# motor_pwm_driver

--- config.mk ---
export PLATFORM = sky130hd
export DESIGN_NAME = motor_pwm_driver
export DESIGN_NICKNAME = d
export VERILOG_FILES = /design/src/rtl/motor_pwm_pkg.sv /design/src/rtl/pwm_period_counter.sv /design/src/rtl/motor_pwm_driver.sv
export SDC_FILE = /design/constraint.sdc
export NUM_CORES = 1
export LEC_CHECK = 0
export CAP_MARGIN = 20
export CORE_UTILIZATION = 40
export CTS_CLUSTER_DIAMETER = 150
export CTS_CLUSTER_SIZE = 12
export DETAILED_ROUTE_END_ITERATION = 12
export PLACE_DENSITY = 0.68
export SLEW_MARGIN = 20
export SYNTH_ARGS = -nofsm -noshare
export SYNTH_HDL_FRONTEND = slang
export SYNTH_SLANG_ARGS = --single-unit
--- constraint.sdc ---
create_clock -name clk -period 5 [get_ports clk]
set_input_delay 0.75 -clock clk [delete_from_list [all_inputs] [get_ports clk]]
set_output_delay 0.75 -clock clk [all_outputs]
set_load 0.05 [all_outputs]
--- src/rtl/motor_pwm_pkg.sv ---
// Shared state encoding, widths and magnitude helper for the motor PWM driver.
package motor_pwm_pkg;

  typedef enum logic [1:0] {
    S_IDLE = 2'd0,
    S_RUN  = 2'd1,
    S_DEAD = 2'd2
  } state_t;

  localparam int unsigned CNT_W_DEF = 16;
  localparam int unsigned CMD_W     = 16;
  localparam int unsigned MAG_W     = CMD_W + 1;

  // Two's-complement magnitude; one extra bit so -32768 maps to +32768.
  function automatic logic [MAG_W-1:0] abs_mag(input logic [CMD_W-1:0] v);
    logic [MAG_W-1:0] ext;
    ext = {v[CMD_W-1], v};
    return v[CMD_W-1] ? (~ext + MAG_W'(1)) : ext;
  endfunction

endpackage

--- src/rtl/pwm_period_counter.sv ---
// PWM period counter: wraps at PERIOD_CNT-1, held at 0 while cleared, flags the first clock of a period.
module pwm_period_counter
  import motor_pwm_pkg::*;
#(
  parameter int unsigned PERIOD_CNT = 7200,
  parameter int unsigned CNT_W      = CNT_W_DEF
) (
  input  logic             clk,
  input  logic             rst,
  input  logic             run,
  input  logic             clear,
  output logic [CNT_W-1:0] cnt,
  output logic [CNT_W-1:0] cnt_next_c,
  output logic             wrap_c,
  output logic             period_start
);

  always_comb begin
    wrap_c     = (cnt == CNT_W'(PERIOD_CNT - 1));
    cnt_next_c = (clear || wrap_c) ? '0 : cnt + CNT_W'(1);
  end

  always_ff @(posedge clk or posedge rst) begin
    if (rst) begin
      cnt          <= '0;
      period_start <= 1'b0;
    end else begin
      cnt          <= cnt_next_c;
      period_start <= run && (cnt_next_c == '0);
    end
  end

endmodule

--- src/rtl/motor_pwm_driver.sv ---
// Signed duty command to one PWM/direction channel, double-buffered on period boundaries.
// Optional reversal blanking enabled by defining PWM_DEADTIME_EN.
module motor_pwm_driver
  import motor_pwm_pkg::*;
#(
  parameter int unsigned PERIOD_CNT  = 7200,
  parameter int unsigned DUTY_MAX    = 7000,
  parameter int unsigned DEAD_CYCLES = 50,
  parameter int unsigned CNT_W       = CNT_W_DEF
) (
  input  logic                    clk,
  input  logic                    rst,
  input  logic                    en,
  input  logic signed [CMD_W-1:0] Blance_pwm,
  output logic                    pwm_out,
  output logic                    dir_out,
  output logic                    period_start,
  output logic [CNT_W-1:0]        duty_active
);

  state_t           state, state_n;
  logic [CMD_W-1:0] shadow;
  logic [MAG_W-1:0] mag_c;
  logic [CNT_W-1:0] duty_cmd_c, duty_n;
  logic [CNT_W-1:0] cnt, cnt_next_c;
  logic             wrap_c, dir_next_c, dir_n, pwm_n, load_c, dead_done_c;
  logic             run_c, clear_c;

  pwm_period_counter #(
    .PERIOD_CNT(PERIOD_CNT),
    .CNT_W     (CNT_W)
  ) u_counter (
    .clk         (clk),
    .rst         (rst),
    .run         (run_c),
    .clear       (clear_c),
    .cnt         (cnt),
    .cnt_next_c  (cnt_next_c),
    .wrap_c      (wrap_c),
    .period_start(period_start)
  );

  // Clamped magnitude and direction of the buffered command.
  always_comb begin
    mag_c       = abs_mag(shadow);
    duty_cmd_c  = (mag_c > MAG_W'(DUTY_MAX)) ? CNT_W'(DUTY_MAX) : CNT_W'(mag_c);
    dir_next_c  = ~shadow[CMD_W-1];
    dead_done_c = (cnt == CNT_W'(DEAD_CYCLES - 1));
  end

  // Next state, boundary load and PWM compare against the post-edge counter.
  always_comb begin
    state_n = state;
    load_c  = 1'b0;
    case (state)
      S_IDLE: begin
        if (en) begin
          state_n = S_RUN;
          load_c  = 1'b1;
        end
      end
      S_RUN: begin
        if (!en) begin
          state_n = S_IDLE;
        end else if (wrap_c) begin
          load_c = 1'b1;
`ifdef PWM_DEADTIME_EN
          if (dir_next_c != dir_out) state_n = S_DEAD;
`endif
        end
      end
      S_DEAD: begin
        if (!en) state_n = S_IDLE;
        else if (dead_done_c) state_n = S_RUN;
      end
      default: state_n = S_IDLE;
    endcase
    duty_n  = load_c ? duty_cmd_c : duty_active;
    dir_n   = load_c ? dir_next_c : dir_out;
    run_c   = (state_n != S_IDLE);
    clear_c = (state_n == S_IDLE) || (state == S_IDLE);
    pwm_n   = (state_n == S_RUN) && (cnt_next_c < duty_n);
  end

  always_ff @(posedge clk or posedge rst) begin
    if (rst) begin
      state       <= S_IDLE;
      shadow      <= '0;
      duty_active <= '0;
      dir_out     <= 1'b1;
      pwm_out     <= 1'b0;
    end else begin
      state       <= state_n;
      shadow      <= Blance_pwm;
      duty_active <= duty_n;
      dir_out     <= dir_n;
      pwm_out     <= pwm_n;
    end
  end

endmodule
# adder_share_arbiter

$ cat config.mk
export PLATFORM = sky130hd
export DESIGN_NAME = adder_share_arbiter
export DESIGN_NICKNAME = d
export VERILOG_FILES = /design/src/rtl/adder_share_arbiter.sv
export SDC_FILE = /design/constraint.sdc
export NUM_CORES = 1
export LEC_CHECK = 0
export ABC_AREA = 0
export CORE_MARGIN = 5
export CORE_UTILIZATION = 43
export CTS_CLUSTER_DIAMETER = 80
export CTS_CLUSTER_SIZE = 24
export DETAILED_ROUTE_END_ITERATION = 12
export PLACE_DENSITY = 0.8
export SYNTH_ARGS = -nofsm -noshare
export SYNTH_HDL_FRONTEND = slang
export SYNTH_SLANG_ARGS = --single-unit
$ cat constraint.sdc
create_clock -name clk -period 3.6 [get_ports clk]
set_input_delay 0.72 -clock clk [delete_from_list [all_inputs] [get_ports clk]]
set_output_delay 0.72 -clock clk [all_outputs]
set_load 0.1 [all_outputs]
$ cat src/rtl/adder_share_arbiter.sv
// Shares one N-bit adder between NREQ requesters with round-robin grant into a single result slot.
// Latency: result is valid one cycle after the accept edge; drain and refill can overlap in one cycle.
// Backpressure: while the slot is full and res_ready is low, no requester is granted and the result holds.
module adder_share_arbiter #(
    parameter int N    = 4,
    parameter int NREQ = 4,
    parameter int IDW  = (NREQ > 1) ? $clog2(NREQ) : 1,
    parameter int CW   = 16
) (
    input  logic              clk,
    input  logic              rst_n,
    input  logic [NREQ-1:0]   req_valid,
    input  logic [NREQ*N-1:0] req_a,
    input  logic [NREQ*N-1:0] req_b,
    output logic [NREQ-1:0]   req_ready,
    output logic              res_valid,
    input  logic              res_ready,
    output logic [N:0]        res_sum,
    output logic [IDW-1:0]    res_id,
    output logic [CW-1:0]     ops_done,
    output logic              busy
);

    typedef enum logic {
        EMPTY = 1'b0,
        FULL  = 1'b1
    } slot_e;

    slot_e          slot_q, slot_d;
    logic [N:0]     res_sum_q, res_sum_d;
    logic [IDW-1:0] res_id_q, res_id_d;
    logic [IDW-1:0] ptr_q, ptr_d;
    logic [CW-1:0]  ops_done_q, ops_done_d;

    logic           load_ok;
    logic           gnt_found;
    logic [IDW-1:0] gnt_idx;
    logic [IDW:0]   scan;
    logic           do_grant;
    logic [N-1:0]   a_sel, b_sel;
    logic           handoff;

    // Scan from ptr upward with wrap; the first valid requester wins.
    always_comb begin
        gnt_found = 1'b0;
        gnt_idx   = '0;
        scan      = '0;
        for (int k = 0; k < NREQ; k++) begin
            scan = {1'b0, ptr_q} + (IDW+1)'(k);
            if (scan >= (IDW+1)'(NREQ)) begin
                scan = scan - (IDW+1)'(NREQ);
            end
            if (!gnt_found && req_valid[scan[IDW-1:0]]) begin
                gnt_found = 1'b1;
                gnt_idx   = scan[IDW-1:0];
            end
        end
    end

    always_comb begin
        a_sel = '0;
        b_sel = '0;
        for (int i = 0; i < NREQ; i++) begin
            if (gnt_idx == IDW'(i)) begin
                a_sel = req_a[i*N +: N];
                b_sel = req_b[i*N +: N];
            end
        end
    end

    always_comb begin
        load_ok  = (slot_q == EMPTY) || res_ready;
        do_grant = load_ok && gnt_found;
        handoff  = (slot_q == FULL) && res_ready;

        req_ready = '0;
        if (do_grant && rst_n) begin
            req_ready[gnt_idx] = 1'b1;
        end

        slot_d     = slot_q;
        res_sum_d  = res_sum_q;
        res_id_d   = res_id_q;
        ptr_d      = ptr_q;
        ops_done_d = ops_done_q + (handoff ? CW'(1) : CW'(0));

        if (do_grant) begin
            slot_d    = FULL;
            res_sum_d = {1'b0, a_sel} + {1'b0, b_sel};
            res_id_d  = gnt_idx;
            ptr_d     = (gnt_idx == IDW'(NREQ-1)) ? '0 : gnt_idx + IDW'(1);
        end else if (handoff) begin
            slot_d = EMPTY;
        end
    end

    always_ff @(posedge clk or negedge rst_n) begin
        if (!rst_n) begin
            slot_q     <= EMPTY;
            res_sum_q  <= '0;
            res_id_q   <= '0;
            ptr_q      <= '0;
            ops_done_q <= '0;
        end else begin
            slot_q     <= slot_d;
            res_sum_q  <= res_sum_d;
            res_id_q   <= res_id_d;
            ptr_q      <= ptr_d;
            ops_done_q <= ops_done_d;
        end
    end

    assign res_valid = (slot_q == FULL);
    assign res_sum   = res_sum_q;
    assign res_id    = res_id_q;
    assign ops_done  = ops_done_q;
    assign busy      = res_valid || (|req_valid);

endmodule
# result_bus_scheduler

--- config.mk ---
export PLATFORM = sky130hd
export DESIGN_NAME = result_bus_scheduler
export DESIGN_NICKNAME = d
export VERILOG_FILES = /design/src/rtl/result_bus_scheduler_pkg.sv /design/src/rtl/result_bus_scheduler_picker.sv /design/src/rtl/result_bus_scheduler.sv
export SDC_FILE = /design/constraint.sdc
export NUM_CORES = 1
export LEC_CHECK = 0
export CAP_MARGIN = 30
export CELL_PAD_IN_SITES_DETAIL_PLACEMENT = 0
export CELL_PAD_IN_SITES_GLOBAL_PLACEMENT = 1
export CORE_ASPECT_RATIO = 0.75
export CORE_MARGIN = 3
export CORE_UTILIZATION = 35
export DETAILED_ROUTE_END_ITERATION = 6
export HOLD_SLACK_MARGIN = 0.03
export PLACE_DENSITY = 0.89
export SYNTH_ARGS = -nofsm -noshare
export SYNTH_HDL_FRONTEND = slang
export SYNTH_SLANG_ARGS = --single-unit
--- constraint.sdc ---
create_clock -name clock -period 8.6 [get_ports clock]
set_input_delay 1.29 -clock clock [delete_from_list [all_inputs] [get_ports clock]]
set_output_delay 1.29 -clock clock [all_outputs]
set_load 0.01 [all_outputs]
--- src/rtl/result_bus_scheduler_pkg.sv ---
// -----------------------------------------------------------------------------
// result_bus_scheduler_pkg
// Shared definitions for the result bus scheduler and its rotating picker:
//   - flat-array slice macro (slice i of width w out of a packed vector)
//   - default station/bus counts and the matching index width
//   - index_add_mod(): (a + b) mod n for station indices, done as
//     compare-and-subtract so it also works for non-power-of-2 counts.
// No ports; imported with result_bus_scheduler_pkg::*.
// -----------------------------------------------------------------------------
`define RBS_SLICE(vec, i, w) vec[(i)*(w) +: (w)]

package result_bus_scheduler_pkg;

   localparam int STATION_COUNT_DEFAULT      = 4;
   localparam int BUS_COUNT_DEFAULT          = 2;
   localparam int STATION_INDEX_SIZE_DEFAULT = $clog2(STATION_COUNT_DEFAULT);

   // Operands are always below n, so a single conditional subtract wraps.
   function automatic int unsigned index_add_mod(input int unsigned a,
                                                 input int unsigned b,
                                                 input int unsigned n);
      int unsigned sum;
      sum = a + b;
      if (sum >= n) begin
         sum = sum - n;
      end else begin
         sum = sum;
      end
      return sum;
   endfunction

endpackage

--- src/rtl/result_bus_scheduler_picker.sv ---
// -----------------------------------------------------------------------------
// rotating_priority_picker
// Purely combinational round-robin allocator. Stations are scanned starting
// at i_ptr and wrapping; each requesting station takes the lowest-index free
// bus that is still untaken this cycle. At most one bus per station.
// Ports:
//   i_request    per-station request vector
//   i_ptr        scan start index
//   i_bus_free   per-bus availability mask
//   o_grant      per-station grant vector
//   o_bus_source flat per-bus station index (valid where o_bus_taken is set)
//   o_bus_taken  per-bus "allocated this cycle" flags
//   o_next_ptr   one past the last station granted in scan order, else i_ptr
// -----------------------------------------------------------------------------
module rotating_priority_picker
   import result_bus_scheduler_pkg::*;
#(
   parameter int STATION_COUNT      = STATION_COUNT_DEFAULT,
   parameter int BUS_COUNT          = BUS_COUNT_DEFAULT,
   parameter int STATION_INDEX_SIZE = STATION_INDEX_SIZE_DEFAULT
) (
   input  logic [STATION_COUNT-1:0]                i_request,
   input  logic [STATION_INDEX_SIZE-1:0]           i_ptr,
   input  logic [BUS_COUNT-1:0]                    i_bus_free,
   output logic [STATION_COUNT-1:0]                o_grant,
   output logic [STATION_INDEX_SIZE*BUS_COUNT-1:0] o_bus_source,
   output logic [BUS_COUNT-1:0]                    o_bus_taken,
   output logic [STATION_INDEX_SIZE-1:0]           o_next_ptr
);

   logic [STATION_INDEX_SIZE-1:0] w_idx;
   logic                          w_placed;

   // Scan stations in rotating order and hand out buses lowest-index first.
   always_comb begin
      o_grant      = '0;
      o_bus_source = '0;
      o_bus_taken  = '0;
      o_next_ptr   = i_ptr;
      w_idx        = '0;
      w_placed     = 1'b0;
      for (int k = 0; k < STATION_COUNT; k++) begin
         w_idx    = STATION_INDEX_SIZE'(index_add_mod(32'(i_ptr), k, STATION_COUNT));
         w_placed = 1'b0;
         for (int j = 0; j < BUS_COUNT; j++) begin
            if (i_request[w_idx] && !w_placed && i_bus_free[j] && !o_bus_taken[j]) begin
               w_placed                                     = 1'b1;
               o_bus_taken[j]                               = 1'b1;
               o_grant[w_idx]                               = 1'b1;
               `RBS_SLICE(o_bus_source, j, STATION_INDEX_SIZE) = w_idx;
               // Later grants in scan order overwrite, leaving one past the last.
               o_next_ptr = STATION_INDEX_SIZE'(index_add_mod(32'(w_idx), 1, STATION_COUNT));
            end else begin
               w_placed = w_placed;
            end
         end
      end
   end

endmodule

--- src/rtl/result_bus_scheduler.sv ---
// -----------------------------------------------------------------------------
// result_bus_scheduler
// Registered round-robin scheduler for the common result buses. Up to
// BUS_COUNT ready stations are granted per cycle (combinational grant); the
// granted values appear on the per-bus output registers on the next cycle.
// Ports:
//   clock, reset      rising-edge clock, synchronous active-high reset
//   flush             empties all buses, suppresses grants, keeps the pointer
//   station_ready     per-station result-present flags
//   station_value     flat array of station results (slice i = station i)
//   station_grant     combinational per-station accept
//   bus_hold          per-bus consumer stall (only meaningful on a valid bus)
//   bus_asserted      registered per-bus valid
//   bus_source        registered flat per-bus station index
//   bus_value         registered flat per-bus value
// -----------------------------------------------------------------------------
module result_bus_scheduler
   import result_bus_scheduler_pkg::*;
#(
   parameter int SIZE               = 32,
   parameter int STATION_COUNT      = STATION_COUNT_DEFAULT,
   parameter int BUS_COUNT          = BUS_COUNT_DEFAULT,
   parameter int STATION_INDEX_SIZE = $clog2(STATION_COUNT)
) (
   input  logic                                    clock,
   input  logic                                    reset,
   input  logic                                    flush,
   input  logic [STATION_COUNT-1:0]                station_ready,
   input  logic [SIZE*STATION_COUNT-1:0]           station_value,
   output logic [STATION_COUNT-1:0]                station_grant,
   input  logic [BUS_COUNT-1:0]                    bus_hold,
   output logic [BUS_COUNT-1:0]                    bus_asserted,
   output logic [STATION_INDEX_SIZE*BUS_COUNT-1:0] bus_source,
   output logic [SIZE*BUS_COUNT-1:0]               bus_value
);

   logic [BUS_COUNT-1:0]                    r_bus_asserted;
   logic [STATION_INDEX_SIZE*BUS_COUNT-1:0] r_bus_source;
   logic [SIZE*BUS_COUNT-1:0]               r_bus_value;
   logic [STATION_INDEX_SIZE-1:0]           r_ptr;

   logic [BUS_COUNT-1:0]                    w_bus_free;
   logic [STATION_COUNT-1:0]                w_grant;
   logic [STATION_INDEX_SIZE*BUS_COUNT-1:0] w_pick_source;
   logic [BUS_COUNT-1:0]                    w_taken;
   logic [STATION_INDEX_SIZE-1:0]           w_next_ptr;
   logic [SIZE*BUS_COUNT-1:0]               w_capture_value;

   // A bus is only unavailable when it carries a result its consumer stalls on.
   assign w_bus_free = ~(r_bus_asserted & bus_hold);

   rotating_priority_picker #(
      .STATION_COUNT      (STATION_COUNT),
      .BUS_COUNT          (BUS_COUNT),
      .STATION_INDEX_SIZE (STATION_INDEX_SIZE)
   ) u_picker (
      .i_request    (station_ready),
      .i_ptr        (r_ptr),
      .i_bus_free   (w_bus_free),
      .o_grant      (w_grant),
      .o_bus_source (w_pick_source),
      .o_bus_taken  (w_taken),
      .o_next_ptr   (w_next_ptr)
   );

   // Nothing is accepted while the buses are being reset or flushed.
   assign station_grant = (reset || flush) ? '0 : w_grant;

   // Select each taken bus's value from the granted station's slice.
   always_comb begin
      w_capture_value = '0;
      for (int j = 0; j < BUS_COUNT; j++) begin
         for (int i = 0; i < STATION_COUNT; i++) begin
            if (`RBS_SLICE(w_pick_source, j, STATION_INDEX_SIZE) == STATION_INDEX_SIZE'(i)) begin
               `RBS_SLICE(w_capture_value, j, SIZE) = `RBS_SLICE(station_value, i, SIZE);
            end else begin
               w_capture_value = w_capture_value;
            end
         end
      end
   end

   // Bus registers and priority pointer; reset outranks flush.
   always_ff @(posedge clock) begin
      if (reset) begin
         r_bus_asserted <= '0;
         r_bus_source   <= '0;
         r_bus_value    <= '0;
         r_ptr          <= '0;
      end else if (flush) begin
         r_bus_asserted <= '0;
         r_bus_source   <= '0;
         r_bus_value    <= '0;
      end else begin
         for (int j = 0; j < BUS_COUNT; j++) begin
            if (w_taken[j]) begin
               r_bus_asserted[j]                               <= 1'b1;
               `RBS_SLICE(r_bus_source, j, STATION_INDEX_SIZE) <= `RBS_SLICE(w_pick_source, j, STATION_INDEX_SIZE);
               `RBS_SLICE(r_bus_value, j, SIZE)                <= `RBS_SLICE(w_capture_value, j, SIZE);
            end else if (w_bus_free[j]) begin
               r_bus_asserted[j]                               <= 1'b0;
               `RBS_SLICE(r_bus_source, j, STATION_INDEX_SIZE) <= '0;
               `RBS_SLICE(r_bus_value, j, SIZE)                <= '0;
            end
         end
         if (|w_grant) begin
            r_ptr <= w_next_ptr;
         end
      end
   end

   assign bus_asserted = r_bus_asserted;
   assign bus_source   = r_bus_source;
   assign bus_value    = r_bus_value;

endmodule

# regwrite_arbiter

**config.mk**
```make
export PLATFORM = sky130hd
export DESIGN_NAME = regwrite_arbiter
export DESIGN_NICKNAME = d
export VERILOG_FILES = /design/src/rtl/regfile_pkg.sv /design/src/rtl/regwrite_arbiter_rr_arb2.sv /design/src/rtl/regwrite_arbiter.sv
export SDC_FILE = /design/constraint.sdc
export NUM_CORES = 1
export LEC_CHECK = 0
export CAP_MARGIN = 20
export CORE_ASPECT_RATIO = 1.4
export CORE_UTILIZATION = 54
export DETAILED_ROUTE_END_ITERATION = 16
export DONT_BUFFER_PORTS = 1
export GPL_TIMING_DRIVEN = 0
export HOLD_SLACK_MARGIN = 0.05
export PLACE_DENSITY = 0.69
export SETUP_SLACK_MARGIN = 0.2
export SYNTH_ARGS = -nofsm -noshare
export SYNTH_HDL_FRONTEND = slang
export SYNTH_SLANG_ARGS = --single-unit
```
**constraint.sdc**
```tcl
create_clock -name clk -period 2.6 [get_ports clk]
set_clock_uncertainty 0.2 [all_clocks]
set_input_delay 0.52 -clock clk [delete_from_list [all_inputs] [get_ports clk]]
set_output_delay 0.52 -clock clk [all_outputs]
set_load 0.03 [all_outputs]
```
**src/rtl/regfile_pkg.sv**
```systemverilog
// Shared register-file definitions: default widths, the hardwired-zero
// register index and the write-command record used by writeback logic.
package regfile_pkg;

    localparam int AW_DEFAULT = 5;
    localparam int DW_DEFAULT = 32;

    // Register 0 reads as zero, so writes aimed at it are dropped.
    localparam logic [AW_DEFAULT-1:0] REG_ZERO = '0;

    // One write request or command toward the register file.
    typedef struct packed {
        logic                  valid;
        logic [AW_DEFAULT-1:0] addr;
        logic [DW_DEFAULT-1:0] data;
    } wr_cmd_t;

    // Returns 1 when an address names a real, writable register.
    function automatic logic is_writable(input logic [AW_DEFAULT-1:0] addr);
        return addr != REG_ZERO;
    endfunction

endpackage

```
**src/rtl/regwrite_arbiter_rr_arb2.sv**
```systemverilog
// Two-way round-robin arbiter. The pointer remembers the most recently
// granted requester so that on a tie the other requester wins.
module rr_arb2 (
    input  logic       clk,
    input  logic       rst_n,
    input  logic [1:0] req_i,
    output logic [1:0] gnt_o
);

    logic last_q;
    logic last_d;

    // Grant selection: a lone requester always wins, and a tie goes to the one not granted last.
    always_comb begin
        gnt_o = 2'b00;
        if (rst_n) begin
            unique case (req_i)
                2'b01:   gnt_o = 2'b01;
                2'b10:   gnt_o = 2'b10;
                2'b11:   gnt_o = last_q ? 2'b01 : 2'b10;
                default: gnt_o = 2'b00;
            endcase
        end
    end

    // Pointer follows the granted index and holds while nobody is granted.
    always_comb begin
        last_d = last_q;
        if (gnt_o[0]) begin
            last_d = 1'b0;
        end else if (gnt_o[1]) begin
            last_d = 1'b1;
        end
    end

    // Pointer register; reset points at requester 1 so requester 0 wins the first tie.
    always_ff @(posedge clk) begin
        if (!rst_n) begin
            last_q <= 1'b1;
        end else begin
            last_q <= last_d;
        end
    end

endmodule

```
**src/rtl/regwrite_arbiter.sv**
```systemverilog
// Shares the register file's single write port between the MEM/WB stage
// (requester 0) and the load/debug unit (requester 1). The granted request
// is registered into a one-cycle write command; writes to register 0 are
// acknowledged but dropped, committed writes are counted, and a read of the
// register being written this cycle is flagged.
module regwrite_arbiter
    import regfile_pkg::*;
#(
    parameter int AW = AW_DEFAULT,
    parameter int DW = DW_DEFAULT,
    parameter int CW = 16
) (
    input  logic          clk,
    input  logic          rst_n,

    input  logic          req0_valid,
    input  logic [AW-1:0] req0_reg,
    input  logic [DW-1:0] req0_data,
    output logic          req0_ready,

    input  logic          req1_valid,
    input  logic [AW-1:0] req1_reg,
    input  logic [DW-1:0] req1_data,
    output logic          req1_ready,

    output logic          regwrite,
    output logic [AW-1:0] writereg,
    output logic [DW-1:0] writeda,

    input  logic [AW-1:0] rd_addr,
    output logic          pend_hit,
    output logic [CW-1:0] wr_count
);

    localparam logic [CW-1:0] COUNT_MAX = '1;
    localparam logic [AW-1:0] ZERO_ADDR = AW'(REG_ZERO);

    typedef struct packed {
        logic          valid;
        logic [AW-1:0] addr;
        logic [DW-1:0] data;
    } cmd_t;

    logic [1:0]    gnt;
    cmd_t          selCmd;
    logic          selWritable;

    logic          regwrite_q, regwrite_d;
    logic [AW-1:0] writereg_q, writereg_d;
    logic [DW-1:0] writeda_q,  writeda_d;
    logic [CW-1:0] wr_count_q, wr_count_d;

    rr_arb2 u_arb (
        .clk   (clk),
        .rst_n (rst_n),
        .req_i ({req1_valid, req0_valid}),
        .gnt_o (gnt)
    );

    assign req0_ready = gnt[0];
    assign req1_ready = gnt[1];

    // Request mux: pick the granted requester's address and data.
    always_comb begin
        selCmd       = '0;
        selCmd.valid = |gnt;
        if (gnt[1]) begin
            selCmd.addr = req1_reg;
            selCmd.data = req1_data;
        end else begin
            selCmd.addr = req0_reg;
            selCmd.data = req0_data;
        end
        selWritable = selCmd.valid && (selCmd.addr != ZERO_ADDR);
    end

    // Next write command: load on a real write, otherwise drop the strobe and hold address/data.
    always_comb begin
        regwrite_d = 1'b0;
        writereg_d = writereg_q;
        writeda_d  = writeda_q;
        wr_count_d = wr_count_q;
        if (selWritable) begin
            regwrite_d = 1'b1;
            writereg_d = selCmd.addr;
            writeda_d  = selCmd.data;
            if (wr_count_q != COUNT_MAX) begin
                wr_count_d = wr_count_q + 1'b1;
            end
        end
    end

    // Output command register and committed-write counter; reset cancels any in-flight write.
    always_ff @(posedge clk) begin
        if (!rst_n) begin
            regwrite_q <= 1'b0;
            writereg_q <= '0;
            writeda_q  <= '0;
            wr_count_q <= '0;
        end else begin
            regwrite_q <= regwrite_d;
            writereg_q <= writereg_d;
            writeda_q  <= writeda_d;
            wr_count_q <= wr_count_d;
        end
    end

    assign regwrite = regwrite_q;
    assign writereg = writereg_q;
    assign writeda  = writeda_q;
    assign wr_count = wr_count_q;

    // Hazard flag: decode is reading the register that commits on this cycle's falling edge.
    always_comb begin
        pend_hit = regwrite_q && (writereg_q == rd_addr) && (rd_addr != ZERO_ADDR);
    end

endmodule

```
# ram_loader

===== src/rtl/ram_loader.sv =====
// Boot-time RAM image loader: streams load_len bytes into RAM, then verifies a
// trailing checksum byte before releasing the processor hold.
module ram_loader #(
  parameter int ADDR_W  = 15,
  parameter int TIMEOUT = 1023
) (
  input  logic              clk,
  input  logic              rst_n,
  input  logic              start,
  input  logic [ADDR_W-1:0] load_len,
  input  logic [7:0]        in_data,
  input  logic              in_valid,
  output logic              in_ready,
  output logic [ADDR_W-1:0] ram_addr,
  output logic [7:0]        ram_data,
  output logic              ram_we,
  output logic              cpu_hold,
  output logic              done,
  output logic              error
);

  localparam int IDLE_W = $clog2(TIMEOUT + 1);

  typedef enum logic [2:0] {IDLE, LOAD, CHECK, DONE, ERR} state_t;

  state_t              state, state_next;
  logic [ADDR_W-1:0]   len;
  logic [ADDR_W-1:0]   count;
  logic [7:0]          sum;
  logic [7:0]          csum;
  logic [IDLE_W-1:0]   idle_cnt;
  logic                xfer;
  logic                timeout;
  logic                last_byte;

  // in_ready is registered and tracks the LOAD/CHECK states exactly
  assign xfer      = in_valid & in_ready;
  assign timeout   = (idle_cnt == IDLE_W'(TIMEOUT - 1));
  assign last_byte = (count == len - 1'b1);
  assign csum      = sum + in_data;

  always_ff @(posedge clk) begin
    if (!rst_n) state <= IDLE;
    else        state <= state_next;
  end

  always_comb begin
    state_next = state;
    case (state)
      IDLE, DONE, ERR: begin
        if (start) state_next = (load_len != '0) ? LOAD : ERR;
      end
      LOAD: begin
        if (timeout)                state_next = ERR;
        else if (xfer && last_byte) state_next = CHECK;
      end
      CHECK: begin
        if (timeout)   state_next = ERR;
        else if (xfer) state_next = (csum == 8'd0) ? DONE : ERR;
      end
      default: state_next = IDLE;
    endcase
  end

  // Status outputs are registered from the next state so they line up with it.
  always_ff @(posedge clk) begin
    if (!rst_n) begin
      len      <= '0;
      count    <= '0;
      sum      <= '0;
      idle_cnt <= '0;
      ram_addr <= '0;
      ram_data <= '0;
      ram_we   <= 1'b0;
      in_ready <= 1'b0;
      cpu_hold <= 1'b1;
      done     <= 1'b0;
      error    <= 1'b0;
    end else begin
      ram_we   <= 1'b0;
      in_ready <= (state_next == LOAD) || (state_next == CHECK);
      cpu_hold <= (state_next != DONE);
      done     <= (state_next == DONE);
      error    <= (state_next == ERR);
      case (state)
        IDLE, DONE, ERR: begin
          if (start && load_len != '0) begin
            len      <= load_len;
            count    <= '0;
            sum      <= '0;
            idle_cnt <= '0;
          end
        end
        LOAD: begin
          if (!timeout) begin
            if (xfer) begin
              ram_addr <= count;
              ram_data <= in_data;
              ram_we   <= 1'b1;
              sum      <= csum;
              count    <= count + 1'b1;
              idle_cnt <= '0;
            end else begin
              idle_cnt <= idle_cnt + 1'b1;
            end
          end
        end
        CHECK: begin
          if (!timeout) begin
            if (xfer) idle_cnt <= '0;
            else      idle_cnt <= idle_cnt + 1'b1;
          end
        end
        default: ;
      endcase
    end
  end

endmodule


===== config.mk =====
export PLATFORM = sky130hd
export DESIGN_NAME = ram_loader
export DESIGN_NICKNAME = d
export VERILOG_FILES = /design/src/rtl/ram_loader.sv
export SDC_FILE = /design/constraint.sdc
export NUM_CORES = 1
export LEC_CHECK = 0
export ABC_AREA = 0
export CORE_MARGIN = 2
export CORE_UTILIZATION = 50
export DETAILED_ROUTE_END_ITERATION = 12
export PLACE_DENSITY = 0.83
export SYNTH_ARGS = -nofsm -noshare
export SYNTH_HDL_FRONTEND = slang
export SYNTH_SLANG_ARGS = --single-unit

===== constraint.sdc =====
create_clock -name clk -period 3.1 [get_ports clk]
set_input_delay 0.93 -clock clk [delete_from_list [all_inputs] [get_ports clk]]
set_output_delay 0.93 -clock clk [all_outputs]
set_load 0.01 [all_outputs]

**adder_share_arbiter: metal layers overlaid**

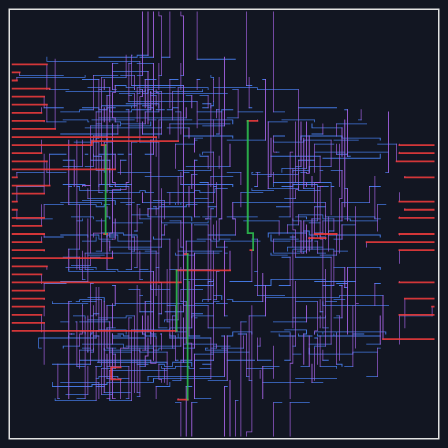
M4 -> green  # wire length 72.3 um
M3 -> red  # wire length 383 um
M2 -> purple  # wire length 2160 um
M1 -> blue  # wire length 1780 um

**adder_share_arbiter: where the registers sit**

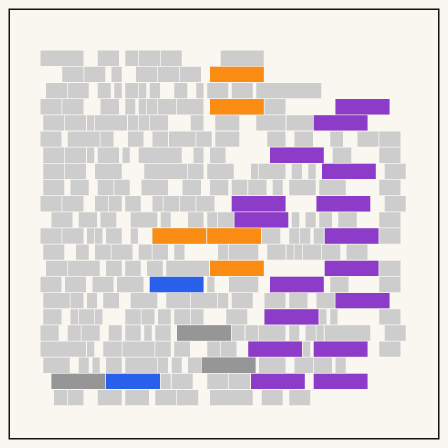
`ops_done` -> purple  # placed flops 16
`res_id` -> blue  # placed flops 2
`res_sum` -> orange  # placed flops 5, where center
not colored = 3

==> summary.txt, adder_share_arbiter <==
Summary of implementation figures.

Cells and area
The area used by sequential logic in the layout is 651 um2. The number of sequential storage elements is 26.

Synth
The number of unique standard cell types used by synthesis is 36. The most instantiated flip-flop cell in the synthesis netlist is dfrtp_1.

Route
The detailed route wirelength on metal2 is 2160 um. The detailed router put a total of 1780 um of wire on met1. The DRC violation total left in the routed layout is recorded as 0.

Global route
The global routing met1 resource utilization is 21.9%. The all-layer global routing usage is 17.8%. The total grt overflow is 0.

Setup path
The required time at the endpoint of the critical path is 2880 ps. The data arrival time reported for the critical path is 2670 ps.

Min path
The startpoint identified for the worst hold timing path is ops_done[15]. The type recorded for the worst min-delay path is flop to flop.

Outcome
The flow ran to the end, and the final reports show no timing, DRC or antenna violations.

Clock tree
The clock buffer count from CTS is 3.
adder_share_arbiter: per-stage QoR:
| step | setup TNS, ps | hold slack (ps) | area (um2) |
|---|---|---|---|
| 3_5_place_dp | -1310 | 463 | 2570 |
| 3_3_place_gp | -843 | 455 | 2570 |
| 6_report | 0 | 473 | 2710 |
| 2_1_floorplan | 0 | 424 | 1660 |
| 5_1_grt | 0 | 516 | 2710 |
| 4_1_cts | 0 | 478 | 2670 |
adder_share_arbiter: where the power goes:
part / internal [W] / switching [W]
registers: 0.000376 / 0.0000835
logic: 0.000552 / 0.000954
clock network: 0.000149 / 0.0000919
adder_share_arbiter: layout by cell type (no fill, tap or decap), drive strengths merged, types with 5 or more instances in the layout:
cell,instances
a221oi,7
buf,28
dfrtp,26
clkdlybuf4s50,58
nand3,6
a21oi,8
nor2,6
nand2,13
nor2b,9
o31ai,8
inv,6
xnor2,5
xor2,10
ha,10
o21ai,10
nor4,6
adder_share_arbiter: worst max-delay path: cells and delay by family:
| family | cells | cell delay (ps) |
|---|---|---|
| adder cells (fa/ha/maj) | 1 | 250 |
| buffers and inverters | 4 | 810 |
| multiplexers | 1 | 150 |
| AND/OR/NAND/NOR | 3 | 730 |
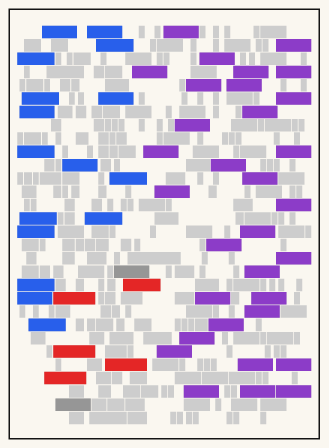
**Above:** regwrite_arbiter (where the registers sit).
`wr_count` -> blue  # placed flops 16
`writereg` -> red  # placed flops 5, where south-west
`writeda` -> purple  # placed flops 32
FF/Latch Area: 0.00113 mm2
final standard cell utilization of the core: 62.7%
sequential cell power: 0.00108 W
share of the final layout cell area in sequential cells: 36.6%

==> summary.txt, regwrite_arbiter <==
Summary of implementation figures.

Outcome
The run finished with clean final reports.

Power and ir drop
Per the OpenROAD power report, leakage power amounts to 1.16 nW. The proportion of power drawn by combinational gates is 15.7%.

Cells and area
The register with the most flip-flops in the layout has 32 of them. The cell kind with the greatest summed area is logic gates. The design has 55 sequential cells. Per the layout report, the design carries 3 non-clock inverters.

STA
The worst slew margin relative to its limit is 50.5%.

Synth
The number of nets in the synthesized netlist is 405. Multiplexer cells account for 6.44% of the synthesized area.

Placed design
The placement stage leaves a total instance area of 0.00291 mm2. The last weighted congestion value of the routability-driven placer is 0.747.

Setup path
Per the STA report, the cell with the highest stage delay on the worst path is dfxtp_4. Per the timing report, the biggest fanout along the worst path comes to 4.

Floorplan
The report lists the number of standard-cell rows as 30.

Clock tree
Gates resized during post-CTS repair numbered 9.

Min path
The startpoint identified for the worst hold timing path is req1_data[20].
## regwrite_arbiter: metrics by stage
| stage | TNS [ps] | cells | hold slack (ps) |
|---|---|---|---|
| 2_1_floorplan | 0 | 321 | 261 |
| 3_3_place_gp | 0 | 385 | 277 |
| 3_5_place_dp | -12.4 | 385 | 302 |
| 4_1_cts | 0 | 392 | 175 |
| 5_1_grt | 0 | 392 | 168 |
| 6_report | 0 | 392 | 184 |
## regwrite_arbiter: logic make-up after synthesis
| group | count (synthesis) |
|---|---|
| compound gates | 47 |
| fa+ha+maj | 1 |
| simple gates | 167 |
| flops | 55 |
| xor+xnor | 7 |
| mux | 18 |
| buf+inv | 26 |
## regwrite_arbiter: critical path: cells and delay by family, from the launching register on
kind            cells  cell delay [ps]
compound gates      1               70
simple gates        4              780
flops               1              440
## regwrite_arbiter: power by group through the flow
stage | Clock [W] | Sequential (W) | Combinational [W]
2_1_floorplan | 0 | 0.00108 | 0.000253
3_3_place_gp | 0 | 0.00109 | 0.000293
3_5_place_dp | 0 | 0.00110 | 0.000300
4_1_cts | 0.000563 | 0.00108 | 0.000301
5_1_grt | 0.000599 | 0.00109 | 0.000337
6_report | 0.000548 | 0.00108 | 0.000304
**motor_pwm_driver: where the registers sit**

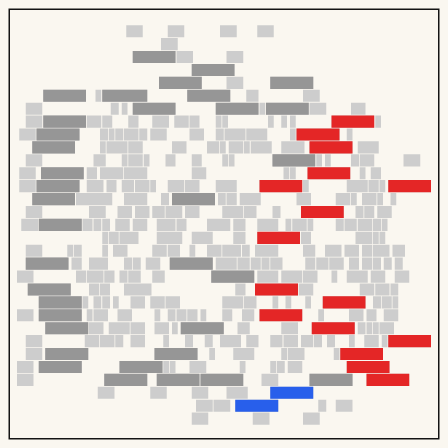
`state` -> blue  # placed flops 2
`u_counter.cnt` -> red  # placed flops 16
share of the final layout cell area in sequential cells: 36.7%
final standard cell utilization of the core: 49.1%

==> summary.txt, motor_pwm_driver <==
Summary of implementation figures.

Global route
The first global-routing pass estimated 11600 um of wire. Entering global routing, the biggest net connects 54 pins.

Setup path
The capture point of the critical path is pwm_out. Per the timing report, the biggest fanout along the worst path comes to 14. The worst path buffer plus inverter count is 1. The most critical setup path has its startpoint at shadow[0].

The capturing point of the worst reg2reg path is pwm_out. For reference, the critical path cell chain is inv_1 -> ha_1 -> nor2b_1 -> a31o_1 -> xor2_1 -> a221oi_1 -> o21ai_2 -> a21o_4 -> a32oi_1 -> ha_1 -> a21o_1 -> a21o_1 -> a21oi_1 -> o21ai_0 -> a211oi_1 -> o41a_1 -> a31o_1.

Synth
Per the post-synthesis stats, the area per cell is 10.1 um2. The gate count after technology mapping is 308.

Power and ir drop
The flow reported a cell area power density of 243 mW/mm2.

Min path
The path class of the tightest hold or removal check is flop to flop.

Route
The total length of routed wires is 6670 um.

Outcome
The run finished with clean final reports.

Clock tree
TritonCTS built the clock tree.

Flow run
Per the run summary, max-cap violations total 0.

STA
Per the timing report, the achievable frequency comes out to 0.240 GHz.

Cells and area
The number of diodes is 0.
[motor_pwm_driver: area by class of cell]
class	count	area (um2)	share of cell area, %
Timing Repair Buffer	39	385	10.6
Tap cell	99	124	3.42
Clock buffer	6	72.6	2.00
Multi-Input combinational cell	223	1630	45.1
Inverter	18	68.8	1.90
Clock inverter	2	10.0	0.277
Sequential cell	53	1330	36.7
[motor_pwm_driver: metal layers]
layer  part of all wire [%]  vias up  track usage (%)
met2                     52       27             32.5
met5                      0        -                0
met1                     45     1133             21.5
li1                       -     1191                -
met4                    1.1        0             3.76
met3                    1.9        8             3.05
[motor_pwm_driver: stage by stage]
step / hold WS [ps] / setup WS [ps] / total power, W / instances
6_report: 487 / 826 / 0.000879 / 440
5_1_grt: 541 / 545 / 0.000925 / 440
4_1_cts: 496 / 795 / 0.000892 / 440
3_5_place_dp: 482 / 733 / 0.000655 / 432
3_3_place_gp: 507 / 873 / 0.000652 / 432
2_1_floorplan: 507 / 1290 / 0.000595 / 308
[motor_pwm_driver: kinds of logic after synthesis]
group	synth area share, %
fa+ha+maj	7.57
simple gates	18.5
flops	42.7
mux	0.322
xor+xnor	9.02
compound gates	17.1
buf+inv	4.79
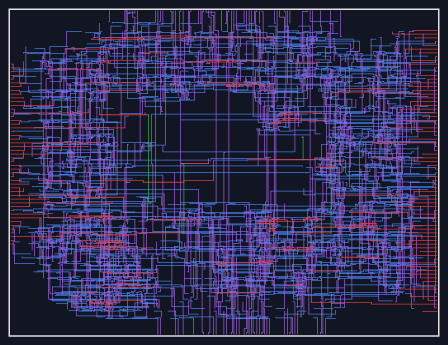
**Above:** result_bus_scheduler (metal layers overlaid).
M3 -> red  # wire length 2050 um
M1 -> blue  # wire length 10900 um
M2 -> purple  # wire length 9660 um
M4 -> green  # wire length 93.0 um

==> summary.txt, result_bus_scheduler <==
Summary of implementation figures.

Outcome
The run finished with clean final reports.

Floorplan
The die area is 0.0183 mm2. The number of ports placed on the die boundary is 211.

Synth
Looking at area per cell type in the netlist, the leader is dfxtp_1. After Yosys synthesis, XOR and XNOR cells account for 0.300% of the synthesized area. For reference, compound AND-OR and OR-AND cells occupy 29.1% of the area reported after synthesis. The synthesis report gives the async set-or-reset register share as 0%.

Cells and area
The cell kind with the greatest summed area is logic gates. Across the whole layout, storage elements make up 17.3% of the cell area. The fill cell instance count of the final layout is 1491.

The final layout contains 1043 nets.

Power and ir drop
Power spread over the standard cell area amounts to 339 mW/mm2.

Route
Detailed routing placed a total of 9660 um of wire on met2. The total vias in the final route is 6609. The script logs the mean routed wire length per placed instance as 20.4 um.

Setup path
The capturing point of the worst reg2reg path is bus_value[33]. OpenSTA lists the critical path endpoint as station_grant[2].

Global route
met1 track demand over resource after global routing is 35.5%. The total grt overflow is 0. The initial antenna violation count came to 0.

STA
In this build the clock could be raised as far as 0.182 GHz.

Clock tree
For this design, the sink count on the clock tree is 72.
[result_bus_scheduler: cell usage in the layout (no fill, tap or decap), types with 9 or more instances in the layout]
cell,netlist,routed
a32o_1,33,33
inv_1,37,36
nor2_1,14,12
o2111ai_1,32,32
clkbuf_16,0,9
nand2_1,113,113
clkdlybuf4s50_1,0,210
nand3_1,33,33
a21oi_1,44,43
dfxtp_1,72,71
a31oi_1,40,40
buf_4,1,11
nand3b_1,32,32
o221ai_1,32,32
mux2i_1,68,68
nor3_1,38,38
[result_bus_scheduler: per-stage QoR]
step | util [%] | worst slack (ps)
floorplan | - | 4250
global placement | 49.2 | 3160
detailed placement | 49.5 | 3140
CTS | 51.6 | 3140
global route | 51.6 | 2930
finish | 51.6 | 3120
[result_bus_scheduler: worst reg2reg max path: cells and delay by family, from the launching register on]
kind / cells / cell delay (ps)
buffers and inverters: 2 / 650
multiplexers: 1 / 670
AND-OR/OR-AND: 5 / 2050
adder cells (fa/ha/maj): 1 / 510
AND/OR/NAND/NOR: 1 / 190
flip-flops: 1 / 700
[result_bus_scheduler: where the power goes]
part | internal (W) | switching, W
Clock | 0.000283 | 0.000155
Combinational | 0.000775 | 0.00114
Sequential | 0.000420 | 0.0000577
**ram_loader: clock nets**

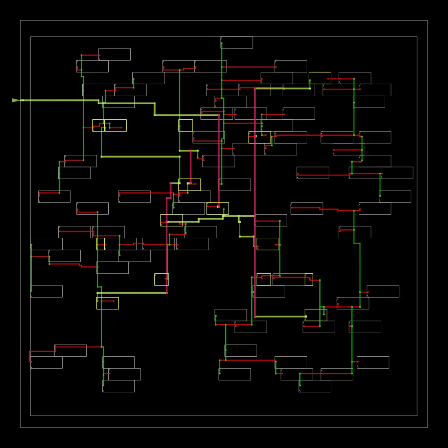
Power Clock: 0.000686 W
CLK BUF: 9
clock latency at the later pin of the worst-skew pair: 360 ps

**ram_loader: gate families picked out**

Bar = 20 um.
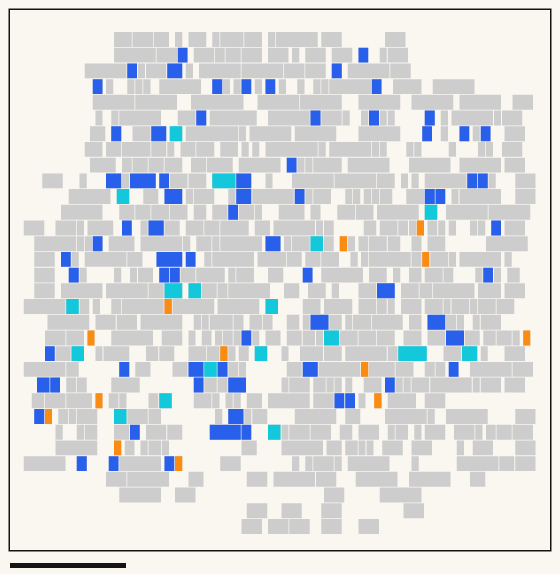
and/or cells -> cyan  # cells 18, most used or3_1
inv cells -> orange  # cells 13, most used inv_1
aoi and oai cells -> blue  # cells 71, most used a21oi_1, where widely spread
Comb/total area: 46.1%
post-layout instance count excluding filler cells: 678
highest-count logic cell in the final layout: dfxtp_1

==> summary.txt, ram_loader <==
Summary of implementation figures.

Route
The detailed route wirelength on metal2 is 5390 um. The number of DRC violations after detailed-routing iteration 0 is 205. The post-route antenna net violation count is 0. The number of iterations in the first detailed-routing pass is 5.

Global route
Global routing used 42.7% of the available met2 tracks. The met3 usage is 5.48%.

Clock tree
The maximum buffer depth of the clock tree is 2.

Power and ir drop
The cell-internal power is 0.00148 W. The flow reports power dissipated in combinational cells as 0.000321 W. Net switching is 28.5% of the power.

Cells and area
Leaving out buffers and inverters, the combinational logic in the layout accounts for 0.00235 mm2. The final report gives the standard cell area, fillers excluded, as 0.00509 mm2.

Floorplan
For this floorplan the total number of well-tap instances is 102.

STA
For the final routed database, the setup TNS stands at 0 ps.

Outcome
The flow ran to the end, and the final reports show no timing, DRC or antenna violations.

Synth
Per the Yosys statistics, synthesis produced 496 cells.
[ram_loader: state kept, by name, summed over array words and instances (netlist names)]
signal    count
count        15
len          15
ram_addr     15
idle_cnt     10
ram_data      8
sum           8
state         3
cpu_hold      1
done          1
error         1
in_ready      1
ram_we        1
[ram_loader: logic make-up (layout without fill, tap and decap cells)]
family,count (synthesis),in the layout,synth area share [%]
mux,17,17,4.25
fa+ha+maj,12,12,3.94
compound gates,92,92,15.1
xor+xnor,36,36,7.87
buf+inv,40,120,3.78
simple gates,220,220,25.6
flops,79,79,39.5
[ram_loader: final timing paths]
| check | from | endpoint | slack (ps) | depth (start not counted) |
|---|---|---|---|---|
| worst max-delay path | in_data[0] | cpu_hold | 40 | 10 |
| worst min register to register | ram_addr[6] | ram_addr[6] | 460 | 2 |
| worst max register to register | len[0] | cpu_hold | 150 | 10 |
| worst min-delay path | ram_addr[6] | ram_addr[6] | 460 | 2 |
[ram_loader: worst max-delay path, cell delays in order]
cell and delay (ps):
buf_6 100, ha_4 150, fa_2 340, a211o_1 280, a31o_1 220, a21oi_2 140, xor2_1 210, nand4b_1 240
o221a_2 360, or3_1 350

# hazard_controller

**hazard_controller: I/O pins on the die edge**

Pins as bars across the die edge, other pins in gray.
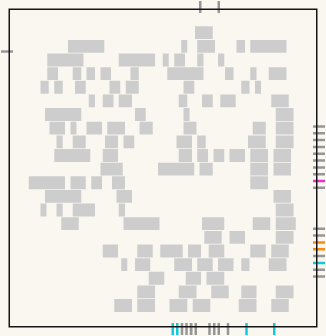

### config.mk
export PLATFORM = sky130hd
export DESIGN_NAME = hazard_controller
export DESIGN_NICKNAME = d
export VERILOG_FILES = /design/src/rtl/hazard_pkg.sv /design/src/rtl/hz_perf_counter.sv /design/src/rtl/hazard_controller.sv
export SDC_FILE = /design/constraint.sdc
export NUM_CORES = 1
export LEC_CHECK = 0
export ABC_CLOCK_PERIOD_IN_PS = 3480
export CAP_MARGIN = 40
export CELL_PAD_IN_SITES_DETAIL_PLACEMENT = 1
export CELL_PAD_IN_SITES_GLOBAL_PLACEMENT = 2
export CORE_AREA = 2 2 59 61
export CTS_CLUSTER_SIZE = 30
export DETAILED_ROUTE_END_ITERATION = 10
export DIE_AREA = 0 0 61 63
export GPL_TIMING_DRIVEN = 0
export PLACE_DENSITY_LB_ADDON = 0.08
export SYNTH_ARGS = -nofsm -noshare
export SYNTH_HDL_FRONTEND = slang
export SYNTH_SLANG_ARGS = --single-unit
### constraint.sdc
create_clock -name clk -period 3.48 [get_ports clk]
set_input_delay 0.522 -clock clk [delete_from_list [all_inputs] [get_ports clk]]
set_output_delay 0.522 -clock clk [all_outputs]
set_load 0.01 [all_outputs]
### src/rtl/hazard_pkg.sv
// Shared encodings for the pipeline hazard controller: FSM states, the load writeback select,
// and the default mul/div timeout.
package hazard_pkg;

  typedef enum logic [1:0] {
    ST_RUN         = 2'd0,
    ST_LOAD_STALL  = 2'd1,
    ST_MULDIV_WAIT = 2'd2,
    ST_FLUSH       = 2'd3
  } hz_state_e;

  localparam logic [1:0] SEL_DATA_LOAD          = 2'd3;
  localparam int         MULDIV_TIMEOUT_DEFAULT = 40;

endpackage

### src/rtl/hz_perf_counter.sv
// Saturating 32-bit event counter: adds one per cycle with inc high, holds at all-ones.
// Synchronous active-high reset clears it.
module hz_perf_counter (
  input  logic        clk,
  input  logic        rst,
  input  logic        inc,
  output logic [31:0] count
);

  always_ff @(posedge clk) begin
    if (rst) begin
      count <= 32'd0;
    end else if (inc && (count != 32'hFFFF_FFFF)) begin
      count <= count + 32'd1;
    end
  end

endmodule

### src/rtl/hazard_controller.sv
// Pipeline hazard FSM: load-use stall, mul/div wait with timeout, taken-branch flush.
// Optional stall-cycle counter (stall_cnt port) is built only when HAZARD_PERF_CNT_EN is defined.
module hazard_controller
  import hazard_pkg::*;
#(
  parameter int MULDIV_TIMEOUT = MULDIV_TIMEOUT_DEFAULT
) (
  input  logic        clk,
  input  logic        rst,
  input  logic [4:0]  id_rsA,
  input  logic [4:0]  id_rsB,
  input  logic        id_is_jalr,
  input  logic        id_is_branch,
  input  logic [4:0]  exe_rd,
  input  logic        exe_wr_en,
  input  logic [1:0]  exe_sel_data,
  input  logic        exe_muldiv_start,
  input  logic        muldiv_done,
  input  logic        exe_branch_taken,
  output logic        stall_if,
  output logic        stall_id,
  output logic        stall_exe,
  output logic        flush_id,
  output logic        flush_exe,
  output logic [1:0]  hz_state,
  output logic        hz_err
`ifdef HAZARD_PERF_CNT_EN
  ,
  output logic [31:0] stall_cnt
`endif
);

  localparam int CNT_W = ($clog2(MULDIV_TIMEOUT) > 8) ? $clog2(MULDIV_TIMEOUT) : 8;
  localparam logic [CNT_W-1:0] TO_LAST = CNT_W'(MULDIV_TIMEOUT - 1);
  localparam logic [CNT_W-1:0] CNT_MAX = '1;

  hz_state_e        state;
  hz_state_e        state_nxt;
  logic [CNT_W-1:0] to_cnt;
  logic             load_use;
  logic             err_set;
  logic             s_if, s_id, s_exe, f_id, f_exe;

  // Only branch/JALR consume operands in ID; ALU consumers are covered by forwarding.
  assign load_use = (exe_sel_data == SEL_DATA_LOAD) && exe_wr_en && (exe_rd != 5'd0) &&
                    (id_is_jalr || id_is_branch) &&
                    ((id_rsA == exe_rd) || (id_is_branch && (id_rsB == exe_rd)));

  // Stalls and flushes must act in the cycle the event is seen, so they decode state + inputs.
  always_comb begin
    state_nxt = state;
    err_set   = 1'b0;
    s_if      = 1'b0;
    s_id      = 1'b0;
    s_exe     = 1'b0;
    f_id      = 1'b0;
    f_exe     = 1'b0;
    unique case (state)
      ST_RUN: begin
        if (exe_branch_taken) begin
          f_id      = 1'b1;
          f_exe     = 1'b1;
          state_nxt = ST_FLUSH;
        end else if (exe_muldiv_start) begin
          s_if      = 1'b1;
          s_id      = 1'b1;
          s_exe     = 1'b1;
          state_nxt = ST_MULDIV_WAIT;
        end else if (load_use) begin
          s_if      = 1'b1;
          s_id      = 1'b1;
          f_exe     = 1'b1;
          state_nxt = ST_LOAD_STALL;
        end
      end
      ST_LOAD_STALL: state_nxt = ST_RUN;
      ST_MULDIV_WAIT: begin
        if (muldiv_done) begin
          state_nxt = ST_RUN;
        end else if (to_cnt == TO_LAST) begin
          err_set   = 1'b1;
          state_nxt = ST_RUN;
        end else begin
          s_if  = 1'b1;
          s_id  = 1'b1;
          s_exe = 1'b1;
        end
      end
      ST_FLUSH: state_nxt = ST_RUN;
    endcase
  end

  assign stall_if  = s_if  && !rst;
  assign stall_id  = s_id  && !rst;
  assign stall_exe = s_exe && !rst;
  assign flush_id  = f_id  && !rst;
  assign flush_exe = f_exe && !rst;
  assign hz_state  = state;

  always_ff @(posedge clk) begin
    if (rst) begin
      state  <= ST_RUN;
      to_cnt <= '0;
      hz_err <= 1'b0;
    end else begin
      state <= state_nxt;
      if ((state == ST_RUN) && exe_muldiv_start && !exe_branch_taken) begin
        to_cnt <= '0;
      end else if ((state == ST_MULDIV_WAIT) && (to_cnt != CNT_MAX)) begin
        to_cnt <= to_cnt + 1'b1;
      end
      if (err_set) begin
        hz_err <= 1'b1;
      end
    end
  end

`ifdef HAZARD_PERF_CNT_EN
  hz_perf_counter u_perf (
    .clk   (clk),
    .rst   (rst),
    .inc   (stall_if),
    .count (stall_cnt)
  );
`endif

endmodule

# rr_arbiter4

==> src/rtl/rr_arb_pkg.sv <==
// Shared constants and types for the four-way round-robin arbiter.
package rr_arb_pkg;

    localparam int NUM_REQ = 4;
    localparam int IDX_W   = 2;

    typedef enum logic {
        IDLE  = 1'b0,
        GRANT = 1'b1
    } state_e;

    typedef struct packed {
        logic             found;
        logic [IDX_W-1:0] idx;
    } search_t;

endpackage

==> src/rtl/arb_onehot_dec.sv <==
// Combinational index-to-one-hot decoder; output is all zeros when disabled.
module arb_onehot_dec
    import rr_arb_pkg::*;
(
    input  logic [IDX_W-1:0]   idx,
    input  logic               en,
    output logic [NUM_REQ-1:0] onehot
);

    // One-hot decode gated by the enable
    always_comb begin
        onehot = {NUM_REQ{1'b0}};
        if (en) begin
            onehot = NUM_REQ'(1) << idx;
        end else begin
            onehot = {NUM_REQ{1'b0}};
        end
    end

endmodule

==> src/rtl/rr_arbiter4.sv <==
// Four-way round-robin arbiter with hold-limit preemption of a long-running owner.
module rr_arbiter4
    import rr_arb_pkg::*;
#(
    parameter int MAX_HOLD = 8,
    parameter int CNT_W    = 4
) (
    input  logic               clk,
    input  logic               rst_n,
    input  logic [NUM_REQ-1:0] req,
    output logic [NUM_REQ-1:0] gnt,
    output logic [IDX_W-1:0]   gnt_idx,
    output logic               gnt_valid,
    output logic               preempt
);

    localparam logic             PREEMPT_EN = (MAX_HOLD != 0);
    localparam logic [CNT_W-1:0] HOLD_LAST  = (MAX_HOLD == 0) ? {CNT_W{1'b0}} : CNT_W'(MAX_HOLD - 1);

    state_e             state_q, state_d;
    logic [IDX_W-1:0]   idx_q, idx_d;
    logic [IDX_W-1:0]   ptr_q, ptr_d;
    logic [CNT_W-1:0]   hold_q, hold_d;
    logic               preempt_q, preempt_d;

    logic [NUM_REQ-1:0] others_s;
    search_t            idle_win_s;
    search_t            next_win_s;

    function automatic search_t rr_search(input logic [NUM_REQ-1:0] mask,
                                          input logic [IDX_W-1:0]   start);
        search_t          res;
        logic [IDX_W-1:0] cand;
        res = '{found: 1'b0, idx: {IDX_W{1'b0}}};
        for (int i = 0; i < NUM_REQ; i++) begin
            cand = start + IDX_W'(i);
            if (!res.found && mask[cand]) begin
                res.found = 1'b1;
                res.idx   = cand;
            end else begin
                res = res;
            end
        end
        return res;
    endfunction

    // Next owner, pointer, hold counter and preempt pulse
    always_comb begin
        state_d    = state_q;
        idx_d      = idx_q;
        ptr_d      = ptr_q;
        hold_d     = hold_q;
        preempt_d  = 1'b0;
        // The old owner is masked out so a timeout can never re-grant it.
        others_s   = req & ~(NUM_REQ'(1) << idx_q);
        idle_win_s = rr_search(req, ptr_q);
        next_win_s = rr_search(others_s, idx_q + IDX_W'(1));
        case (state_q)
            IDLE: begin
                if (idle_win_s.found) begin
                    state_d = GRANT;
                    idx_d   = idle_win_s.idx;
                    hold_d  = {CNT_W{1'b0}};
                end else begin
                    state_d = IDLE;
                end
            end
            GRANT: begin
                if (!req[idx_q]) begin
                    ptr_d  = idx_q + IDX_W'(1);
                    hold_d = {CNT_W{1'b0}};
                    if (next_win_s.found) begin
                        idx_d = next_win_s.idx;
                    end else begin
                        state_d = IDLE;
                    end
                end else if (PREEMPT_EN && (hold_q == HOLD_LAST) && next_win_s.found) begin
                    idx_d     = next_win_s.idx;
                    ptr_d     = idx_q + IDX_W'(1);
                    hold_d    = {CNT_W{1'b0}};
                    preempt_d = 1'b1;
                end else if (hold_q != HOLD_LAST) begin
                    hold_d = hold_q + CNT_W'(1);
                end else begin
                    hold_d = hold_q;
                end
            end
            default: begin
                state_d = IDLE;
                hold_d  = {CNT_W{1'b0}};
            end
        endcase
    end

    // State registers with synchronous active-low reset
    always_ff @(posedge clk) begin
        if (!rst_n) begin
            state_q   <= IDLE;
            idx_q     <= {IDX_W{1'b0}};
            ptr_q     <= {IDX_W{1'b0}};
            hold_q    <= {CNT_W{1'b0}};
            preempt_q <= 1'b0;
        end else begin
            state_q   <= state_d;
            idx_q     <= idx_d;
            ptr_q     <= ptr_d;
            hold_q    <= hold_d;
            preempt_q <= preempt_d;
        end
    end

    assign gnt_valid = (state_q == GRANT);
    assign gnt_idx   = idx_q;
    assign preempt   = preempt_q;

    arb_onehot_dec u_dec (
        .idx    (idx_q),
        .en     (gnt_valid),
        .onehot (gnt)
    );

endmodule

==> config.mk <==
export PLATFORM = sky130hd
export DESIGN_NAME = rr_arbiter4
export DESIGN_NICKNAME = d
export VERILOG_FILES = /design/src/rtl/rr_arb_pkg.sv /design/src/rtl/arb_onehot_dec.sv /design/src/rtl/rr_arbiter4.sv
export SDC_FILE = /design/constraint.sdc
export NUM_CORES = 1
export LEC_CHECK = 0
export CORE_MARGIN = 3
export CORE_UTILIZATION = 30
export DETAILED_ROUTE_END_ITERATION = 12
export GPL_ROUTABILITY_DRIVEN = 0
export PLACE_DENSITY = 0.52
export SETUP_SLACK_MARGIN = 0.05
export SLEW_MARGIN = 20
export SYNTH_ARGS = -nofsm -noshare
export SYNTH_HDL_FRONTEND = slang
export SYNTH_SLANG_ARGS = --single-unit
==> constraint.sdc <==
create_clock -name clk -period 2.8 [get_ports clk]
set_input_delay 0.7 -clock clk [delete_from_list [all_inputs] [get_ports clk]]
set_output_delay 0.7 -clock clk [all_outputs]
set_load 0.05 [all_outputs]
# piece_scheduler_flat

<file path="config.mk">
export PLATFORM = sky130hd
export DESIGN_NAME = piece_scheduler_flat
export DESIGN_NICKNAME = d
export VERILOG_FILES = /design/src/rtl/piece_scheduler_if.sv /design/src/rtl/piece_scheduler.sv /design/src/flat_wrapper.sv
export SDC_FILE = /design/constraint.sdc
export NUM_CORES = 1
export LEC_CHECK = 0
export ABC_AREA = 0
export CAP_MARGIN = 20
export CORE_UTILIZATION = 48
export CTS_CLUSTER_DIAMETER = 150
export DETAILED_ROUTE_END_ITERATION = 7
export PLACE_DENSITY = 0.88
export SETUP_SLACK_MARGIN = 0.02
export SKIP_CTS_REPAIR_TIMING = 1
export SLEW_MARGIN = 20
export SYNTH_ARGS = -nofsm -noshare
export SYNTH_HDL_FRONTEND = slang
export SYNTH_SLANG_ARGS = --single-unit
</file>
<file path="constraint.sdc">
create_clock -name clk -period 2.6 [get_ports clk]
set_input_delay 0.78 -clock clk [delete_from_list [all_inputs] [get_ports clk]]
set_output_delay 0.78 -clock clk [all_outputs]
set_load 0.1 [all_outputs]
</file>
<file path="src/rtl/piece_scheduler_if.sv">
// Game-logic side of the piece scheduler.
// The head piece is handed over with a valid/ready handshake, and the
// second FIFO entry is published as a preview.
//
//   out_valid  : head piece available (FIFO non-empty)
//   out_ready  : game logic takes the head piece this cycle
//   out_piece  : head piece ID 0..6, 0 when empty
//   next_valid : a second entry exists
//   next_piece : second entry, 0 when next_valid = 0
//
// The scheduler uses the master modport and the game logic uses the slave modport.
interface piece_scheduler_if;
    logic       out_valid;
    logic       out_ready;
    logic [2:0] out_piece;
    logic       next_valid;
    logic [2:0] next_piece;

    modport master (
        output out_valid,
        output out_piece,
        output next_valid,
        output next_piece,
        input  out_ready
    );

    modport slave (
        input  out_valid,
        input  out_piece,
        input  next_valid,
        input  next_piece,
        output out_ready
    );
endinterface

</file>
<file path="src/rtl/piece_scheduler.sv">
// 7-bag tetromino scheduler.
// Each cycle it takes a candidate piece from the free-running LFSR and
// rejection-samples it against the current bag. It buffers accepted pieces
// in a lookahead shift-register FIFO and serves them to game logic.
// Every aligned group of 7 issued pieces is a permutation of 0..6.
//
// Parameters
//   DEPTH     : lookahead FIFO entries (2..8)
//   MAX_TRIES : consecutive rejections before the deterministic fallback (1..15)
//
// Ports
//   clk      : system clock, rising edge
//   reset    : asynchronous active-high reset, clears all state
//   rnd      : LFSR output; only rnd[2:0] forms the candidate
//   flush    : one-cycle new-game pulse; empties the FIFO and the bag
//   bus      : handshake/preview interface towards game logic (master)
//   bag_mask : bit i set = piece i already drawn from the current bag
module piece_scheduler #(
    parameter int DEPTH     = 4,
    parameter int MAX_TRIES = 8
) (
    input  logic                     clk,
    input  logic                     reset,
    input  logic [14:0]              rnd,
    input  logic                     flush,
    piece_scheduler_if.master        bus,
    output logic [6:0]               bag_mask
);

    // ------------------------------------------------------------------
    // State
    // ------------------------------------------------------------------
    logic [2:0] fifo      [DEPTH];
    logic [2:0] fifo_next [DEPTH];
    logic [3:0] count;
    logic [3:0] tries;
    logic [6:0] mask;

    // ------------------------------------------------------------------
    // Draw decision
    // ------------------------------------------------------------------
    logic [2:0] cand;
    logic       reject;
    logic       forced;
    logic       draw;
    logic       accept;
    logic       pop;
    logic [2:0] piece;
    logic [6:0] mask_set;
    logic [3:0] wr_idx;

    // The upper LFSR bits are deliberately ignored.
    logic unused_rnd_bits;
    assign unused_rnd_bits = ^rnd[14:3];

    // Returns the lowest-index piece not yet drawn from the bag.
    // The bag never holds all seven pieces because it is refilled on the
    // seventh accept, so at least one bit is always clear.
    function automatic logic [2:0] first_clear(input logic [6:0] m);
        logic [2:0] idx;
        idx = 3'd0;
        for (int i = 6; i >= 0; i--) begin
            if (!m[i]) idx = 3'(i);
        end
        return idx;
    endfunction

    always_comb begin
        cand   = rnd[2:0];
        // Candidate 7 is not a piece. Guard it before indexing the mask.
        reject = (cand == 3'd7) ? 1'b1 : mask[cand];
        forced = reject && (tries == 4'(MAX_TRIES - 1));
        draw   = (count < 4'(DEPTH)) && !flush;
        accept = draw && (!reject || forced);
        pop    = bus.out_valid && bus.out_ready && !flush;
        piece  = reject ? first_clear(mask) : cand;
        mask_set = mask | (7'd1 << piece);
        // When the FIFO pops in the same cycle, the tail slot moves down by one.
        wr_idx = pop ? (count - 4'd1) : count;
    end

    // ------------------------------------------------------------------
    // FIFO next-state: shift toward the head on pop, write the tail on accept
    // ------------------------------------------------------------------
    always_comb begin
        for (int i = 0; i < DEPTH; i++) begin
            fifo_next[i] = fifo[i];
        end
        if (pop) begin
            for (int i = 0; i < DEPTH - 1; i++) begin
                fifo_next[i] = fifo[i + 1];
            end
        end
        if (accept) begin
            for (int i = 0; i < DEPTH; i++) begin
                if (4'(i) == wr_idx) fifo_next[i] = piece;
            end
        end
    end

    // ------------------------------------------------------------------
    // Registers
    // ------------------------------------------------------------------
    always_ff @(posedge clk or posedge reset) begin
        if (reset) begin
            count <= 4'd0;
            tries <= 4'd0;
            mask  <= 7'd0;
            for (int i = 0; i < DEPTH; i++) begin
                fifo[i] <= 3'd0;
            end
        end else if (flush) begin
            // A new game discards everything that is buffered, including a same-cycle pop.
            count <= 4'd0;
            tries <= 4'd0;
            mask  <= 7'd0;
        end else begin
            if (draw) begin
                tries <= accept ? 4'd0 : (tries + 4'd1);
            end
            if (accept) begin
                // Completing the bag starts a fresh one immediately.
                mask <= (mask_set == 7'h7F) ? 7'h00 : mask_set;
            end
            for (int i = 0; i < DEPTH; i++) begin
                fifo[i] <= fifo_next[i];
            end
            count <= count + {3'd0, accept} - {3'd0, pop};
        end
    end

    // ------------------------------------------------------------------
    // Outputs, decoded purely from registered state
    // ------------------------------------------------------------------
    always_comb begin
        bus.out_valid  = (count != 4'd0);
        bus.out_piece  = bus.out_valid ? fifo[0] : 3'd0;
        bus.next_valid = (count >= 4'd2);
        bus.next_piece = bus.next_valid ? fifo[1] : 3'd0;
        bag_mask       = mask;
    end

endmodule

</file>
<file path="src/flat_wrapper.sv">
// flat-port wrapper written by rule: the top's interface ports become plain ports
module piece_scheduler_flat 
#(
    parameter int DEPTH     = 4,
    parameter int MAX_TRIES = 8
)
  (clk, reset, rnd, flush, bag_mask, bus_out_valid, bus_out_piece, bus_next_valid, bus_next_piece, bus_out_ready);
  piece_scheduler_if bus_i ();
  input  logic clk;
  input  logic reset;
  input  logic [14:0] rnd;
  input  logic flush;
  output logic [6:0] bag_mask;
  output wire logic [$bits(bus_i.out_valid)-1:0] bus_out_valid;
  output wire logic [$bits(bus_i.out_piece)-1:0] bus_out_piece;
  output wire logic [$bits(bus_i.next_valid)-1:0] bus_next_valid;
  output wire logic [$bits(bus_i.next_piece)-1:0] bus_next_piece;
  input wire logic [$bits(bus_i.out_ready)-1:0] bus_out_ready;
  assign bus_out_valid = bus_i.out_valid;
  assign bus_out_piece = bus_i.out_piece;
  assign bus_next_valid = bus_i.next_valid;
  assign bus_next_piece = bus_i.next_piece;
  assign bus_i.out_ready = bus_out_ready;
  piece_scheduler #(.DEPTH(DEPTH), .MAX_TRIES(MAX_TRIES)) u_core (.clk(clk), .reset(reset), .rnd(rnd), .flush(flush), .bus(bus_i), .bag_mask(bag_mask));
endmodule
</file>
# ci_sequencer

$ cat src/rtl/ci_sequencer_pkg.sv
// Shared definitions for the instruction-cycle sequencer: machine-cycle phase
// encodings, microcode continuation bit position and a phase decode helper.
package ci_sequencer_pkg;

  // Six machine-cycle phases plus the instruction-boundary halt state
  typedef enum logic [2:0] {
    ST_S1   = 3'd0,
    ST_S2   = 3'd1,
    ST_S3   = 3'd2,
    ST_S4   = 3'd3,
    ST_S5   = 3'd4,
    ST_S6   = 3'd5,
    ST_HALT = 3'd6
  } phase_t;

  // The parent connects i_mc_cont to bit MC_CONT_BIT of the microcode word
  localparam int MCODE_WIDTH = 32;
  localparam int MC_CONT_BIT = MCODE_WIDTH - 1;

  // One-hot position of an S-state; ST_HALT has no tick position
  function automatic logic [5:0] phase_onehot(input phase_t st);
    logic [5:0] oh;
    case (st)
      ST_S1:   oh = 6'b000001;
      ST_S2:   oh = 6'b000010;
      ST_S3:   oh = 6'b000100;
      ST_S4:   oh = 6'b001000;
      ST_S5:   oh = 6'b010000;
      ST_S6:   oh = 6'b100000;
      default: oh = 6'b000000;
    endcase
    return oh;
  endfunction

endpackage

$ cat src/rtl/ci_sequencer.sv
// Instruction-cycle sequencer: fetches the opcode in S1, steps S1..S6 and
// advances the ci_stage counter when the microcode asks for a continuation.
// Ticks, instr_done and stage_err are combinational so the decoder sees them
// in the same cycle the state register is about to advance.
module ci_sequencer
  import ci_sequencer_pkg::*;
#(
  parameter int         MAX_STAGE    = 3,
  parameter logic [7:0] RESET_OPCODE = 8'h00
) (
  input  logic       i_clk,
  input  logic       i_rst_n,
  input  logic       i_mc_cont,
  input  logic       i_state_ready,
  input  logic [7:0] i_op_byte,
  input  logic       i_op_valid,
  input  logic       i_halt,
  output logic [7:0] o_instr_buffer,
  output logic [1:0] o_ci_stage,
  output logic [5:0] o_s_done_tick,
  output logic       o_fetch_req,
  output logic       o_instr_done,
  output logic       o_stage_err
);

  localparam logic [1:0] MAX_STAGE_C = 2'(MAX_STAGE);

  phase_t     state_r, state_nxt_s;
  logic       fetch_pend_r, fetch_pend_nxt_s;
  logic [1:0] stage_r, stage_nxt_s;
  logic [7:0] buf_r, buf_nxt_s;
  logic       fetch_s1_s;
  logic       complete_s;
  logic       done_s;
  logic       err_s;

  // State, fetch flag, stage counter and instruction buffer registers
  always_ff @(posedge i_clk or negedge i_rst_n) begin
    if (!i_rst_n) begin
      state_r      <= ST_S1;
      fetch_pend_r <= 1'b1;
      stage_r      <= 2'd0;
      buf_r        <= RESET_OPCODE;
    end else begin
      state_r      <= state_nxt_s;
      fetch_pend_r <= fetch_pend_nxt_s;
      stage_r      <= stage_nxt_s;
      buf_r        <= buf_nxt_s;
    end
  end

  // Completion condition, next-state decode and boundary handling
  always_comb begin
    state_nxt_s      = state_r;
    fetch_pend_nxt_s = fetch_pend_r;
    stage_nxt_s      = stage_r;
    buf_nxt_s        = buf_r;
    done_s           = 1'b0;
    err_s            = 1'b0;
    fetch_s1_s       = (state_r == ST_S1) && fetch_pend_r;
    // a fetching S1 additionally needs the opcode byte to be on the bus
    complete_s       = (state_r != ST_HALT) && i_state_ready && (!fetch_s1_s || i_op_valid);

    case (state_r)
      ST_S1: begin
        if (complete_s) begin
          state_nxt_s = ST_S2;
          if (fetch_pend_r) begin
            buf_nxt_s        = i_op_byte;
            fetch_pend_nxt_s = 1'b0;
          end else begin
            buf_nxt_s = buf_r;
          end
        end else begin
          state_nxt_s = state_r;
        end
      end
      ST_S2: begin
        if (complete_s) state_nxt_s = ST_S3;
        else            state_nxt_s = state_r;
      end
      ST_S3: begin
        if (complete_s) state_nxt_s = ST_S4;
        else            state_nxt_s = state_r;
      end
      ST_S4: begin
        if (complete_s) state_nxt_s = ST_S5;
        else            state_nxt_s = state_r;
      end
      ST_S5: begin
        if (complete_s) state_nxt_s = ST_S6;
        else            state_nxt_s = state_r;
      end
      ST_S6: begin
        if (complete_s) begin
          if (i_mc_cont && (stage_r < MAX_STAGE_C)) begin
            // continuation: same opcode, next stage, no refetch
            stage_nxt_s = stage_r + 2'd1;
            state_nxt_s = ST_S1;
          end else begin
            // end of instruction; a continuation at the last stage is an error
            done_s           = 1'b1;
            err_s            = i_mc_cont;
            stage_nxt_s      = 2'd0;
            fetch_pend_nxt_s = 1'b1;
            if (i_halt) state_nxt_s = ST_HALT;
            else        state_nxt_s = ST_S1;
          end
        end else begin
          state_nxt_s = state_r;
        end
      end
      ST_HALT: begin
        if (!i_halt) begin
          state_nxt_s      = ST_S1;
          fetch_pend_nxt_s = 1'b1;
        end else begin
          state_nxt_s = ST_HALT;
        end
      end
      default: begin
        state_nxt_s      = ST_S1;
        fetch_pend_nxt_s = 1'b1;
        stage_nxt_s      = 2'd0;
      end
    endcase
  end

  assign o_instr_buffer = buf_r;
  assign o_ci_stage     = stage_r;
  assign o_fetch_req    = fetch_s1_s;
  assign o_s_done_tick  = complete_s ? phase_onehot(state_r) : 6'b000000;
  assign o_instr_done   = done_s;
  assign o_stage_err    = err_s;

endmodule

$ cat config.mk
export PLATFORM = sky130hd
export DESIGN_NAME = ci_sequencer
export DESIGN_NICKNAME = d
export VERILOG_FILES = /design/src/rtl/ci_sequencer_pkg.sv /design/src/rtl/ci_sequencer.sv
export SDC_FILE = /design/constraint.sdc
export NUM_CORES = 1
export LEC_CHECK = 0
export CAP_MARGIN = 15
export CORE_MARGIN = 5
export CORE_UTILIZATION = 36
export DETAILED_ROUTE_END_ITERATION = 10
export PLACE_DENSITY_LB_ADDON = 0.08
export RECOVER_POWER = 25
export SYNTH_ARGS = -nofsm -noshare
export SYNTH_HDL_FRONTEND = slang
export SYNTH_SLANG_ARGS = --single-unit
$ cat constraint.sdc
create_clock -name i_clk -period 1.6 [get_ports i_clk]
set_input_delay 0.32 -clock i_clk [delete_from_list [all_inputs] [get_ports i_clk]]
set_output_delay 0.32 -clock i_clk [all_outputs]
set_load 0.05 [all_outputs]

==> gallery <==
Gate families picked out.
Bar = 20 um.
panel A
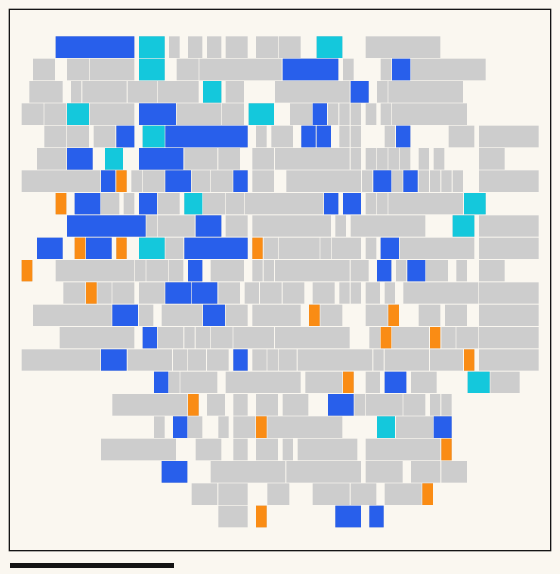
panel B
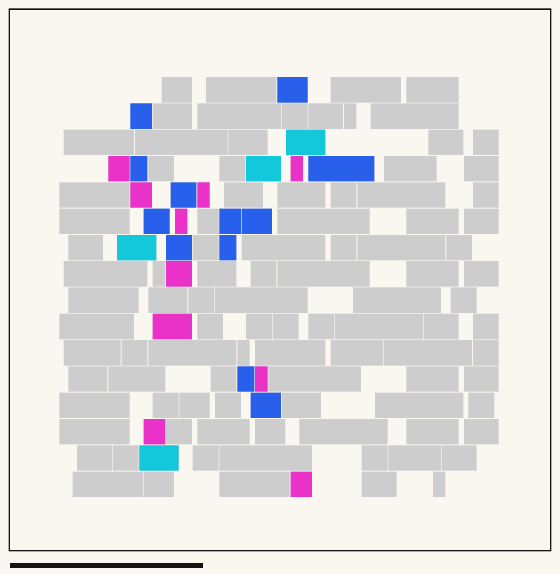
panel C
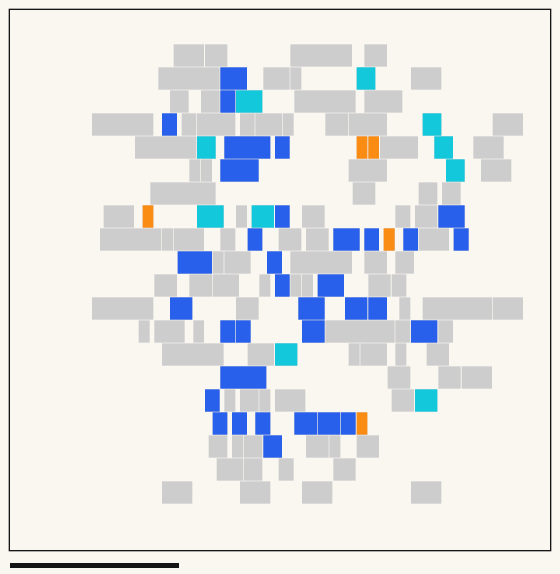
panel D
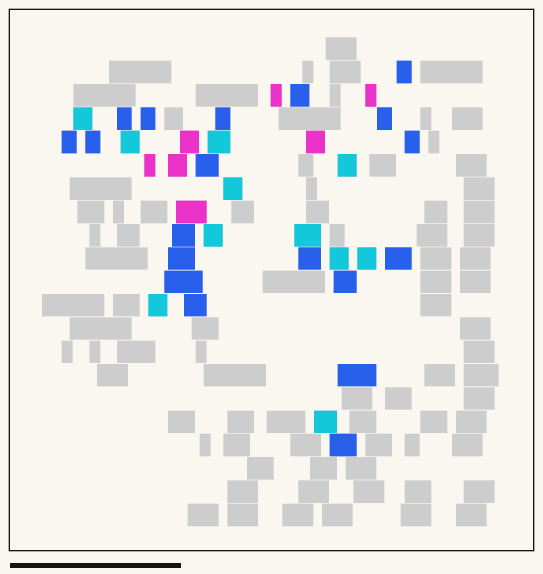
Of these, most cells: panel A
Of these, smallest die: panel B
| from | picture |
|---|---|
| hazard_controller | panel D |
| rr_arbiter4 | panel C |
| piece_scheduler_flat | panel A |
| ci_sequencer | panel B |

Key to panel A:
inv cells -> orange  # cells 18, most used inv_1
and/or cells -> cyan  # cells 14
aoi and oai cells -> blue  # cells 46, most used o21ai_0

**hazard_controller: where the registers sit**

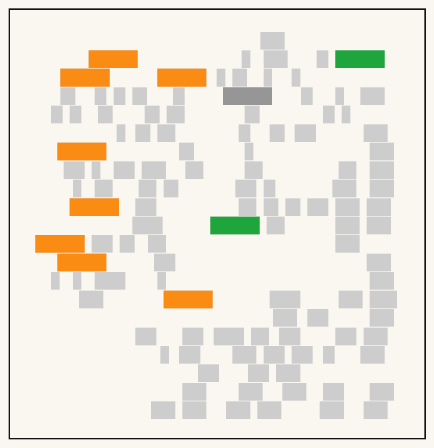
`to_cnt` -> orange  # placed flops 8
`hz_state` -> green  # placed flops 2
FF/Latch Area: 220 um2
final standard cell utilization of the core: 34.6%
sequential cell power: 0.000134 W
share of the final layout cell area in sequential cells: 19.7%

**hazard_controller: clock nets**

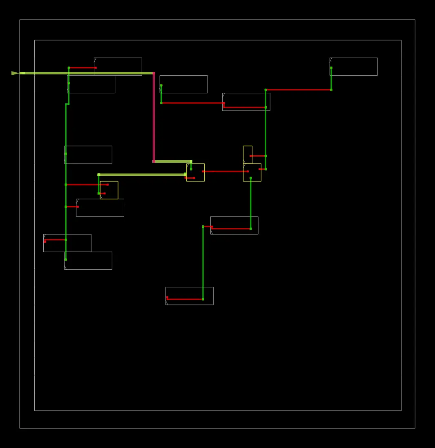
TritonCTS Sinks: 11
setup clock skew after layout: 13.5 ps
Power Clock: 0.0000897 W
flip-flops: 11
number of buffers created by CTS: 3

Notes on 'I/O pins on the die edge' of hazard_controller above:
`flush_id` -> magenta  # pins 1, direction output, edge east
`id_rsA` -> cyan  # pins 5, direction input, edge 4 south, 1 east
`exe_sel_data` -> orange  # pins 2, direction input, edge east
all pins by edge = 18 east, 12 south, 2 north, 1 west

==> summary.txt, hazard_controller <==
Summary of implementation figures.

Outcome
The flow ran to the end, and the final reports show no timing, DRC or antenna violations.

Clock tree
The post-cts sizing count is 0.

Floorplan
The die area is 0.00384 mm2. The number of tapcells is 46. For this configuration, the core starts out at a cell density of 22.1%. The number of ports placed on the die boundary is 33.

Power and ir drop
Power attributed to combinational cells is 0.0000856 W. The clock network accounts for 29.0% of the total power.

Synth
The part of the Yosys area used for sequential elements is 30.9%. The commonest register cell is dfxtp_1. Yosys reports a chip area of 713 um2. The portion of netlist area occupied by mux cells is 1.40%.

STA
The share of the cycle needed by the critical path after routing is 92.7%. The final layout reports a setup TNS of 0 ps. The number of max-slew violations in the final report is 0. The worst slew margin relative to its limit is 72.5%.

Cells and area
The final cell count without fillers is 164. Leaving out fill and tap cells, the most frequent cell in the layout is clkdlybuf4s50_1. Counting the clock-network buffers in the layout gives 4.

Placed design
The placement summary gives the final routability congestion estimate as 0.698.

Route
The number of iterations in the first detailed-routing pass is 2.

Flow run
OpenROAD emitted warnings numbering 26.
## hazard_controller: Yosys cell counts, drive strengths merged, types with 2 or more instances
| cell type | n |
|---|---|
| or2 | 2 |
| buf | 2 |
| nand4 | 2 |
| or3 | 2 |
| xor2 | 13 |
| o21bai | 2 |
| a21oi | 5 |
| nand2 | 3 |
| or4 | 2 |
| o211ai | 4 |
| nor2 | 10 |
| o21ai | 4 |
| and3 | 3 |
| dfxtp | 11 |
| nor3 | 2 |
| nor4 | 2 |
## hazard_controller: logic make-up after synthesis
kind of cell | after synthesis
AND-OR/OR-AND | 20
XOR/XNOR | 14
adder cells (fa/ha/maj) | 1
buffers and inverters | 2
flip-flops | 11
multiplexers | 1
AND/OR/NAND/NOR | 33
## hazard_controller: metrics by stage
stage	setup WS (ps)	power, W
6_report	255	0.000310
3_5_place_dp	251	0.000224
4_1_cts	238	0.000317
2_1_floorplan	1200	0.000171
5_1_grt	62.6	0.000334
3_3_place_gp	243	0.000223
## hazard_controller: critical path, delay by kind of cell
kind	cells	cell delay [ps]
AND-OR/OR-AND	2	560
XOR/XNOR	1	200
AND/OR/NAND/NOR	1	250
buffers and inverters	3	1170
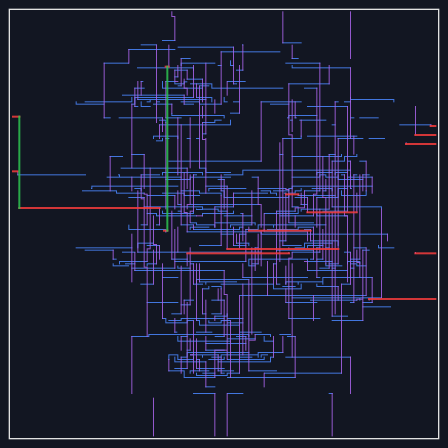
**Above:** rr_arbiter4 (metal layers overlaid).
M4 -> green  # wire length 38.1 um
M1 -> blue  # wire length 1230 um
M2 -> purple  # wire length 1140 um
M3 -> red  # wire length 94.0 um
detailed-route wire length per cell: 13.3 um
sum of routed wire length over all layers: 2510 um

==> summary.txt, rr_arbiter4 <==
Summary of implementation figures.

Setup path
The capturing point of the worst reg2reg path is gnt_idx[0]. The capture point of the critical path is gnt[2]. The kind of capture point of the worst setup path is an output port. The critical path startpoint category is a flop. On the critical path, the stage with the largest delay is an instance of clkdlybuf4s50_1.

Synth
The number of nets produced by synthesis is 139. The gate count after technology mapping is 128. The synthesized netlist devotes 6.23% of its cell area to adder and majority cells.

Global route
Global routing finished with a remaining overflow of 0. On met2, the global router reports a usage of 21.7%.

Clock tree
The latest clock arrival within the worst-skew pair is 270 ps. After clock tree synthesis, the flow added hold-fix buffers numbering 0.

Placed design
The count of input and output buffers is 13.

STA
Setup repair after global routing left no endpoint under its margin. The end-of-flow timing check tallies setup violations at 0.

Cells and area
The finished cells cover 0.00123 mm2. The multi-input gate count is 103. The layout report lists the multi-input gate area as 727 um2. The count of plain and timing-repair buffers is 24.

Outcome
The run finished with clean final reports.

Floorplan
Tap insertion was completed with 44 tapcells. The die area is 0.00408 mm2.
## rr_arbiter4: metrics by stage
| stage | worst slack [ps] | cells | hold slack, ps | total power [W] |
|---|---|---|---|---|
| 2_1_floorplan | 169 | 128 | 462 | 0.000507 |
| 3_3_place_gp | 79.2 | 186 | 483 | 0.000636 |
| 3_5_place_dp | 54.9 | 186 | 491 | 0.000636 |
| 4_1_cts | 165 | 189 | 502 | 0.000737 |
| 5_1_grt | 83.3 | 189 | 523 | 0.000787 |
| 6_report | 187 | 189 | 502 | 0.000729 |
## rr_arbiter4: cells in the final DEF, fill, tap and decap left out, types with 3 or more instances in the layout
cell type / count
nor2_1: 8
nand3_1: 3
a21oi_1: 9
and2_1: 5
dfxtp_1: 9
ha_1: 5
nor2b_1: 6
nor3_1: 5
nand2_1: 11
clkbuf_4: 3
mux2i_1: 3
o21ai_0: 6
a211oi_1: 3
inv_1: 5
clkdlybuf4s50_1: 12
buf_4: 12
nand2b_1: 3
or2b_1: 3
## rr_arbiter4: report_power, final
part | internal (W) | total, W | switching, W
registers | 0.000159 | 0.000189 | 0.0000291
logic | 0.000192 | 0.000443 | 0.000251
clock network | 0.0000496 | 0.0000973 | 0.0000477
total | 0.000401 | 0.000729 | 0.000328
**piece_scheduler_flat: I/O pins on the die edge**

Pins as bars across the die edge, other pins in gray.
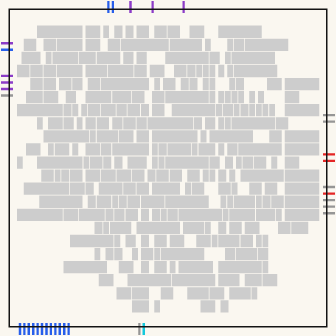
`reset` -> cyan  # pins 1, direction input, edge south
`bag_mask` -> purple  # pins 7, direction output, edge 4 west, 3 north
`rnd` -> blue  # pins 15, direction input, edge 12 south, 2 north, 1 west
`bus_out_piece` -> red  # pins 3, direction output, edge east
all pins by edge = 14 south, 9 east, 6 west, 5 north
Die Width: 65.7 um
PortBufs: 21
height of the die: 65.7 um

==> summary.txt, piece_scheduler_flat <==
Summary of implementation figures.

Route
The routed via count divided by cell count is 5.94.

Outcome
The checks that failed: setup timing. The flow ran to the end, but the final reports show violations.

Cells and area
For this run, the script counts the antenna cells in the layout as 0. The final cell count without fillers is 328.

Min path
According to the hold report, the worst path is of the flop to flop type.

Synth
The number of synthesis warnings is 0. Looking at the gate-level netlist, the highest instance count belongs to nand2_1. In the Yosys report the total cell count is 226. After synthesis, the most frequently instantiated cells are nand2_1 (39), dfrtp_1 (27), nor2_1 (20).

Setup path
The setup slack on the worst flop-to-flop path is 100 ps. STA lists the startpoint of the worst register-to-register path as u_core.bag_mask[3]. Of all nets on the critical path, the largest fanout is 8.

Power and ir drop
Across the VDD grid, the largest voltage drop is 0.587 mV.

Floorplan
In this run the standard cell core region covers 0.00377 mm2.

Placed design
The post-detailed-placement cell area is 0.00250 mm2. The last weighted congestion value of the routability-driven placer is 0.946.

STA
Across all checked pins, the minimum headroom to the slew limit is 55.5%. After layout, the worst setup slack is -141 ps. The number of setup violations in the final report is 7. The final layout reports a setup TNS of -923 ps.

Flow run
The max-capacitance violation count is 0.

Global route
The first-pass GRT wire length is 8020 um.
[piece_scheduler_flat: state kept, by name, indices dropped and copies added, names as in the netlist]
| name | cells |
|---|---|
| u_core.tries | 4 |
| u_core.fifo | 12 |
| u_core.count | 4 |
| u_core.bag_mask | 7 |
[piece_scheduler_flat: per-layer routing]
layer / vias up / GRT usage [%] / wire length [um]
li1: 902 / - / -
met1: 945 / 29.5 / 1990
met2: 77 / 41.7 / 2780
met3: 25 / 3.47 / 304
met4: 0 / 8.15 / 189
met5: - / 0 / 0
[piece_scheduler_flat: worst max-delay path, cell delays in order]
cell and delay (ps):
buf_6 70, buf_8 130, mux2i_2 360, a21boi_4 120, a32oi_4 270, nand2_2 70, or3_1 340, a32o_2 280
o31ai_4 260, buf_6 170, a21oi_2 40
[piece_scheduler_flat: power by group]
group | internal [W] | switching [W] | leakage, nW
Combinational | 0.000758 | 0.00118 | 0.798
Clock | 0.000108 | 0.000138 | 0.0255
Sequential | 0.000530 | 0.0000919 | 0.354
Total | 0.00140 | 0.00141 | 1.18
**ci_sequencer: clock nets**

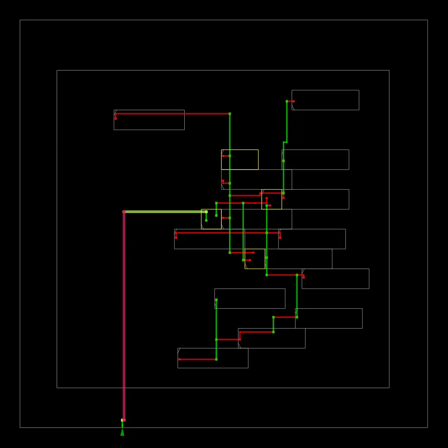
setup clock skew after layout: 3.95 ps
flip-flops: 14
TritonCTS Sinks: 14
clock latency at the later pin of the worst-skew pair: 280 ps
Power Clock: 0.000257 W

==> summary.txt, ci_sequencer <==
Summary of implementation figures.

Setup path
The highest-delay cell along the critical path is dfrtp_2. The startpoint of the worst-slack reg-to-reg timing path is state_r[2]. On the critical path the data arrives at 1490 ps.

Outcome
The final reports fail on setup timing. The run finished, with violations left.

Placed design
The buffer_ports step reported a buffer count of 32.

Clock tree
Per the CTS log, the maximum H-tree level is 1. After clock tree synthesis, the clock-pin slew on the worst setup and hold paths is 90 ps.

STA
Per the timing report, the achievable frequency comes out to 0.553 GHz. The number of setup violations in the final report is 17. Once routing completed, OpenROAD measured the worst setup slack at -207 ps. The final hold violation count recorded for this run is 0.

Min path
The class of the tightest hold or removal check is flop to flop.

Route
The number of remaining DRC errors is 0. Per the detail_route log, the uppermost layer with routed signals is met4. The total met3 wirelength after detailed routing is 165 um. The script logs the mean routed wire length per placed instance as 15.7 um.

Power and ir drop
The overall power of the completed layout is 0.00315 W.

Flow run
The number of warnings the tools reported is 29.

Synth
The portion of netlist area occupied by mux cells is 11.9%.

Floorplan
The number of core rows is 16.
[ci_sequencer: power breakdown]
group	total [W]	internal, W	switching (W)
logic	0.00218	0.00102	0.00116
registers	0.000714	0.000545	0.000169
clock network	0.000257	0.000138	0.000119
total	0.00315	0.00170	0.00145
[ci_sequencer: path summary, 6_finish.rpt]
check | slack, ps | depth (start not counted) | endpoint
max | -210 | 4 | o_s_done_tick[0]
min | 520 | 1 | o_instr_buffer[5]
max reg2reg | -100 | 5 | o_instr_buffer[3]
min reg2reg | 520 | 1 | o_instr_buffer[5]
max in group asynchronous | 450 | 2 | o_ci_stage[0]
min in group asynchronous | 620 | 2 | o_instr_buffer[0]
[ci_sequencer: cell type report]
class / count / area share (%)
well taps: 27 / 2.16
flip-flops and latches: 14 / 22.8
multi-input cells: 48 / 33.6
inverters: 2 / 0.479
repair buffers: 55 / 38.6
clock buffers: 4 / 2.32
[ci_sequencer: flip-flops by register name (all words and copies together), names as in the netlist]
register,count
o_instr_buffer,8
state_r,3
o_ci_stage,2
fetch_pend_r,1
[ci_sequencer: critical path: cells and delay by family, from the launching register on]
family | cells | cell delay, ps
simple gates | 1 | 220
compound gates | 1 | 230
buf+inv | 2 | 290
flops | 1 | 470

# vpu_alu_wb_packer

**vpu_alu_wb_packer: where the registers sit**

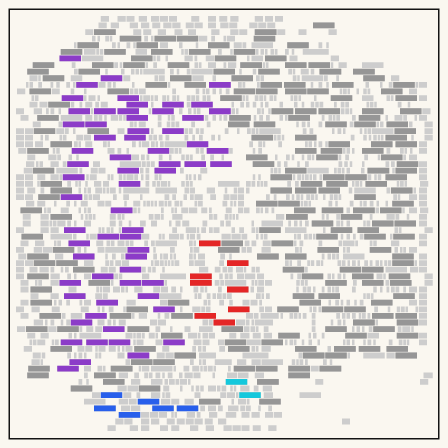

### config.mk
export PLATFORM = sky130hd
export DESIGN_NAME = vpu_alu_wb_packer
export DESIGN_NICKNAME = d
export VERILOG_FILES = /design/src/rtl/vpu_alu_wb_packer.sv
export SDC_FILE = /design/constraint.sdc
export NUM_CORES = 1
export LEC_CHECK = 0
export ABC_CLOCK_PERIOD_IN_PS = 25100
export CAP_MARGIN = 20
export CORE_MARGIN = 2
export CORE_UTILIZATION = 45
export DETAILED_ROUTE_END_ITERATION = 7
export PLACE_DENSITY = 0.69
export SKIP_CTS_REPAIR_TIMING = 1
export SLEW_MARGIN = 10
export SYNTH_ARGS = -nofsm -noshare
export SYNTH_HDL_FRONTEND = slang
export SYNTH_SLANG_ARGS = --single-unit
### constraint.sdc
create_clock -name clk -period 25.1 [get_ports clk]
set_input_delay 3.765 -clock clk [delete_from_list [all_inputs] [get_ports clk]]
set_output_delay 3.765 -clock clk [all_outputs]
set_load 0.02 [all_outputs]
### src/rtl/vpu_alu_wb_packer.sv
// ----------------------------------------------------------------------------
// vpu_alu_wb_packer
//   Consumer end of the VPU ALU result interface. Packs the per-element
//   result stream (right-justified in a 64-bit lane) into 64-bit VRF words,
//   either as SEW-sized elements or as one mask bit per element. A one-word
//   output buffer absorbs VRF backpressure and allows drain and refill in the
//   same cycle, giving one element per cycle.
//
// Optional feature (compile-time macro VPU_WB_TAIL_FILL_EN):
//   defined   - the final word gets all-ones data and write enable on every
//               bit beyond the last element (tail-agnostic fill).
//   undefined - tail bits are written with wmask = 0 and wdata = 0.
//
// Ports:
//   clk, rst       clock, asynchronous active-high reset
//   start_i        begin an instruction (sampled only in IDLE)
//   vl_i           element count 0..VLEN
//   vsew_i         element width (8/16/32/64)
//   vd_i           destination base register
//   mask_dest_i    1 = pack bit 0 of each result as one mask bit
//   elem_valid_i   ALU result valid
//   elem_en_i      ALU result enable (0 = element not written)
//   elem_data_i    ALU result, right-justified
//   elem_ready_o   element accepted when elem_valid_i && elem_ready_o
//   vrf_we_o       write request (output buffer valid)
//   vrf_ready_i    VRF accepts when vrf_we_o && vrf_ready_i
//   vrf_waddr_o    flat word address (vd*WPR + word) mod 32*WPR
//   vrf_wdata_o    packed word
//   vrf_wmask_o    bit-level write enable
//   busy_o         instruction in progress (PACK, DRAIN, DONE)
//   done_o         one-cycle pulse after the final write is accepted
// ----------------------------------------------------------------------------
package vpu_alu_wb_packer_pkg;
    typedef enum logic [1:0] {
        SEW8  = 2'd0,
        SEW16 = 2'd1,
        SEW32 = 2'd2,
        SEW64 = 2'd3
    } VSEW_e;
endpackage

module vpu_alu_wb_packer
    import vpu_alu_wb_packer_pkg::*;
#(
    parameter  int unsigned VLEN = 128,
    localparam int unsigned WPR  = VLEN / 64
) (
    input  logic                        clk,
    input  logic                        rst,
    input  logic                        start_i,
    input  logic [$clog2(VLEN):0]       vl_i,
    input  VSEW_e                       vsew_i,
    input  logic [4:0]                  vd_i,
    input  logic                        mask_dest_i,
    input  logic                        elem_valid_i,
    input  logic                        elem_en_i,
    input  logic [63:0]                 elem_data_i,
    output logic                        elem_ready_o,
    output logic                        vrf_we_o,
    input  logic                        vrf_ready_i,
    output logic [$clog2(32*WPR)-1:0]   vrf_waddr_o,
    output logic [63:0]                 vrf_wdata_o,
    output logic [63:0]                 vrf_wmask_o,
    output logic                        busy_o,
    output logic                        done_o
);

    localparam int unsigned VLW    = $clog2(VLEN) + 1;
    localparam int unsigned AW     = $clog2(32 * WPR);
    localparam int unsigned NWORDS = 32 * WPR;

    typedef enum logic [1:0] {
        S_IDLE,
        S_PACK,
        S_DRAIN,
        S_DONE
    } state_e;

    state_e             state_q, state_d;
    logic [VLW-1:0]     vl_q, vl_d;
    VSEW_e              vsew_q, vsew_d;
    logic               mdest_q, mdest_d;
    logic [VLW-1:0]     e_q, e_d;
    logic [AW-1:0]      waddr_q, waddr_d;
    logic [63:0]        pack_data_q, pack_data_d;
    logic [63:0]        pack_mask_q, pack_mask_d;
    logic               buf_valid_q, buf_valid_d;
    logic [63:0]        buf_data_q, buf_data_d;
    logic [63:0]        buf_mask_q, buf_mask_d;
    logic [AW-1:0]      buf_addr_q, buf_addr_d;

    // Element placement, derived from the element counter only
    logic [2:0]         lane;
    logic [3:0]         b_bytes;
    logic [3:0]         end_byte;
    logic [5:0]         bit_idx;
    logic [63:0]        sew_ones;
    logic [63:0]        slice_d;
    logic [63:0]        slice_m;
    logic [63:0]        tail;
    logic               is_last;
    logic               complete;
    logic [63:0]        word_data;
    logic [63:0]        word_mask;
    logic               elem_ready;

    always_comb begin
        // Only the low counter bits matter for the byte lane inside a word.
        lane     = e_q[2:0] << vsew_q;
        b_bytes  = 4'd1 << vsew_q;
        end_byte = {1'b0, lane} + b_bytes;
        bit_idx  = e_q[5:0];
        is_last  = (e_q == (vl_q - VLW'(1)));

        case (vsew_q)
            SEW8:    sew_ones = 64'h0000_0000_0000_00FF;
            SEW16:   sew_ones = 64'h0000_0000_0000_FFFF;
            SEW32:   sew_ones = 64'h0000_0000_FFFF_FFFF;
            default: sew_ones = 64'hFFFF_FFFF_FFFF_FFFF;
        endcase

        if (mdest_q) begin
            slice_d  = {63'd0, elem_data_i[0]} << bit_idx;
            slice_m  = {63'd0, elem_en_i} << bit_idx;
            complete = (bit_idx == 6'd63) || is_last;
        end else begin
            slice_d  = (elem_data_i & sew_ones) << {lane, 3'b000};
            slice_m  = elem_en_i ? (sew_ones << {lane, 3'b000}) : 64'd0;
            complete = end_byte[3] || is_last;
        end

        tail = 64'd0;
`ifdef VPU_WB_TAIL_FILL_EN
        if (is_last) begin
            if (mdest_q) begin
                if (bit_idx != 6'd63) tail = {64{1'b1}} << (bit_idx + 6'd1);
            end else if (!end_byte[3]) begin
                tail = {64{1'b1}} << {end_byte[2:0], 3'b000};
            end
        end
`endif

        word_data = pack_data_q | slice_d | tail;
        word_mask = pack_mask_q | slice_m | tail;
    end

    always_comb begin
        state_d     = state_q;
        vl_d        = vl_q;
        vsew_d      = vsew_q;
        mdest_d     = mdest_q;
        e_d         = e_q;
        waddr_d     = waddr_q;
        pack_data_d = pack_data_q;
        pack_mask_d = pack_mask_q;
        buf_valid_d = buf_valid_q;
        buf_data_d  = buf_data_q;
        buf_mask_d  = buf_mask_q;
        buf_addr_d  = buf_addr_q;
        elem_ready  = 1'b0;

        if (buf_valid_q && vrf_ready_i) buf_valid_d = 1'b0;

        case (state_q)
            S_IDLE: begin
                if (start_i) begin
                    vl_d        = vl_i;
                    vsew_d      = vsew_i;
                    mdest_d     = mask_dest_i;
                    e_d         = '0;
                    // Running word address replaces vd*WPR + word_idx; words
                    // complete strictly in order so an increment suffices.
                    waddr_d     = AW'(32'(vd_i) * WPR);
                    pack_data_d = '0;
                    pack_mask_d = '0;
                    state_d     = (vl_i == '0) ? S_DONE : S_PACK;
                end
            end
            S_PACK: begin
                elem_ready = !(complete && buf_valid_q && !vrf_ready_i);
                if (elem_valid_i && elem_ready) begin
                    e_d = e_q + VLW'(1);
                    if (complete) begin
                        buf_valid_d = 1'b1;
                        buf_data_d  = word_data;
                        buf_mask_d  = word_mask;
                        buf_addr_d  = waddr_q;
                        waddr_d     = (waddr_q == AW'(NWORDS - 1)) ? '0 : waddr_q + AW'(1);
                        pack_data_d = '0;
                        pack_mask_d = '0;
                    end else begin
                        pack_data_d = word_data;
                        pack_mask_d = word_mask;
                    end
                    if (is_last) state_d = S_DRAIN;
                end
            end
            S_DRAIN: begin
                if (!buf_valid_q || vrf_ready_i) state_d = S_DONE;
            end
            default: begin
                state_d = S_IDLE;
            end
        endcase
    end

    always_ff @(posedge clk or posedge rst) begin
        if (rst) begin
            state_q     <= S_IDLE;
            vl_q        <= '0;
            vsew_q      <= SEW8;
            mdest_q     <= 1'b0;
            e_q         <= '0;
            waddr_q     <= '0;
            pack_data_q <= '0;
            pack_mask_q <= '0;
            buf_valid_q <= 1'b0;
            buf_data_q  <= '0;
            buf_mask_q  <= '0;
            buf_addr_q  <= '0;
        end else begin
            state_q     <= state_d;
            vl_q        <= vl_d;
            vsew_q      <= vsew_d;
            mdest_q     <= mdest_d;
            e_q         <= e_d;
            waddr_q     <= waddr_d;
            pack_data_q <= pack_data_d;
            pack_mask_q <= pack_mask_d;
            buf_valid_q <= buf_valid_d;
            buf_data_q  <= buf_data_d;
            buf_mask_q  <= buf_mask_d;
            buf_addr_q  <= buf_addr_d;
        end
    end

    assign elem_ready_o = elem_ready;
    assign vrf_we_o     = buf_valid_q;
    assign vrf_waddr_o  = buf_addr_q;
    assign vrf_wdata_o  = buf_data_q;
    assign vrf_wmask_o  = buf_mask_q;
    assign busy_o       = (state_q != S_IDLE);
    assign done_o       = (state_q == S_DONE);

endmodule

# nn_layer_sequencer

**config.mk**
```make
export PLATFORM = sky130hd
export DESIGN_NAME = nn_layer_sequencer
export DESIGN_NICKNAME = d
export VERILOG_FILES = /design/src/rtl/nn_pkg.sv /design/src/rtl/nn_layer_sequencer_ack_timer.sv /design/src/rtl/nn_layer_sequencer.sv
export SDC_FILE = /design/constraint.sdc
export NUM_CORES = 1
export LEC_CHECK = 0
export ABC_AREA = 1
export CAP_MARGIN = 20
export CORE_AREA = 3 3 53 55
export CTS_CLUSTER_SIZE = 20
export DETAILED_ROUTE_END_ITERATION = 6
export DIE_AREA = 0 0 56 58
export PLACE_DENSITY = 0.82
export SYNTH_ARGS = -nofsm -noshare
export SYNTH_HDL_FRONTEND = slang
export SYNTH_HIERARCHICAL = 1
export SYNTH_SLANG_ARGS = --single-unit
```
**constraint.sdc**
```tcl
create_clock -name clk -period 3.2 [get_ports clk]
set_input_delay 0.64 -clock clk [delete_from_list [all_inputs] [get_ports clk]]
set_output_delay 0.64 -clock clk [all_outputs]
set_load 0.02 [all_outputs]
```
**src/rtl/nn_pkg.sv**
```systemverilog
// Shared types for the NN layer sequencer: FSM state encoding, error codes
// and the layer index width.
package nn_pkg;

    localparam int LAYER_W = 2;

    typedef enum logic [3:0] {
        IDLE       = 4'd0,
        REQ_IMG    = 4'd1,
        ACK_IMG    = 4'd2,
        XFER_IMG   = 4'd3,
        REQ_COEF   = 4'd4,
        ACK_COEF   = 4'd5,
        XFER_COEF  = 4'd6,
        START_COMP = 4'd7,
        WAIT_COMP  = 4'd8,
        DONE       = 4'd9,
        ERROR      = 4'd10
    } seq_state_t;

    typedef logic [1:0] err_code_t;

    localparam err_code_t ERR_NONE      = 2'b00;
    localparam err_code_t ERR_IMG_TO    = 2'b01;
    localparam err_code_t ERR_COEF_TO   = 2'b10;
    localparam err_code_t ERR_SPUR_DONE = 2'b11;

endpackage

```
**src/rtl/nn_layer_sequencer_ack_timer.sv**
```systemverilog
// Acknowledge watchdog: counts cycles spent waiting for the fetch unit's busy.
// expired flags the cycle whose increment brings the count to ACK_TIMEOUT.
module ack_timer #(
    parameter int ACK_TIMEOUT = 16,
    parameter int TO_W        = 5
) (
    input  logic clk,
    input  logic nrst,
    input  logic clr,
    input  logic en,
    output logic expired
);

    logic [TO_W-1:0] cnt_r;

    // Wait-cycle counter; clear dominates enable.
    always_ff @(posedge clk or negedge nrst) begin
        if (!nrst) begin
            cnt_r <= '0;
        end else if (clr) begin
            cnt_r <= '0;
        end else if (en) begin
            cnt_r <= cnt_r + TO_W'(1);
        end else begin
            cnt_r <= cnt_r;
        end
    end

    assign expired = en && (cnt_r == TO_W'(ACK_TIMEOUT - 1));

endmodule

```
**src/rtl/nn_layer_sequencer.sv**
```systemverilog
// Inference sequencer: one image fetch, then per layer a coefficient fetch and
// a compute pass. All outputs are registered from the next-state decode.
module nn_layer_sequencer
    import nn_pkg::*;
#(
    parameter int NUM_LAYERS  = 3,
    parameter int ACK_TIMEOUT = 16,
    parameter int TO_W        = 5
) (
    input  logic               clk,
    input  logic               nrst,
    input  logic               start,
    input  logic               abort,
    input  logic               busy,
    input  logic               comp_done,
    output logic               get_image,
    output logic               get_coeffs,
    output logic [LAYER_W-1:0] layer,
    output logic               comp_start,
    output logic               seq_busy,
    output logic               done,
    output logic               error,
    output logic [1:0]         err_code
);

    localparam logic [LAYER_W-1:0] LAST_LAYER = LAYER_W'(NUM_LAYERS - 1);

    seq_state_t         state_r;
    seq_state_t         next_state_s;
    logic [LAYER_W-1:0] next_layer_s;
    err_code_t          next_err_s;
    logic               in_ack_s;
    logic               idle_like_s;
    logic               spur_s;
    logic               timer_expired_s;

    assign in_ack_s    = (state_r == ACK_IMG) || (state_r == ACK_COEF);
    assign idle_like_s = (state_r == IDLE) || (state_r == DONE) || (state_r == ERROR);
    assign spur_s      = comp_done && !idle_like_s && (state_r != WAIT_COMP);

    ack_timer #(
        .ACK_TIMEOUT (ACK_TIMEOUT),
        .TO_W        (TO_W)
    ) u_ack_timer (
        .clk     (clk),
        .nrst    (nrst),
        .clr     (!in_ack_s),
        .en      (in_ack_s && !busy),
        .expired (timer_expired_s)
    );

    // Next-state, next-layer and error-code selection with abort > spurious > timeout priority.
    always_comb begin
        next_state_s = state_r;
        next_layer_s = layer;
        next_err_s   = err_code;
        if (abort) begin
            next_state_s = IDLE;
            next_layer_s = '0;
            next_err_s   = ERR_NONE;
        end else if (spur_s) begin
            next_state_s = ERROR;
            next_err_s   = ERR_SPUR_DONE;
        end else begin
            case (state_r)
                IDLE: begin
                    if (start) next_state_s = REQ_IMG;
                    else       next_state_s = IDLE;
                end
                REQ_IMG:  next_state_s = ACK_IMG;
                ACK_IMG: begin
                    if (busy) begin
                        next_state_s = XFER_IMG;
                    end else if (timer_expired_s) begin
                        next_state_s = ERROR;
                        next_err_s   = ERR_IMG_TO;
                    end else begin
                        next_state_s = ACK_IMG;
                    end
                end
                XFER_IMG: begin
                    if (!busy) begin
                        next_state_s = REQ_COEF;
                        next_layer_s = '0;
                    end else begin
                        next_state_s = XFER_IMG;
                    end
                end
                REQ_COEF: next_state_s = ACK_COEF;
                ACK_COEF: begin
                    if (busy) begin
                        next_state_s = XFER_COEF;
                    end else if (timer_expired_s) begin
                        next_state_s = ERROR;
                        next_err_s   = ERR_COEF_TO;
                    end else begin
                        next_state_s = ACK_COEF;
                    end
                end
                XFER_COEF: begin
                    if (!busy) next_state_s = START_COMP;
                    else       next_state_s = XFER_COEF;
                end
                START_COMP: next_state_s = WAIT_COMP;
                WAIT_COMP: begin
                    if (!comp_done) begin
                        next_state_s = WAIT_COMP;
                    end else if (layer == LAST_LAYER) begin
                        next_state_s = DONE;
                    end else begin
                        next_state_s = REQ_COEF;
                        next_layer_s = layer + LAYER_W'(1);
                    end
                end
                DONE: begin
                    if (start) begin
                        next_state_s = REQ_IMG;
                        next_layer_s = '0;
                    end else begin
                        next_state_s = DONE;
                    end
                end
                ERROR: begin
                    if (start) begin
                        next_state_s = REQ_IMG;
                        next_layer_s = '0;
                        next_err_s   = ERR_NONE;
                    end else begin
                        next_state_s = ERROR;
                    end
                end
                default: begin
                    next_state_s = IDLE;
                    next_layer_s = '0;
                    next_err_s   = ERR_NONE;
                end
            endcase
        end
    end

    // State register plus outputs decoded from the state being entered.
    always_ff @(posedge clk or negedge nrst) begin
        if (!nrst) begin
            state_r    <= IDLE;
            layer      <= '0;
            err_code   <= ERR_NONE;
            get_image  <= 1'b0;
            get_coeffs <= 1'b0;
            comp_start <= 1'b0;
            seq_busy   <= 1'b0;
            done       <= 1'b0;
            error      <= 1'b0;
        end else begin
            state_r    <= next_state_s;
            layer      <= next_layer_s;
            err_code   <= next_err_s;
            get_image  <= (next_state_s == REQ_IMG);
            get_coeffs <= (next_state_s == REQ_COEF);
            comp_start <= (next_state_s == START_COMP);
            seq_busy   <= !((next_state_s == IDLE) || (next_state_s == DONE) ||
                            (next_state_s == ERROR));
            done       <= (next_state_s == DONE);
            error      <= (next_state_s == ERROR);
        end
    end

endmodule

```
**vpu_alu_wb_packer: clock nets**

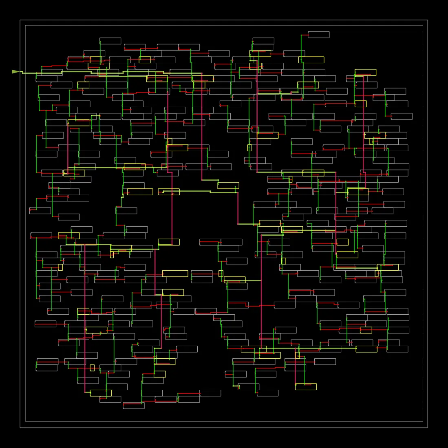
number of buffers created by CTS: 30
flip-flops: 290
TritonCTS Sinks: 290
CLK BUF: 45
setup clock skew after layout: 7.59 ps

About 'where the registers sit' of vpu_alu_wb_packer:
`state_q` -> cyan  # placed flops 2
`vrf_waddr_o` -> blue  # placed flops 6
`e_q` -> red  # placed flops 8
`pack_data_q` -> purple  # placed flops 64
not colored = 210
sequential cell power: 0.000770 W
final standard cell utilization of the core: 57.1%
share of the final layout cell area in sequential cells: 43.1%

==> summary.txt, vpu_alu_wb_packer <==
Summary of implementation figures.

Outcome
The flow ran to the end, and the final reports show no timing, DRC or antenna violations.

STA
The post-layout worst setup margin is 15850 ps. Hold-check failures listed in the final report amount to 0. The number of max-slew violations in the final report is 0.

Synth
After synthesis, the largest family of logic cells by area is AND-OR/OR-AND gates. The proportion of register bits with asynchronous set or reset after synthesis is 100%. The mapped cell area is 0.0134 mm2.

In this run the mean area of a mapped cell was 9.17 um2.

Min path
The number of instances on the worst hold path is 2. The destination of the worst hold path is pack_data_q[45].

Cells and area
The clock-cell share of area is 6.44%. Registers take 0.00726 mm2. The cell kind with the greatest summed area is flip-flops and latches. The final-stage net count is 1721. The fill cell instance count of the final layout is 2630.

Floorplan
The horizontal die dimension is 176 um.

Route
In the detailed route, the total length drawn on met2 is 17900 um. The total vias in the final route is 11700. The routed design shows a via density per instance of 5.73. The number of remaining DRC errors is 0.

Setup path
The count of cell instances traversed by the critical path is 4. By startpoint and endpoint, the worst setup path is classified as input pin to output port.

Power and ir drop
Internal power comes to 0.00136 W. The proportion of power drawn by combinational gates is 46.2%. The analysis attributes to net switching a power of 0.000967 W.

Global route
The met2 demand-to-capacity share in global routing is 38.5%. The all-layer global routing usage is 25.2%.

Clock tree
As reported, the later end of the worst-skew pair has a clock insertion delay of 560 ps.
-- vpu_alu_wb_packer: cells in the mapped netlist, types with 3 or more instances --
cell type / instances
a21o_1: 4
a31oi_1: 11
xnor2_1: 4
a2111oi_0: 8
a22oi_1: 10
a221oi_1: 32
or3_1: 6
nand2b_1: 7
a32o_1: 4
and2_1: 5
nor2_1: 294
dfrtp_1: 290
o21ai_0: 152
mux2i_1: 3
nor3b_1: 3
xor2_1: 4
a21oi_1: 235
nor3_1: 6
o211ai_1: 3
nand4_1: 4
mux2_2: 30
nor2b_1: 17
clkbuf_1: 36
ha_1: 9
or2_2: 5
buf_2: 43
o31ai_1: 3
and3_1: 5
a22o_1: 25
nand3_1: 30
inv_1: 11
buf_4: 6
nand2_1: 115
buf_1: 12
-- vpu_alu_wb_packer: worst reg2reg max path: stages (launching register included) --
cell	delay (ps)
dfrtp_1	750
nor2b_1	330
inv_1	70
a21oi_1	600
ha_1	220
and4bb_2	210
o21ai_0	80
a211oi_1	460
nor2_1	230
a211oi_4	520
buf_12	730
mux2_2	530
**nn_layer_sequencer: metal layers overlaid**

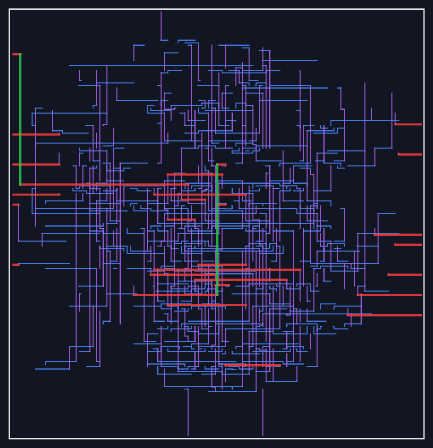
M2 -> purple  # wire length 1270 um
M4 -> green  # wire length 35.4 um
M3 -> red  # wire length 190 um
M1 -> blue  # wire length 1190 um

==> summary.txt, nn_layer_sequencer <==
Summary of implementation figures.

Outcome
The run finished with clean final reports.

STA
Setup repair after global routing left no endpoint under its margin. The final total negative setup slack is 0 ps. The post-layout worst setup margin is 883 ps. The final hold violation count is 0.

The maximum frequency from static timing analysis is 0.432 GHz.

Synth
After synthesis, the chip area reported by Yosys is 0.00129 mm2. Yosys reports that the leading cell type by area covers 36.8% of the netlist area. The number of synthesized flops with an enable pin is 0.

The number of unique standard cell types used by synthesis is 20.

Cells and area
The number of ordinary inverters in the final layout is 34. The number of clock buffer instances in the layout is 3. The final layout contains a sequential cell count of 19. The net count of the finished layout is 222. The final standard cell utilization of the core is 62.0%. The multi-input combinational area share is 45.4%. The clock-cell share of area is 1.83%.

Setup path
STA classifies the critical path startpoint as a flop. The highest-delay cell along the critical path is dfrtp_1. The startpoint of the worst-slack reg-to-reg timing path is state_r[2]. Of all nets on the critical path, the largest fanout is 7.

The worst path buffer plus inverter count is 4. The capture point of the critical path is seq_busy. The worst setup path is captured at a flop. The worst register-to-register path has a setup slack of 880 ps.

Route
TritonRoute reported its final design rule violation total as 0. The detail route stage leaves a number of antenna-violating nets equal to 0.

Clock tree
CTS added clock buffers totalling 3. The report lists the number of cells resized after CTS as 0.

Power and ir drop
In the power breakdown, the internal column shows 0.000558 W. The main power-consuming group is combinational cells. The share of total power in the clock network is 11.1%. The standby leakage power is 0.822 nW.

Min path
The class of the tightest hold or removal check is flop to flop.

Floorplan
The chip occupies 0.00325 mm2. The vertical die dimension reported for this design is 58 um. The number of core rows is 18. The horizontal die dimension is 56 um.

Global route
The global routing met1 resource utilization is 25.6%.

Placed design
Buffers placed on the I/O ports in this run total 15.
[nn_layer_sequencer: cells in the final DEF, fill, tap and decap left out, types with 2 or more instances in the layout]
cell type        count
nand2_1             60
inv_1               28
nor2_1              21
dfrtp_1             19
nand3_1             15
clkdlybuf4s50_1     15
nand2_2              7
a21oi_1              6
o21ai_0              6
nor2_2               5
inv_2                4
nor2_4               4
nor3_1               4
ha_1                 4
clkbuf_4             3
inv_4                2
o21ai_1              2
[nn_layer_sequencer: stage by stage]
step                std cells  cell area (um2)  total power [W]
global route              241             1510          0.00120
global placement          237             1480         0.000977
detailed placement        237             1480         0.000981
floorplan                 192             1290         0.000814
CTS                       241             1510          0.00111
finish                    241             1510          0.00110
[nn_layer_sequencer: cells by family (layout without fill, tap and decap cells)]
kind of cell	count (synthesis)	count (layout)	synth area share (%)
AND/OR/NAND/NOR	118	118	41.8
buffers and inverters	34	53	10.3
flip-flops	19	19	36.8
AND-OR/OR-AND	17	17	7.26
adder cells (fa/ha/maj)	4	4	3.87
[nn_layer_sequencer: layer usage]
layer / wire, um / share of wire (%)
met4: 35 / 1.3
met2: 1270 / 47
met5: 0 / 0
met3: 189 / 7.0
met1: 1190 / 44

==> screenshots <==
I/O pins on the die edge.
Pins as bars across the die edge, other pins in gray.
picture 1
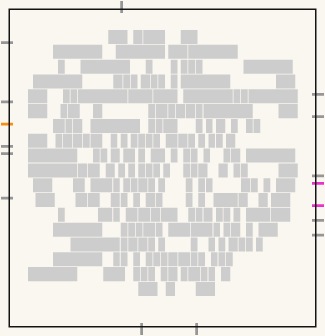
picture 2
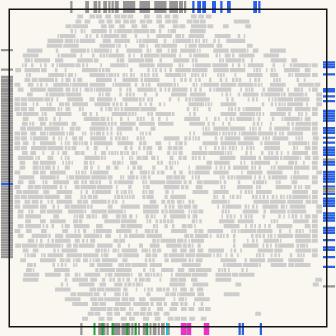
nn_layer_sequencer -> picture 1
vpu_alu_wb_packer -> picture 2
The one with the most pins is picture 2.

Key to picture 1:
`layer` -> magenta  # pins 2, direction output, edge east
`seq_busy` -> orange  # pins 1, direction output, edge west
all pins by edge = 7 east, 6 west, 2 south, 1 north


# demux_rr_dispatcher_flat

**demux_rr_dispatcher_flat: metal layers overlaid**

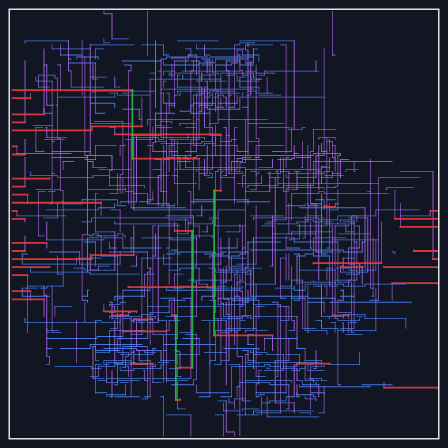
**demux_rr_dispatcher_flat: I/O pins on the die edge**

Pins as bars across the die edge, other pins in gray.
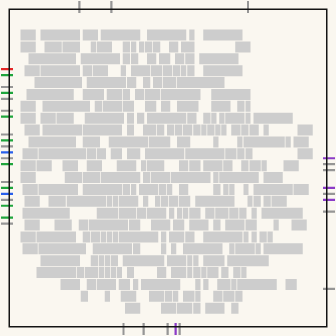
### src/rtl/demux_rr_dispatcher_pkg.sv
// Shared constants and state encoding for the 1:4 round-robin demux dispatcher.
package demux_rr_pkg;

  localparam int NCH  = 4;
  localparam int SELW = 2;
  localparam int CW   = 4;

  typedef enum logic [0:0] {
    IDLE = 1'b0,
    ARB  = 1'b1
  } state_t;

endpackage

### src/rtl/demux_rr_dispatcher_if.sv
// Handshake, flow-control and status bundle between upstream/downstream and the dispatcher.
interface demux_rr_dispatcher_if #(
  parameter int DW = 8
);
  import demux_rr_pkg::*;

  logic            in_valid;
  logic [DW-1:0]   in_data;
  logic            in_ready;
  logic [NCH-1:0]  ch_en;
  logic [NCH-1:0]  credit_ret;
  logic [SELW-1:0] sel;
  logic [DW-1:0]   out_data;
  logic [NCH-1:0]  out_valid;
  logic            busy;
  logic            err_stall;

  modport master (
    output in_valid, in_data, ch_en, credit_ret,
    input  in_ready, sel, out_data, out_valid, busy, err_stall
  );

  modport slave (
    input  in_valid, in_data, ch_en, credit_ret,
    output in_ready, sel, out_data, out_valid, busy, err_stall
  );

endinterface

### src/rtl/demux_rr_dispatcher_rr_pick4.sv
// Rotating-priority picker: first eligible channel at or after ptr, wrapping mod 4.
module rr_pick4
  import demux_rr_pkg::*;
(
  input  logic [NCH-1:0]  eligible,
  input  logic [SELW-1:0] ptr,
  output logic            found,
  output logic [SELW-1:0] idx
);

  logic [SELW-1:0] j;

  // Scan from farthest to nearest offset so the nearest eligible channel wins.
  always_comb begin
    found = 1'b0;
    idx   = '0;
    j     = '0;
    for (int k = NCH - 1; k >= 0; k--) begin
      j = ptr + SELW'(k);
      if (eligible[j]) begin
        found = 1'b1;
        idx   = j;
      end
    end
  end

endmodule

### src/rtl/demux_rr_dispatcher.sv
// Single-word buffered dispatcher: round-robin over enabled, credited channels with stall watchdog.
module demux_rr_dispatcher
  import demux_rr_pkg::*;
#(
  parameter int DW        = 8,
  parameter int CREDITS   = 4,
  parameter int STALL_LIM = 16
) (
  input  logic                  clk,
  input  logic                  rst_n,
  demux_rr_dispatcher_if.slave  bus
);

  state_t          state_q, state_d;
  logic            vld_p0;
  logic [DW-1:0]   hold_p0;
  logic [SELW-1:0] ptr_q;
  logic [7:0]      stall_q;
  logic            err_q;
  logic [CW-1:0]   credit_q [NCH];
  logic [NCH-1:0]  eligible;
  logic            found;
  logic [SELW-1:0] idx;
  logic            load, dispatch, blocked;
  logic [NCH-1:0]  out_valid_q;
  logic [SELW-1:0] sel_q;
  logic [DW-1:0]   out_data_q;

  function automatic logic [CW-1:0] credit_next(input logic [CW-1:0] c,
                                                 input logic ret,
                                                 input logic take);
    case ({ret, take})
      2'b10:   return (c >= CW'(CREDITS)) ? CW'(CREDITS) : c + 1'b1;
      2'b01:   return c - 1'b1;
      default: return c;
    endcase
  endfunction

  function automatic logic [7:0] stall_inc(input logic [7:0] s);
    return (s == 8'hFF) ? s : s + 8'd1;
  endfunction

  assign vld_p0 = (state_q == ARB);

  always_comb begin
    eligible = '0;
    for (int i = 0; i < NCH; i++)
      eligible[i] = bus.ch_en[i] && (credit_q[i] != '0);
  end

  rr_pick4 u_pick (
    .eligible (eligible),
    .ptr      (ptr_q),
    .found    (found),
    .idx      (idx)
  );

  always_comb begin
    state_d  = state_q;
    load     = 1'b0;
    dispatch = 1'b0;
    blocked  = 1'b0;
    case (state_q)
      IDLE: begin
        if (bus.in_valid) begin
          load    = 1'b1;
          state_d = ARB;
        end
      end
      ARB: begin
        if (found) begin
          dispatch = 1'b1;
          state_d  = IDLE;
        end else begin
          blocked = 1'b1;
        end
      end
      default: state_d = IDLE;
    endcase
  end

  // Stage p0: holding register, data only
  always_ff @(posedge clk) begin
    if (load) hold_p0 <= bus.in_data;
  end

  // Stage p1: dispatch strobe, select, pointer and watchdog
  always_ff @(posedge clk or negedge rst_n) begin
    if (!rst_n) begin
      state_q     <= IDLE;
      ptr_q       <= '0;
      stall_q     <= '0;
      err_q       <= 1'b0;
      out_valid_q <= '0;
      sel_q       <= '0;
      out_data_q  <= '0;
    end else begin
      state_q     <= state_d;
      out_valid_q <= '0;
      if (dispatch) begin
        out_valid_q <= NCH'(1) << idx;
        sel_q       <= idx;
        out_data_q  <= hold_p0;
        ptr_q       <= idx + 1'b1;
        stall_q     <= '0;
      end else if (blocked) begin
        stall_q <= stall_inc(stall_q);
        if (stall_inc(stall_q) >= 8'(STALL_LIM)) err_q <= 1'b1;
      end
    end
  end

  always_ff @(posedge clk or negedge rst_n) begin
    if (!rst_n) begin
      for (int i = 0; i < NCH; i++) credit_q[i] <= CW'(CREDITS);
    end else begin
      for (int i = 0; i < NCH; i++)
        credit_q[i] <= credit_next(credit_q[i], bus.credit_ret[i],
                                   dispatch && (idx == SELW'(i)));
    end
  end

  assign bus.in_ready  = !vld_p0;
  assign bus.busy      = vld_p0;
  assign bus.err_stall = err_q;
  assign bus.out_valid = out_valid_q;
  assign bus.sel       = sel_q;
  assign bus.out_data  = out_data_q;

endmodule

### src/flat_wrapper.sv
// flat-port wrapper written by rule: the top's interface ports become plain ports
module demux_rr_dispatcher_flat import demux_rr_pkg::*;
#(
  parameter int DW        = 8,
  parameter int CREDITS   = 4,
  parameter int STALL_LIM = 16
)
  (clk, rst_n, bus_in_valid, bus_in_data, bus_ch_en, bus_credit_ret, bus_in_ready, bus_sel, bus_out_data, bus_out_valid, bus_busy, bus_err_stall);
  demux_rr_dispatcher_if #(.DW(DW)) bus_i ();
  input  logic clk;
  input  logic rst_n;
  input wire logic [$bits(bus_i.in_valid)-1:0] bus_in_valid;
  input wire logic [$bits(bus_i.in_data)-1:0] bus_in_data;
  input wire logic [$bits(bus_i.ch_en)-1:0] bus_ch_en;
  input wire logic [$bits(bus_i.credit_ret)-1:0] bus_credit_ret;
  output wire logic [$bits(bus_i.in_ready)-1:0] bus_in_ready;
  output wire logic [$bits(bus_i.sel)-1:0] bus_sel;
  output wire logic [$bits(bus_i.out_data)-1:0] bus_out_data;
  output wire logic [$bits(bus_i.out_valid)-1:0] bus_out_valid;
  output wire logic [$bits(bus_i.busy)-1:0] bus_busy;
  output wire logic [$bits(bus_i.err_stall)-1:0] bus_err_stall;
  assign bus_i.in_valid = bus_in_valid;
  assign bus_i.in_data = bus_in_data;
  assign bus_i.ch_en = bus_ch_en;
  assign bus_i.credit_ret = bus_credit_ret;
  assign bus_in_ready = bus_i.in_ready;
  assign bus_sel = bus_i.sel;
  assign bus_out_data = bus_i.out_data;
  assign bus_out_valid = bus_i.out_valid;
  assign bus_busy = bus_i.busy;
  assign bus_err_stall = bus_i.err_stall;
  demux_rr_dispatcher #(.DW(DW), .CREDITS(CREDITS), .STALL_LIM(STALL_LIM)) u_core (.clk(clk), .rst_n(rst_n), .bus(bus_i));
endmodule
### config.mk
export PLATFORM = sky130hd
export DESIGN_NAME = demux_rr_dispatcher_flat
export DESIGN_NICKNAME = d
export VERILOG_FILES = /design/src/rtl/demux_rr_dispatcher_pkg.sv /design/src/rtl/demux_rr_dispatcher_if.sv /design/src/rtl/demux_rr_dispatcher_rr_pick4.sv /design/src/rtl/demux_rr_dispatcher.sv /design/src/flat_wrapper.sv
export SDC_FILE = /design/constraint.sdc
export NUM_CORES = 1
export LEC_CHECK = 0
export CORE_MARGIN = 2
export CORE_UTILIZATION = 55
export DETAILED_ROUTE_END_ITERATION = 8
export GPL_TIMING_DRIVEN = 1
export PLACE_DENSITY = 0.9
export SLEW_MARGIN = 25
export SYNTH_ARGS = -nofsm -noshare
export SYNTH_HDL_FRONTEND = slang
export SYNTH_HIERARCHICAL = 1
export SYNTH_SLANG_ARGS = --single-unit
### constraint.sdc
create_clock -name clk -period 7.5 [get_ports clk]
set_input_delay 2.25 -clock clk [delete_from_list [all_inputs] [get_ports clk]]
set_output_delay 2.25 -clock clk [all_outputs]
set_load 0.01 [all_outputs]
==> summary.txt <==
Summary of implementation figures.

Outcome
The run finished with clean final reports.

Route
The detailed route wirelength on metal2 is 2280 um. The routed design shows a via density per instance of 5.65. Once detail routing completed, the nets flagged for antenna violations numbered 0.

The total met3 wirelength after detailed routing is 284 um.

Setup path
All stages included, the depth of the critical timing path comes to 11. The kind of capture point of the worst setup path is a flop.

Synth
The proportion of register bits with asynchronous set or reset after synthesis is 84.0%. In the synthesized netlist, the dominant kind of combinational cell is simple AND/OR/NAND/NOR gates. The cell total in the yosys stat output is 254. The compound-gate portion of the synthesized area is 12.1%. Before any placement, the netlist area is recorded as 0.00257 mm2. The number of nets produced by synthesis is 290. Per the synth stats, the flop cell with the highest instance count is dfrtp_1. The number of synthesized flops with an enable pin is 8. The portion of synthesized area spent on multiplexers is 4.72%.

Cells and area
The multi-input combinational area share is 37.9%. The number of diodes is 0. The number of sequential storage elements is 50. The number of clock buffer instances in the layout is 6. The fill cell instance count of the final layout is 327.

STA
The worst-case max-slew headroom was logged as 50.6%. The worst-case clock skew is 4.65 ps. For this run, the top clock speed supported by timing is 0.219 GHz.

Power and ir drop
The share of total power in the clock network is 19.1%. The sequential group share of total power is 43.3%.

Global route
The initial antenna violation count was 0. The total grt overflow is 0.

Min path
Along the worst hold path, the cell count comes to 1. Looking at the hold checks, the worst path lands on u_core/bus.out_data[1].

Clock tree
The clock buffer count from CTS is 5. At the later pin of the worst-skew pair, clock insertion delay measures 300 ps. In this run the clock root is driven by a clkbuf_8.

The level count of the clock H-tree is 2.

Placed design
The total instance count after detailed placement is 334. RePlAce ended its routability-driven mode at a weighted congestion of 0.856.
About 'metal layers overlaid' of demux_rr_dispatcher_flat:
M4 -> green  # wire length 73.4 um
M1 -> blue  # wire length 2260 um
M2 -> purple  # wire length 2280 um
M3 -> red  # wire length 285 um

About 'I/O pins on the die edge' of demux_rr_dispatcher_flat:
`bus_sel` -> blue  # pins 2, direction output, edge west
`clk` -> red  # pins 1, direction input, edge west
`bus_in_data` -> green  # pins 8, direction input, edge west
`bus_out_valid` -> purple  # pins 4, direction output, edge 3 east, 1 south
all pins by edge = 20 west, 8 east, 5 south, 3 north

-- registers in the layout, indices dropped and copies added (netlist names) --
signal and count:
u_core/bus.out_data 8, u_core/stall_q 8, u_core/bus.busy 1, u_core/ptr_q 2, u_core/bus.sel 2, u_core/bus.err_stall 1
u_core/bus.out_valid 4, u_core/hold_p0 8, u_core/credit_q 16
-- power by group through the flow --
stage	clock network [W]	logic [W]	registers (W)
floorplan	0	0.000233	0.000423
global placement	0	0.000346	0.000424
detailed placement	0	0.000364	0.000428
CTS	0.000189	0.000368	0.000424
global route	0.000201	0.000413	0.000437
finish	0.000187	0.000369	0.000424
-- synth_stat cells, drive strengths merged (4+ instances only) --
| cell | number |
|---|---|
| a21boi | 4 |
| a21oi | 15 |
| and3 | 7 |
| clkbuf | 4 |
| dfrtp | 38 |
| dfstp | 4 |
| edfxtp | 8 |
| ha | 17 |
| inv | 21 |
| mux2 | 9 |
| nand2 | 20 |
| nand3 | 5 |
| nand3b | 5 |
| nor2 | 24 |
| nor2b | 5 |
| nor3 | 10 |
| o21ai | 19 |
| or3 | 4 |


==> screenshots <==
Clock nets.
(a)
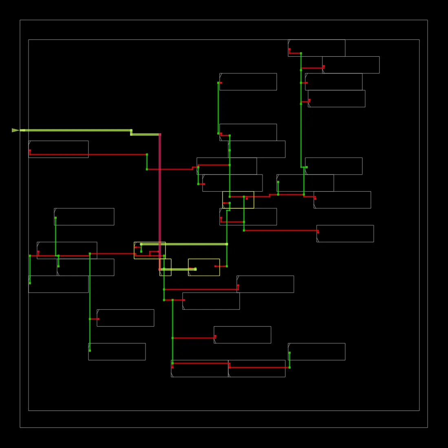
(b)
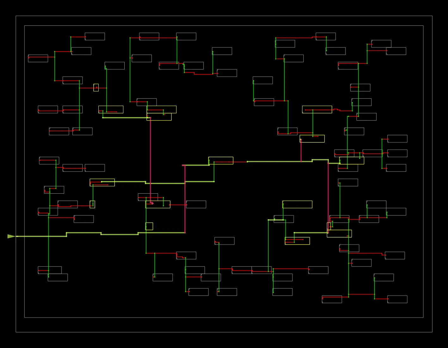
(c)
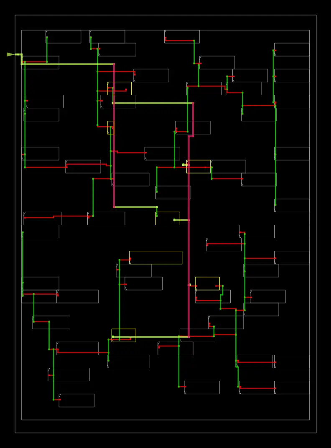
(d)
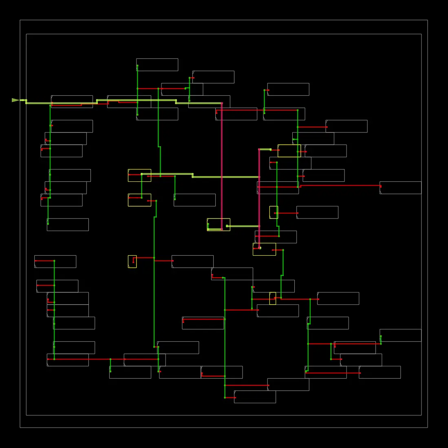
(e)
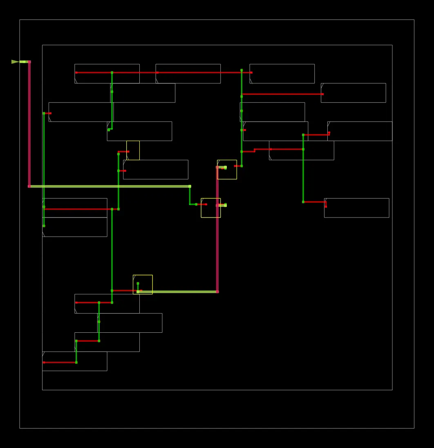
(f)
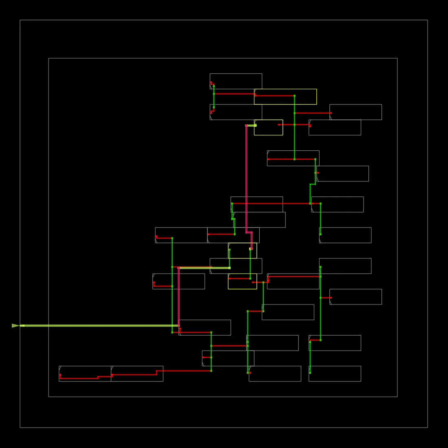
Of these, most sequential cells: (b)
Of these, fewest sequential cells: (e)
regwrite_arbiter -> (c)
motor_pwm_driver -> (d)
result_bus_scheduler -> (b)
nn_layer_sequencer -> (e)
adder_share_arbiter -> (f)
piece_scheduler_flat -> (a)


==> gallery <==
Gate families picked out.
shot_01.png
Bar = 20 um.
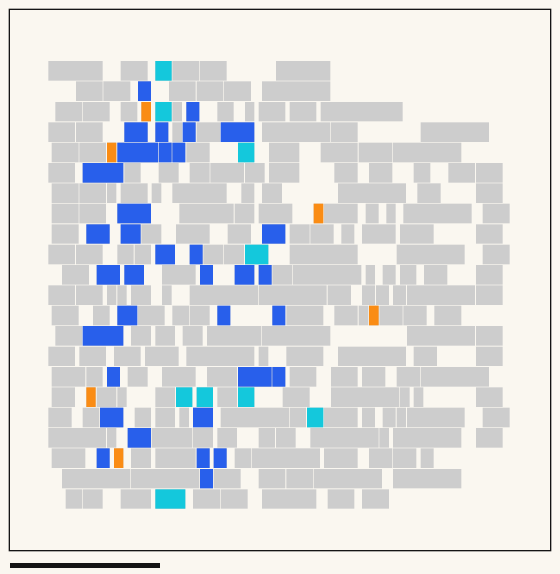
shot_02.png
Bar = 50 um.
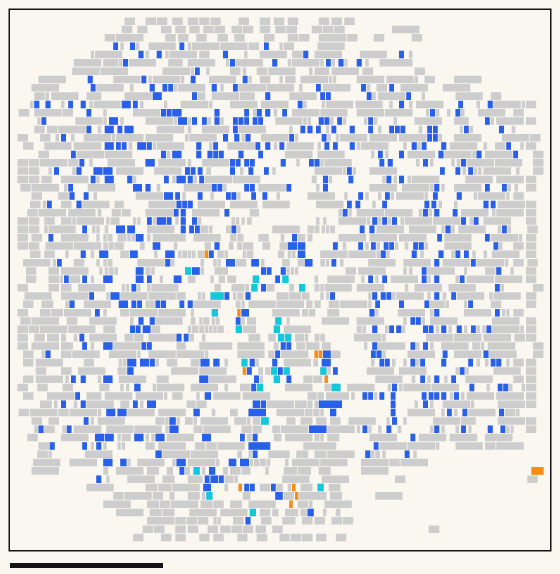
shot_03.png
Bar = 20 um.
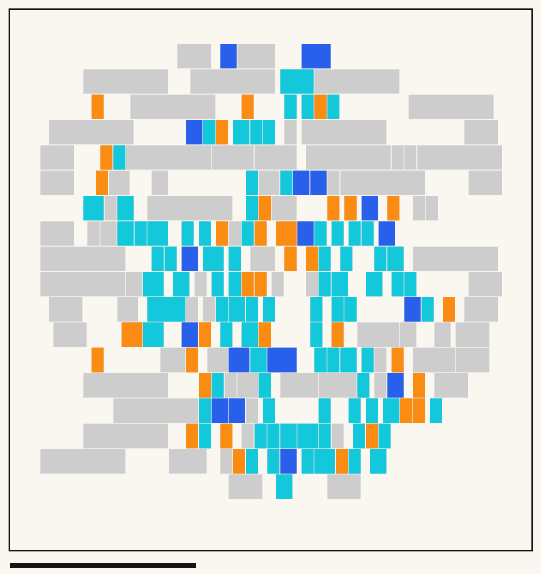
shot_04.png
Bar = 20 um.
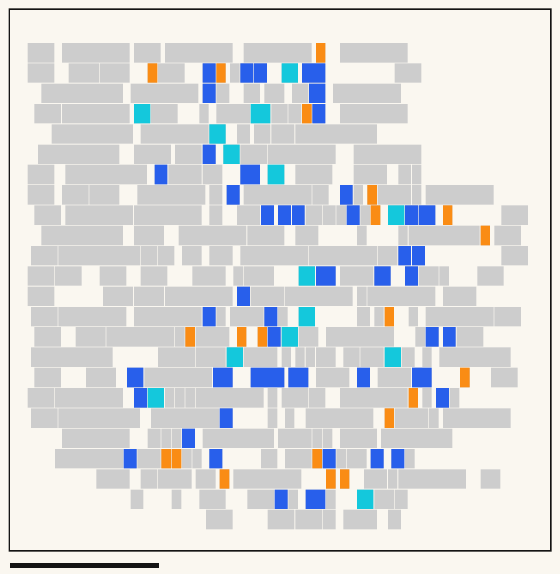
| from | picture |
|---|---|
| vpu_alu_wb_packer | shot_02.png |
| demux_rr_dispatcher_flat | shot_04.png |
| nn_layer_sequencer | shot_03.png |
| adder_share_arbiter | shot_01.png |
Of these, largest die: shot_02.png

Key to shot_03.png:
inv cells -> orange  # cells 34, most used inv_1
nand cells -> cyan  # cells 84, most used nand2_1
aoi and oai cells -> blue  # cells 17

Power figures rest on the tool's default switching activity, not on a simulated workload.
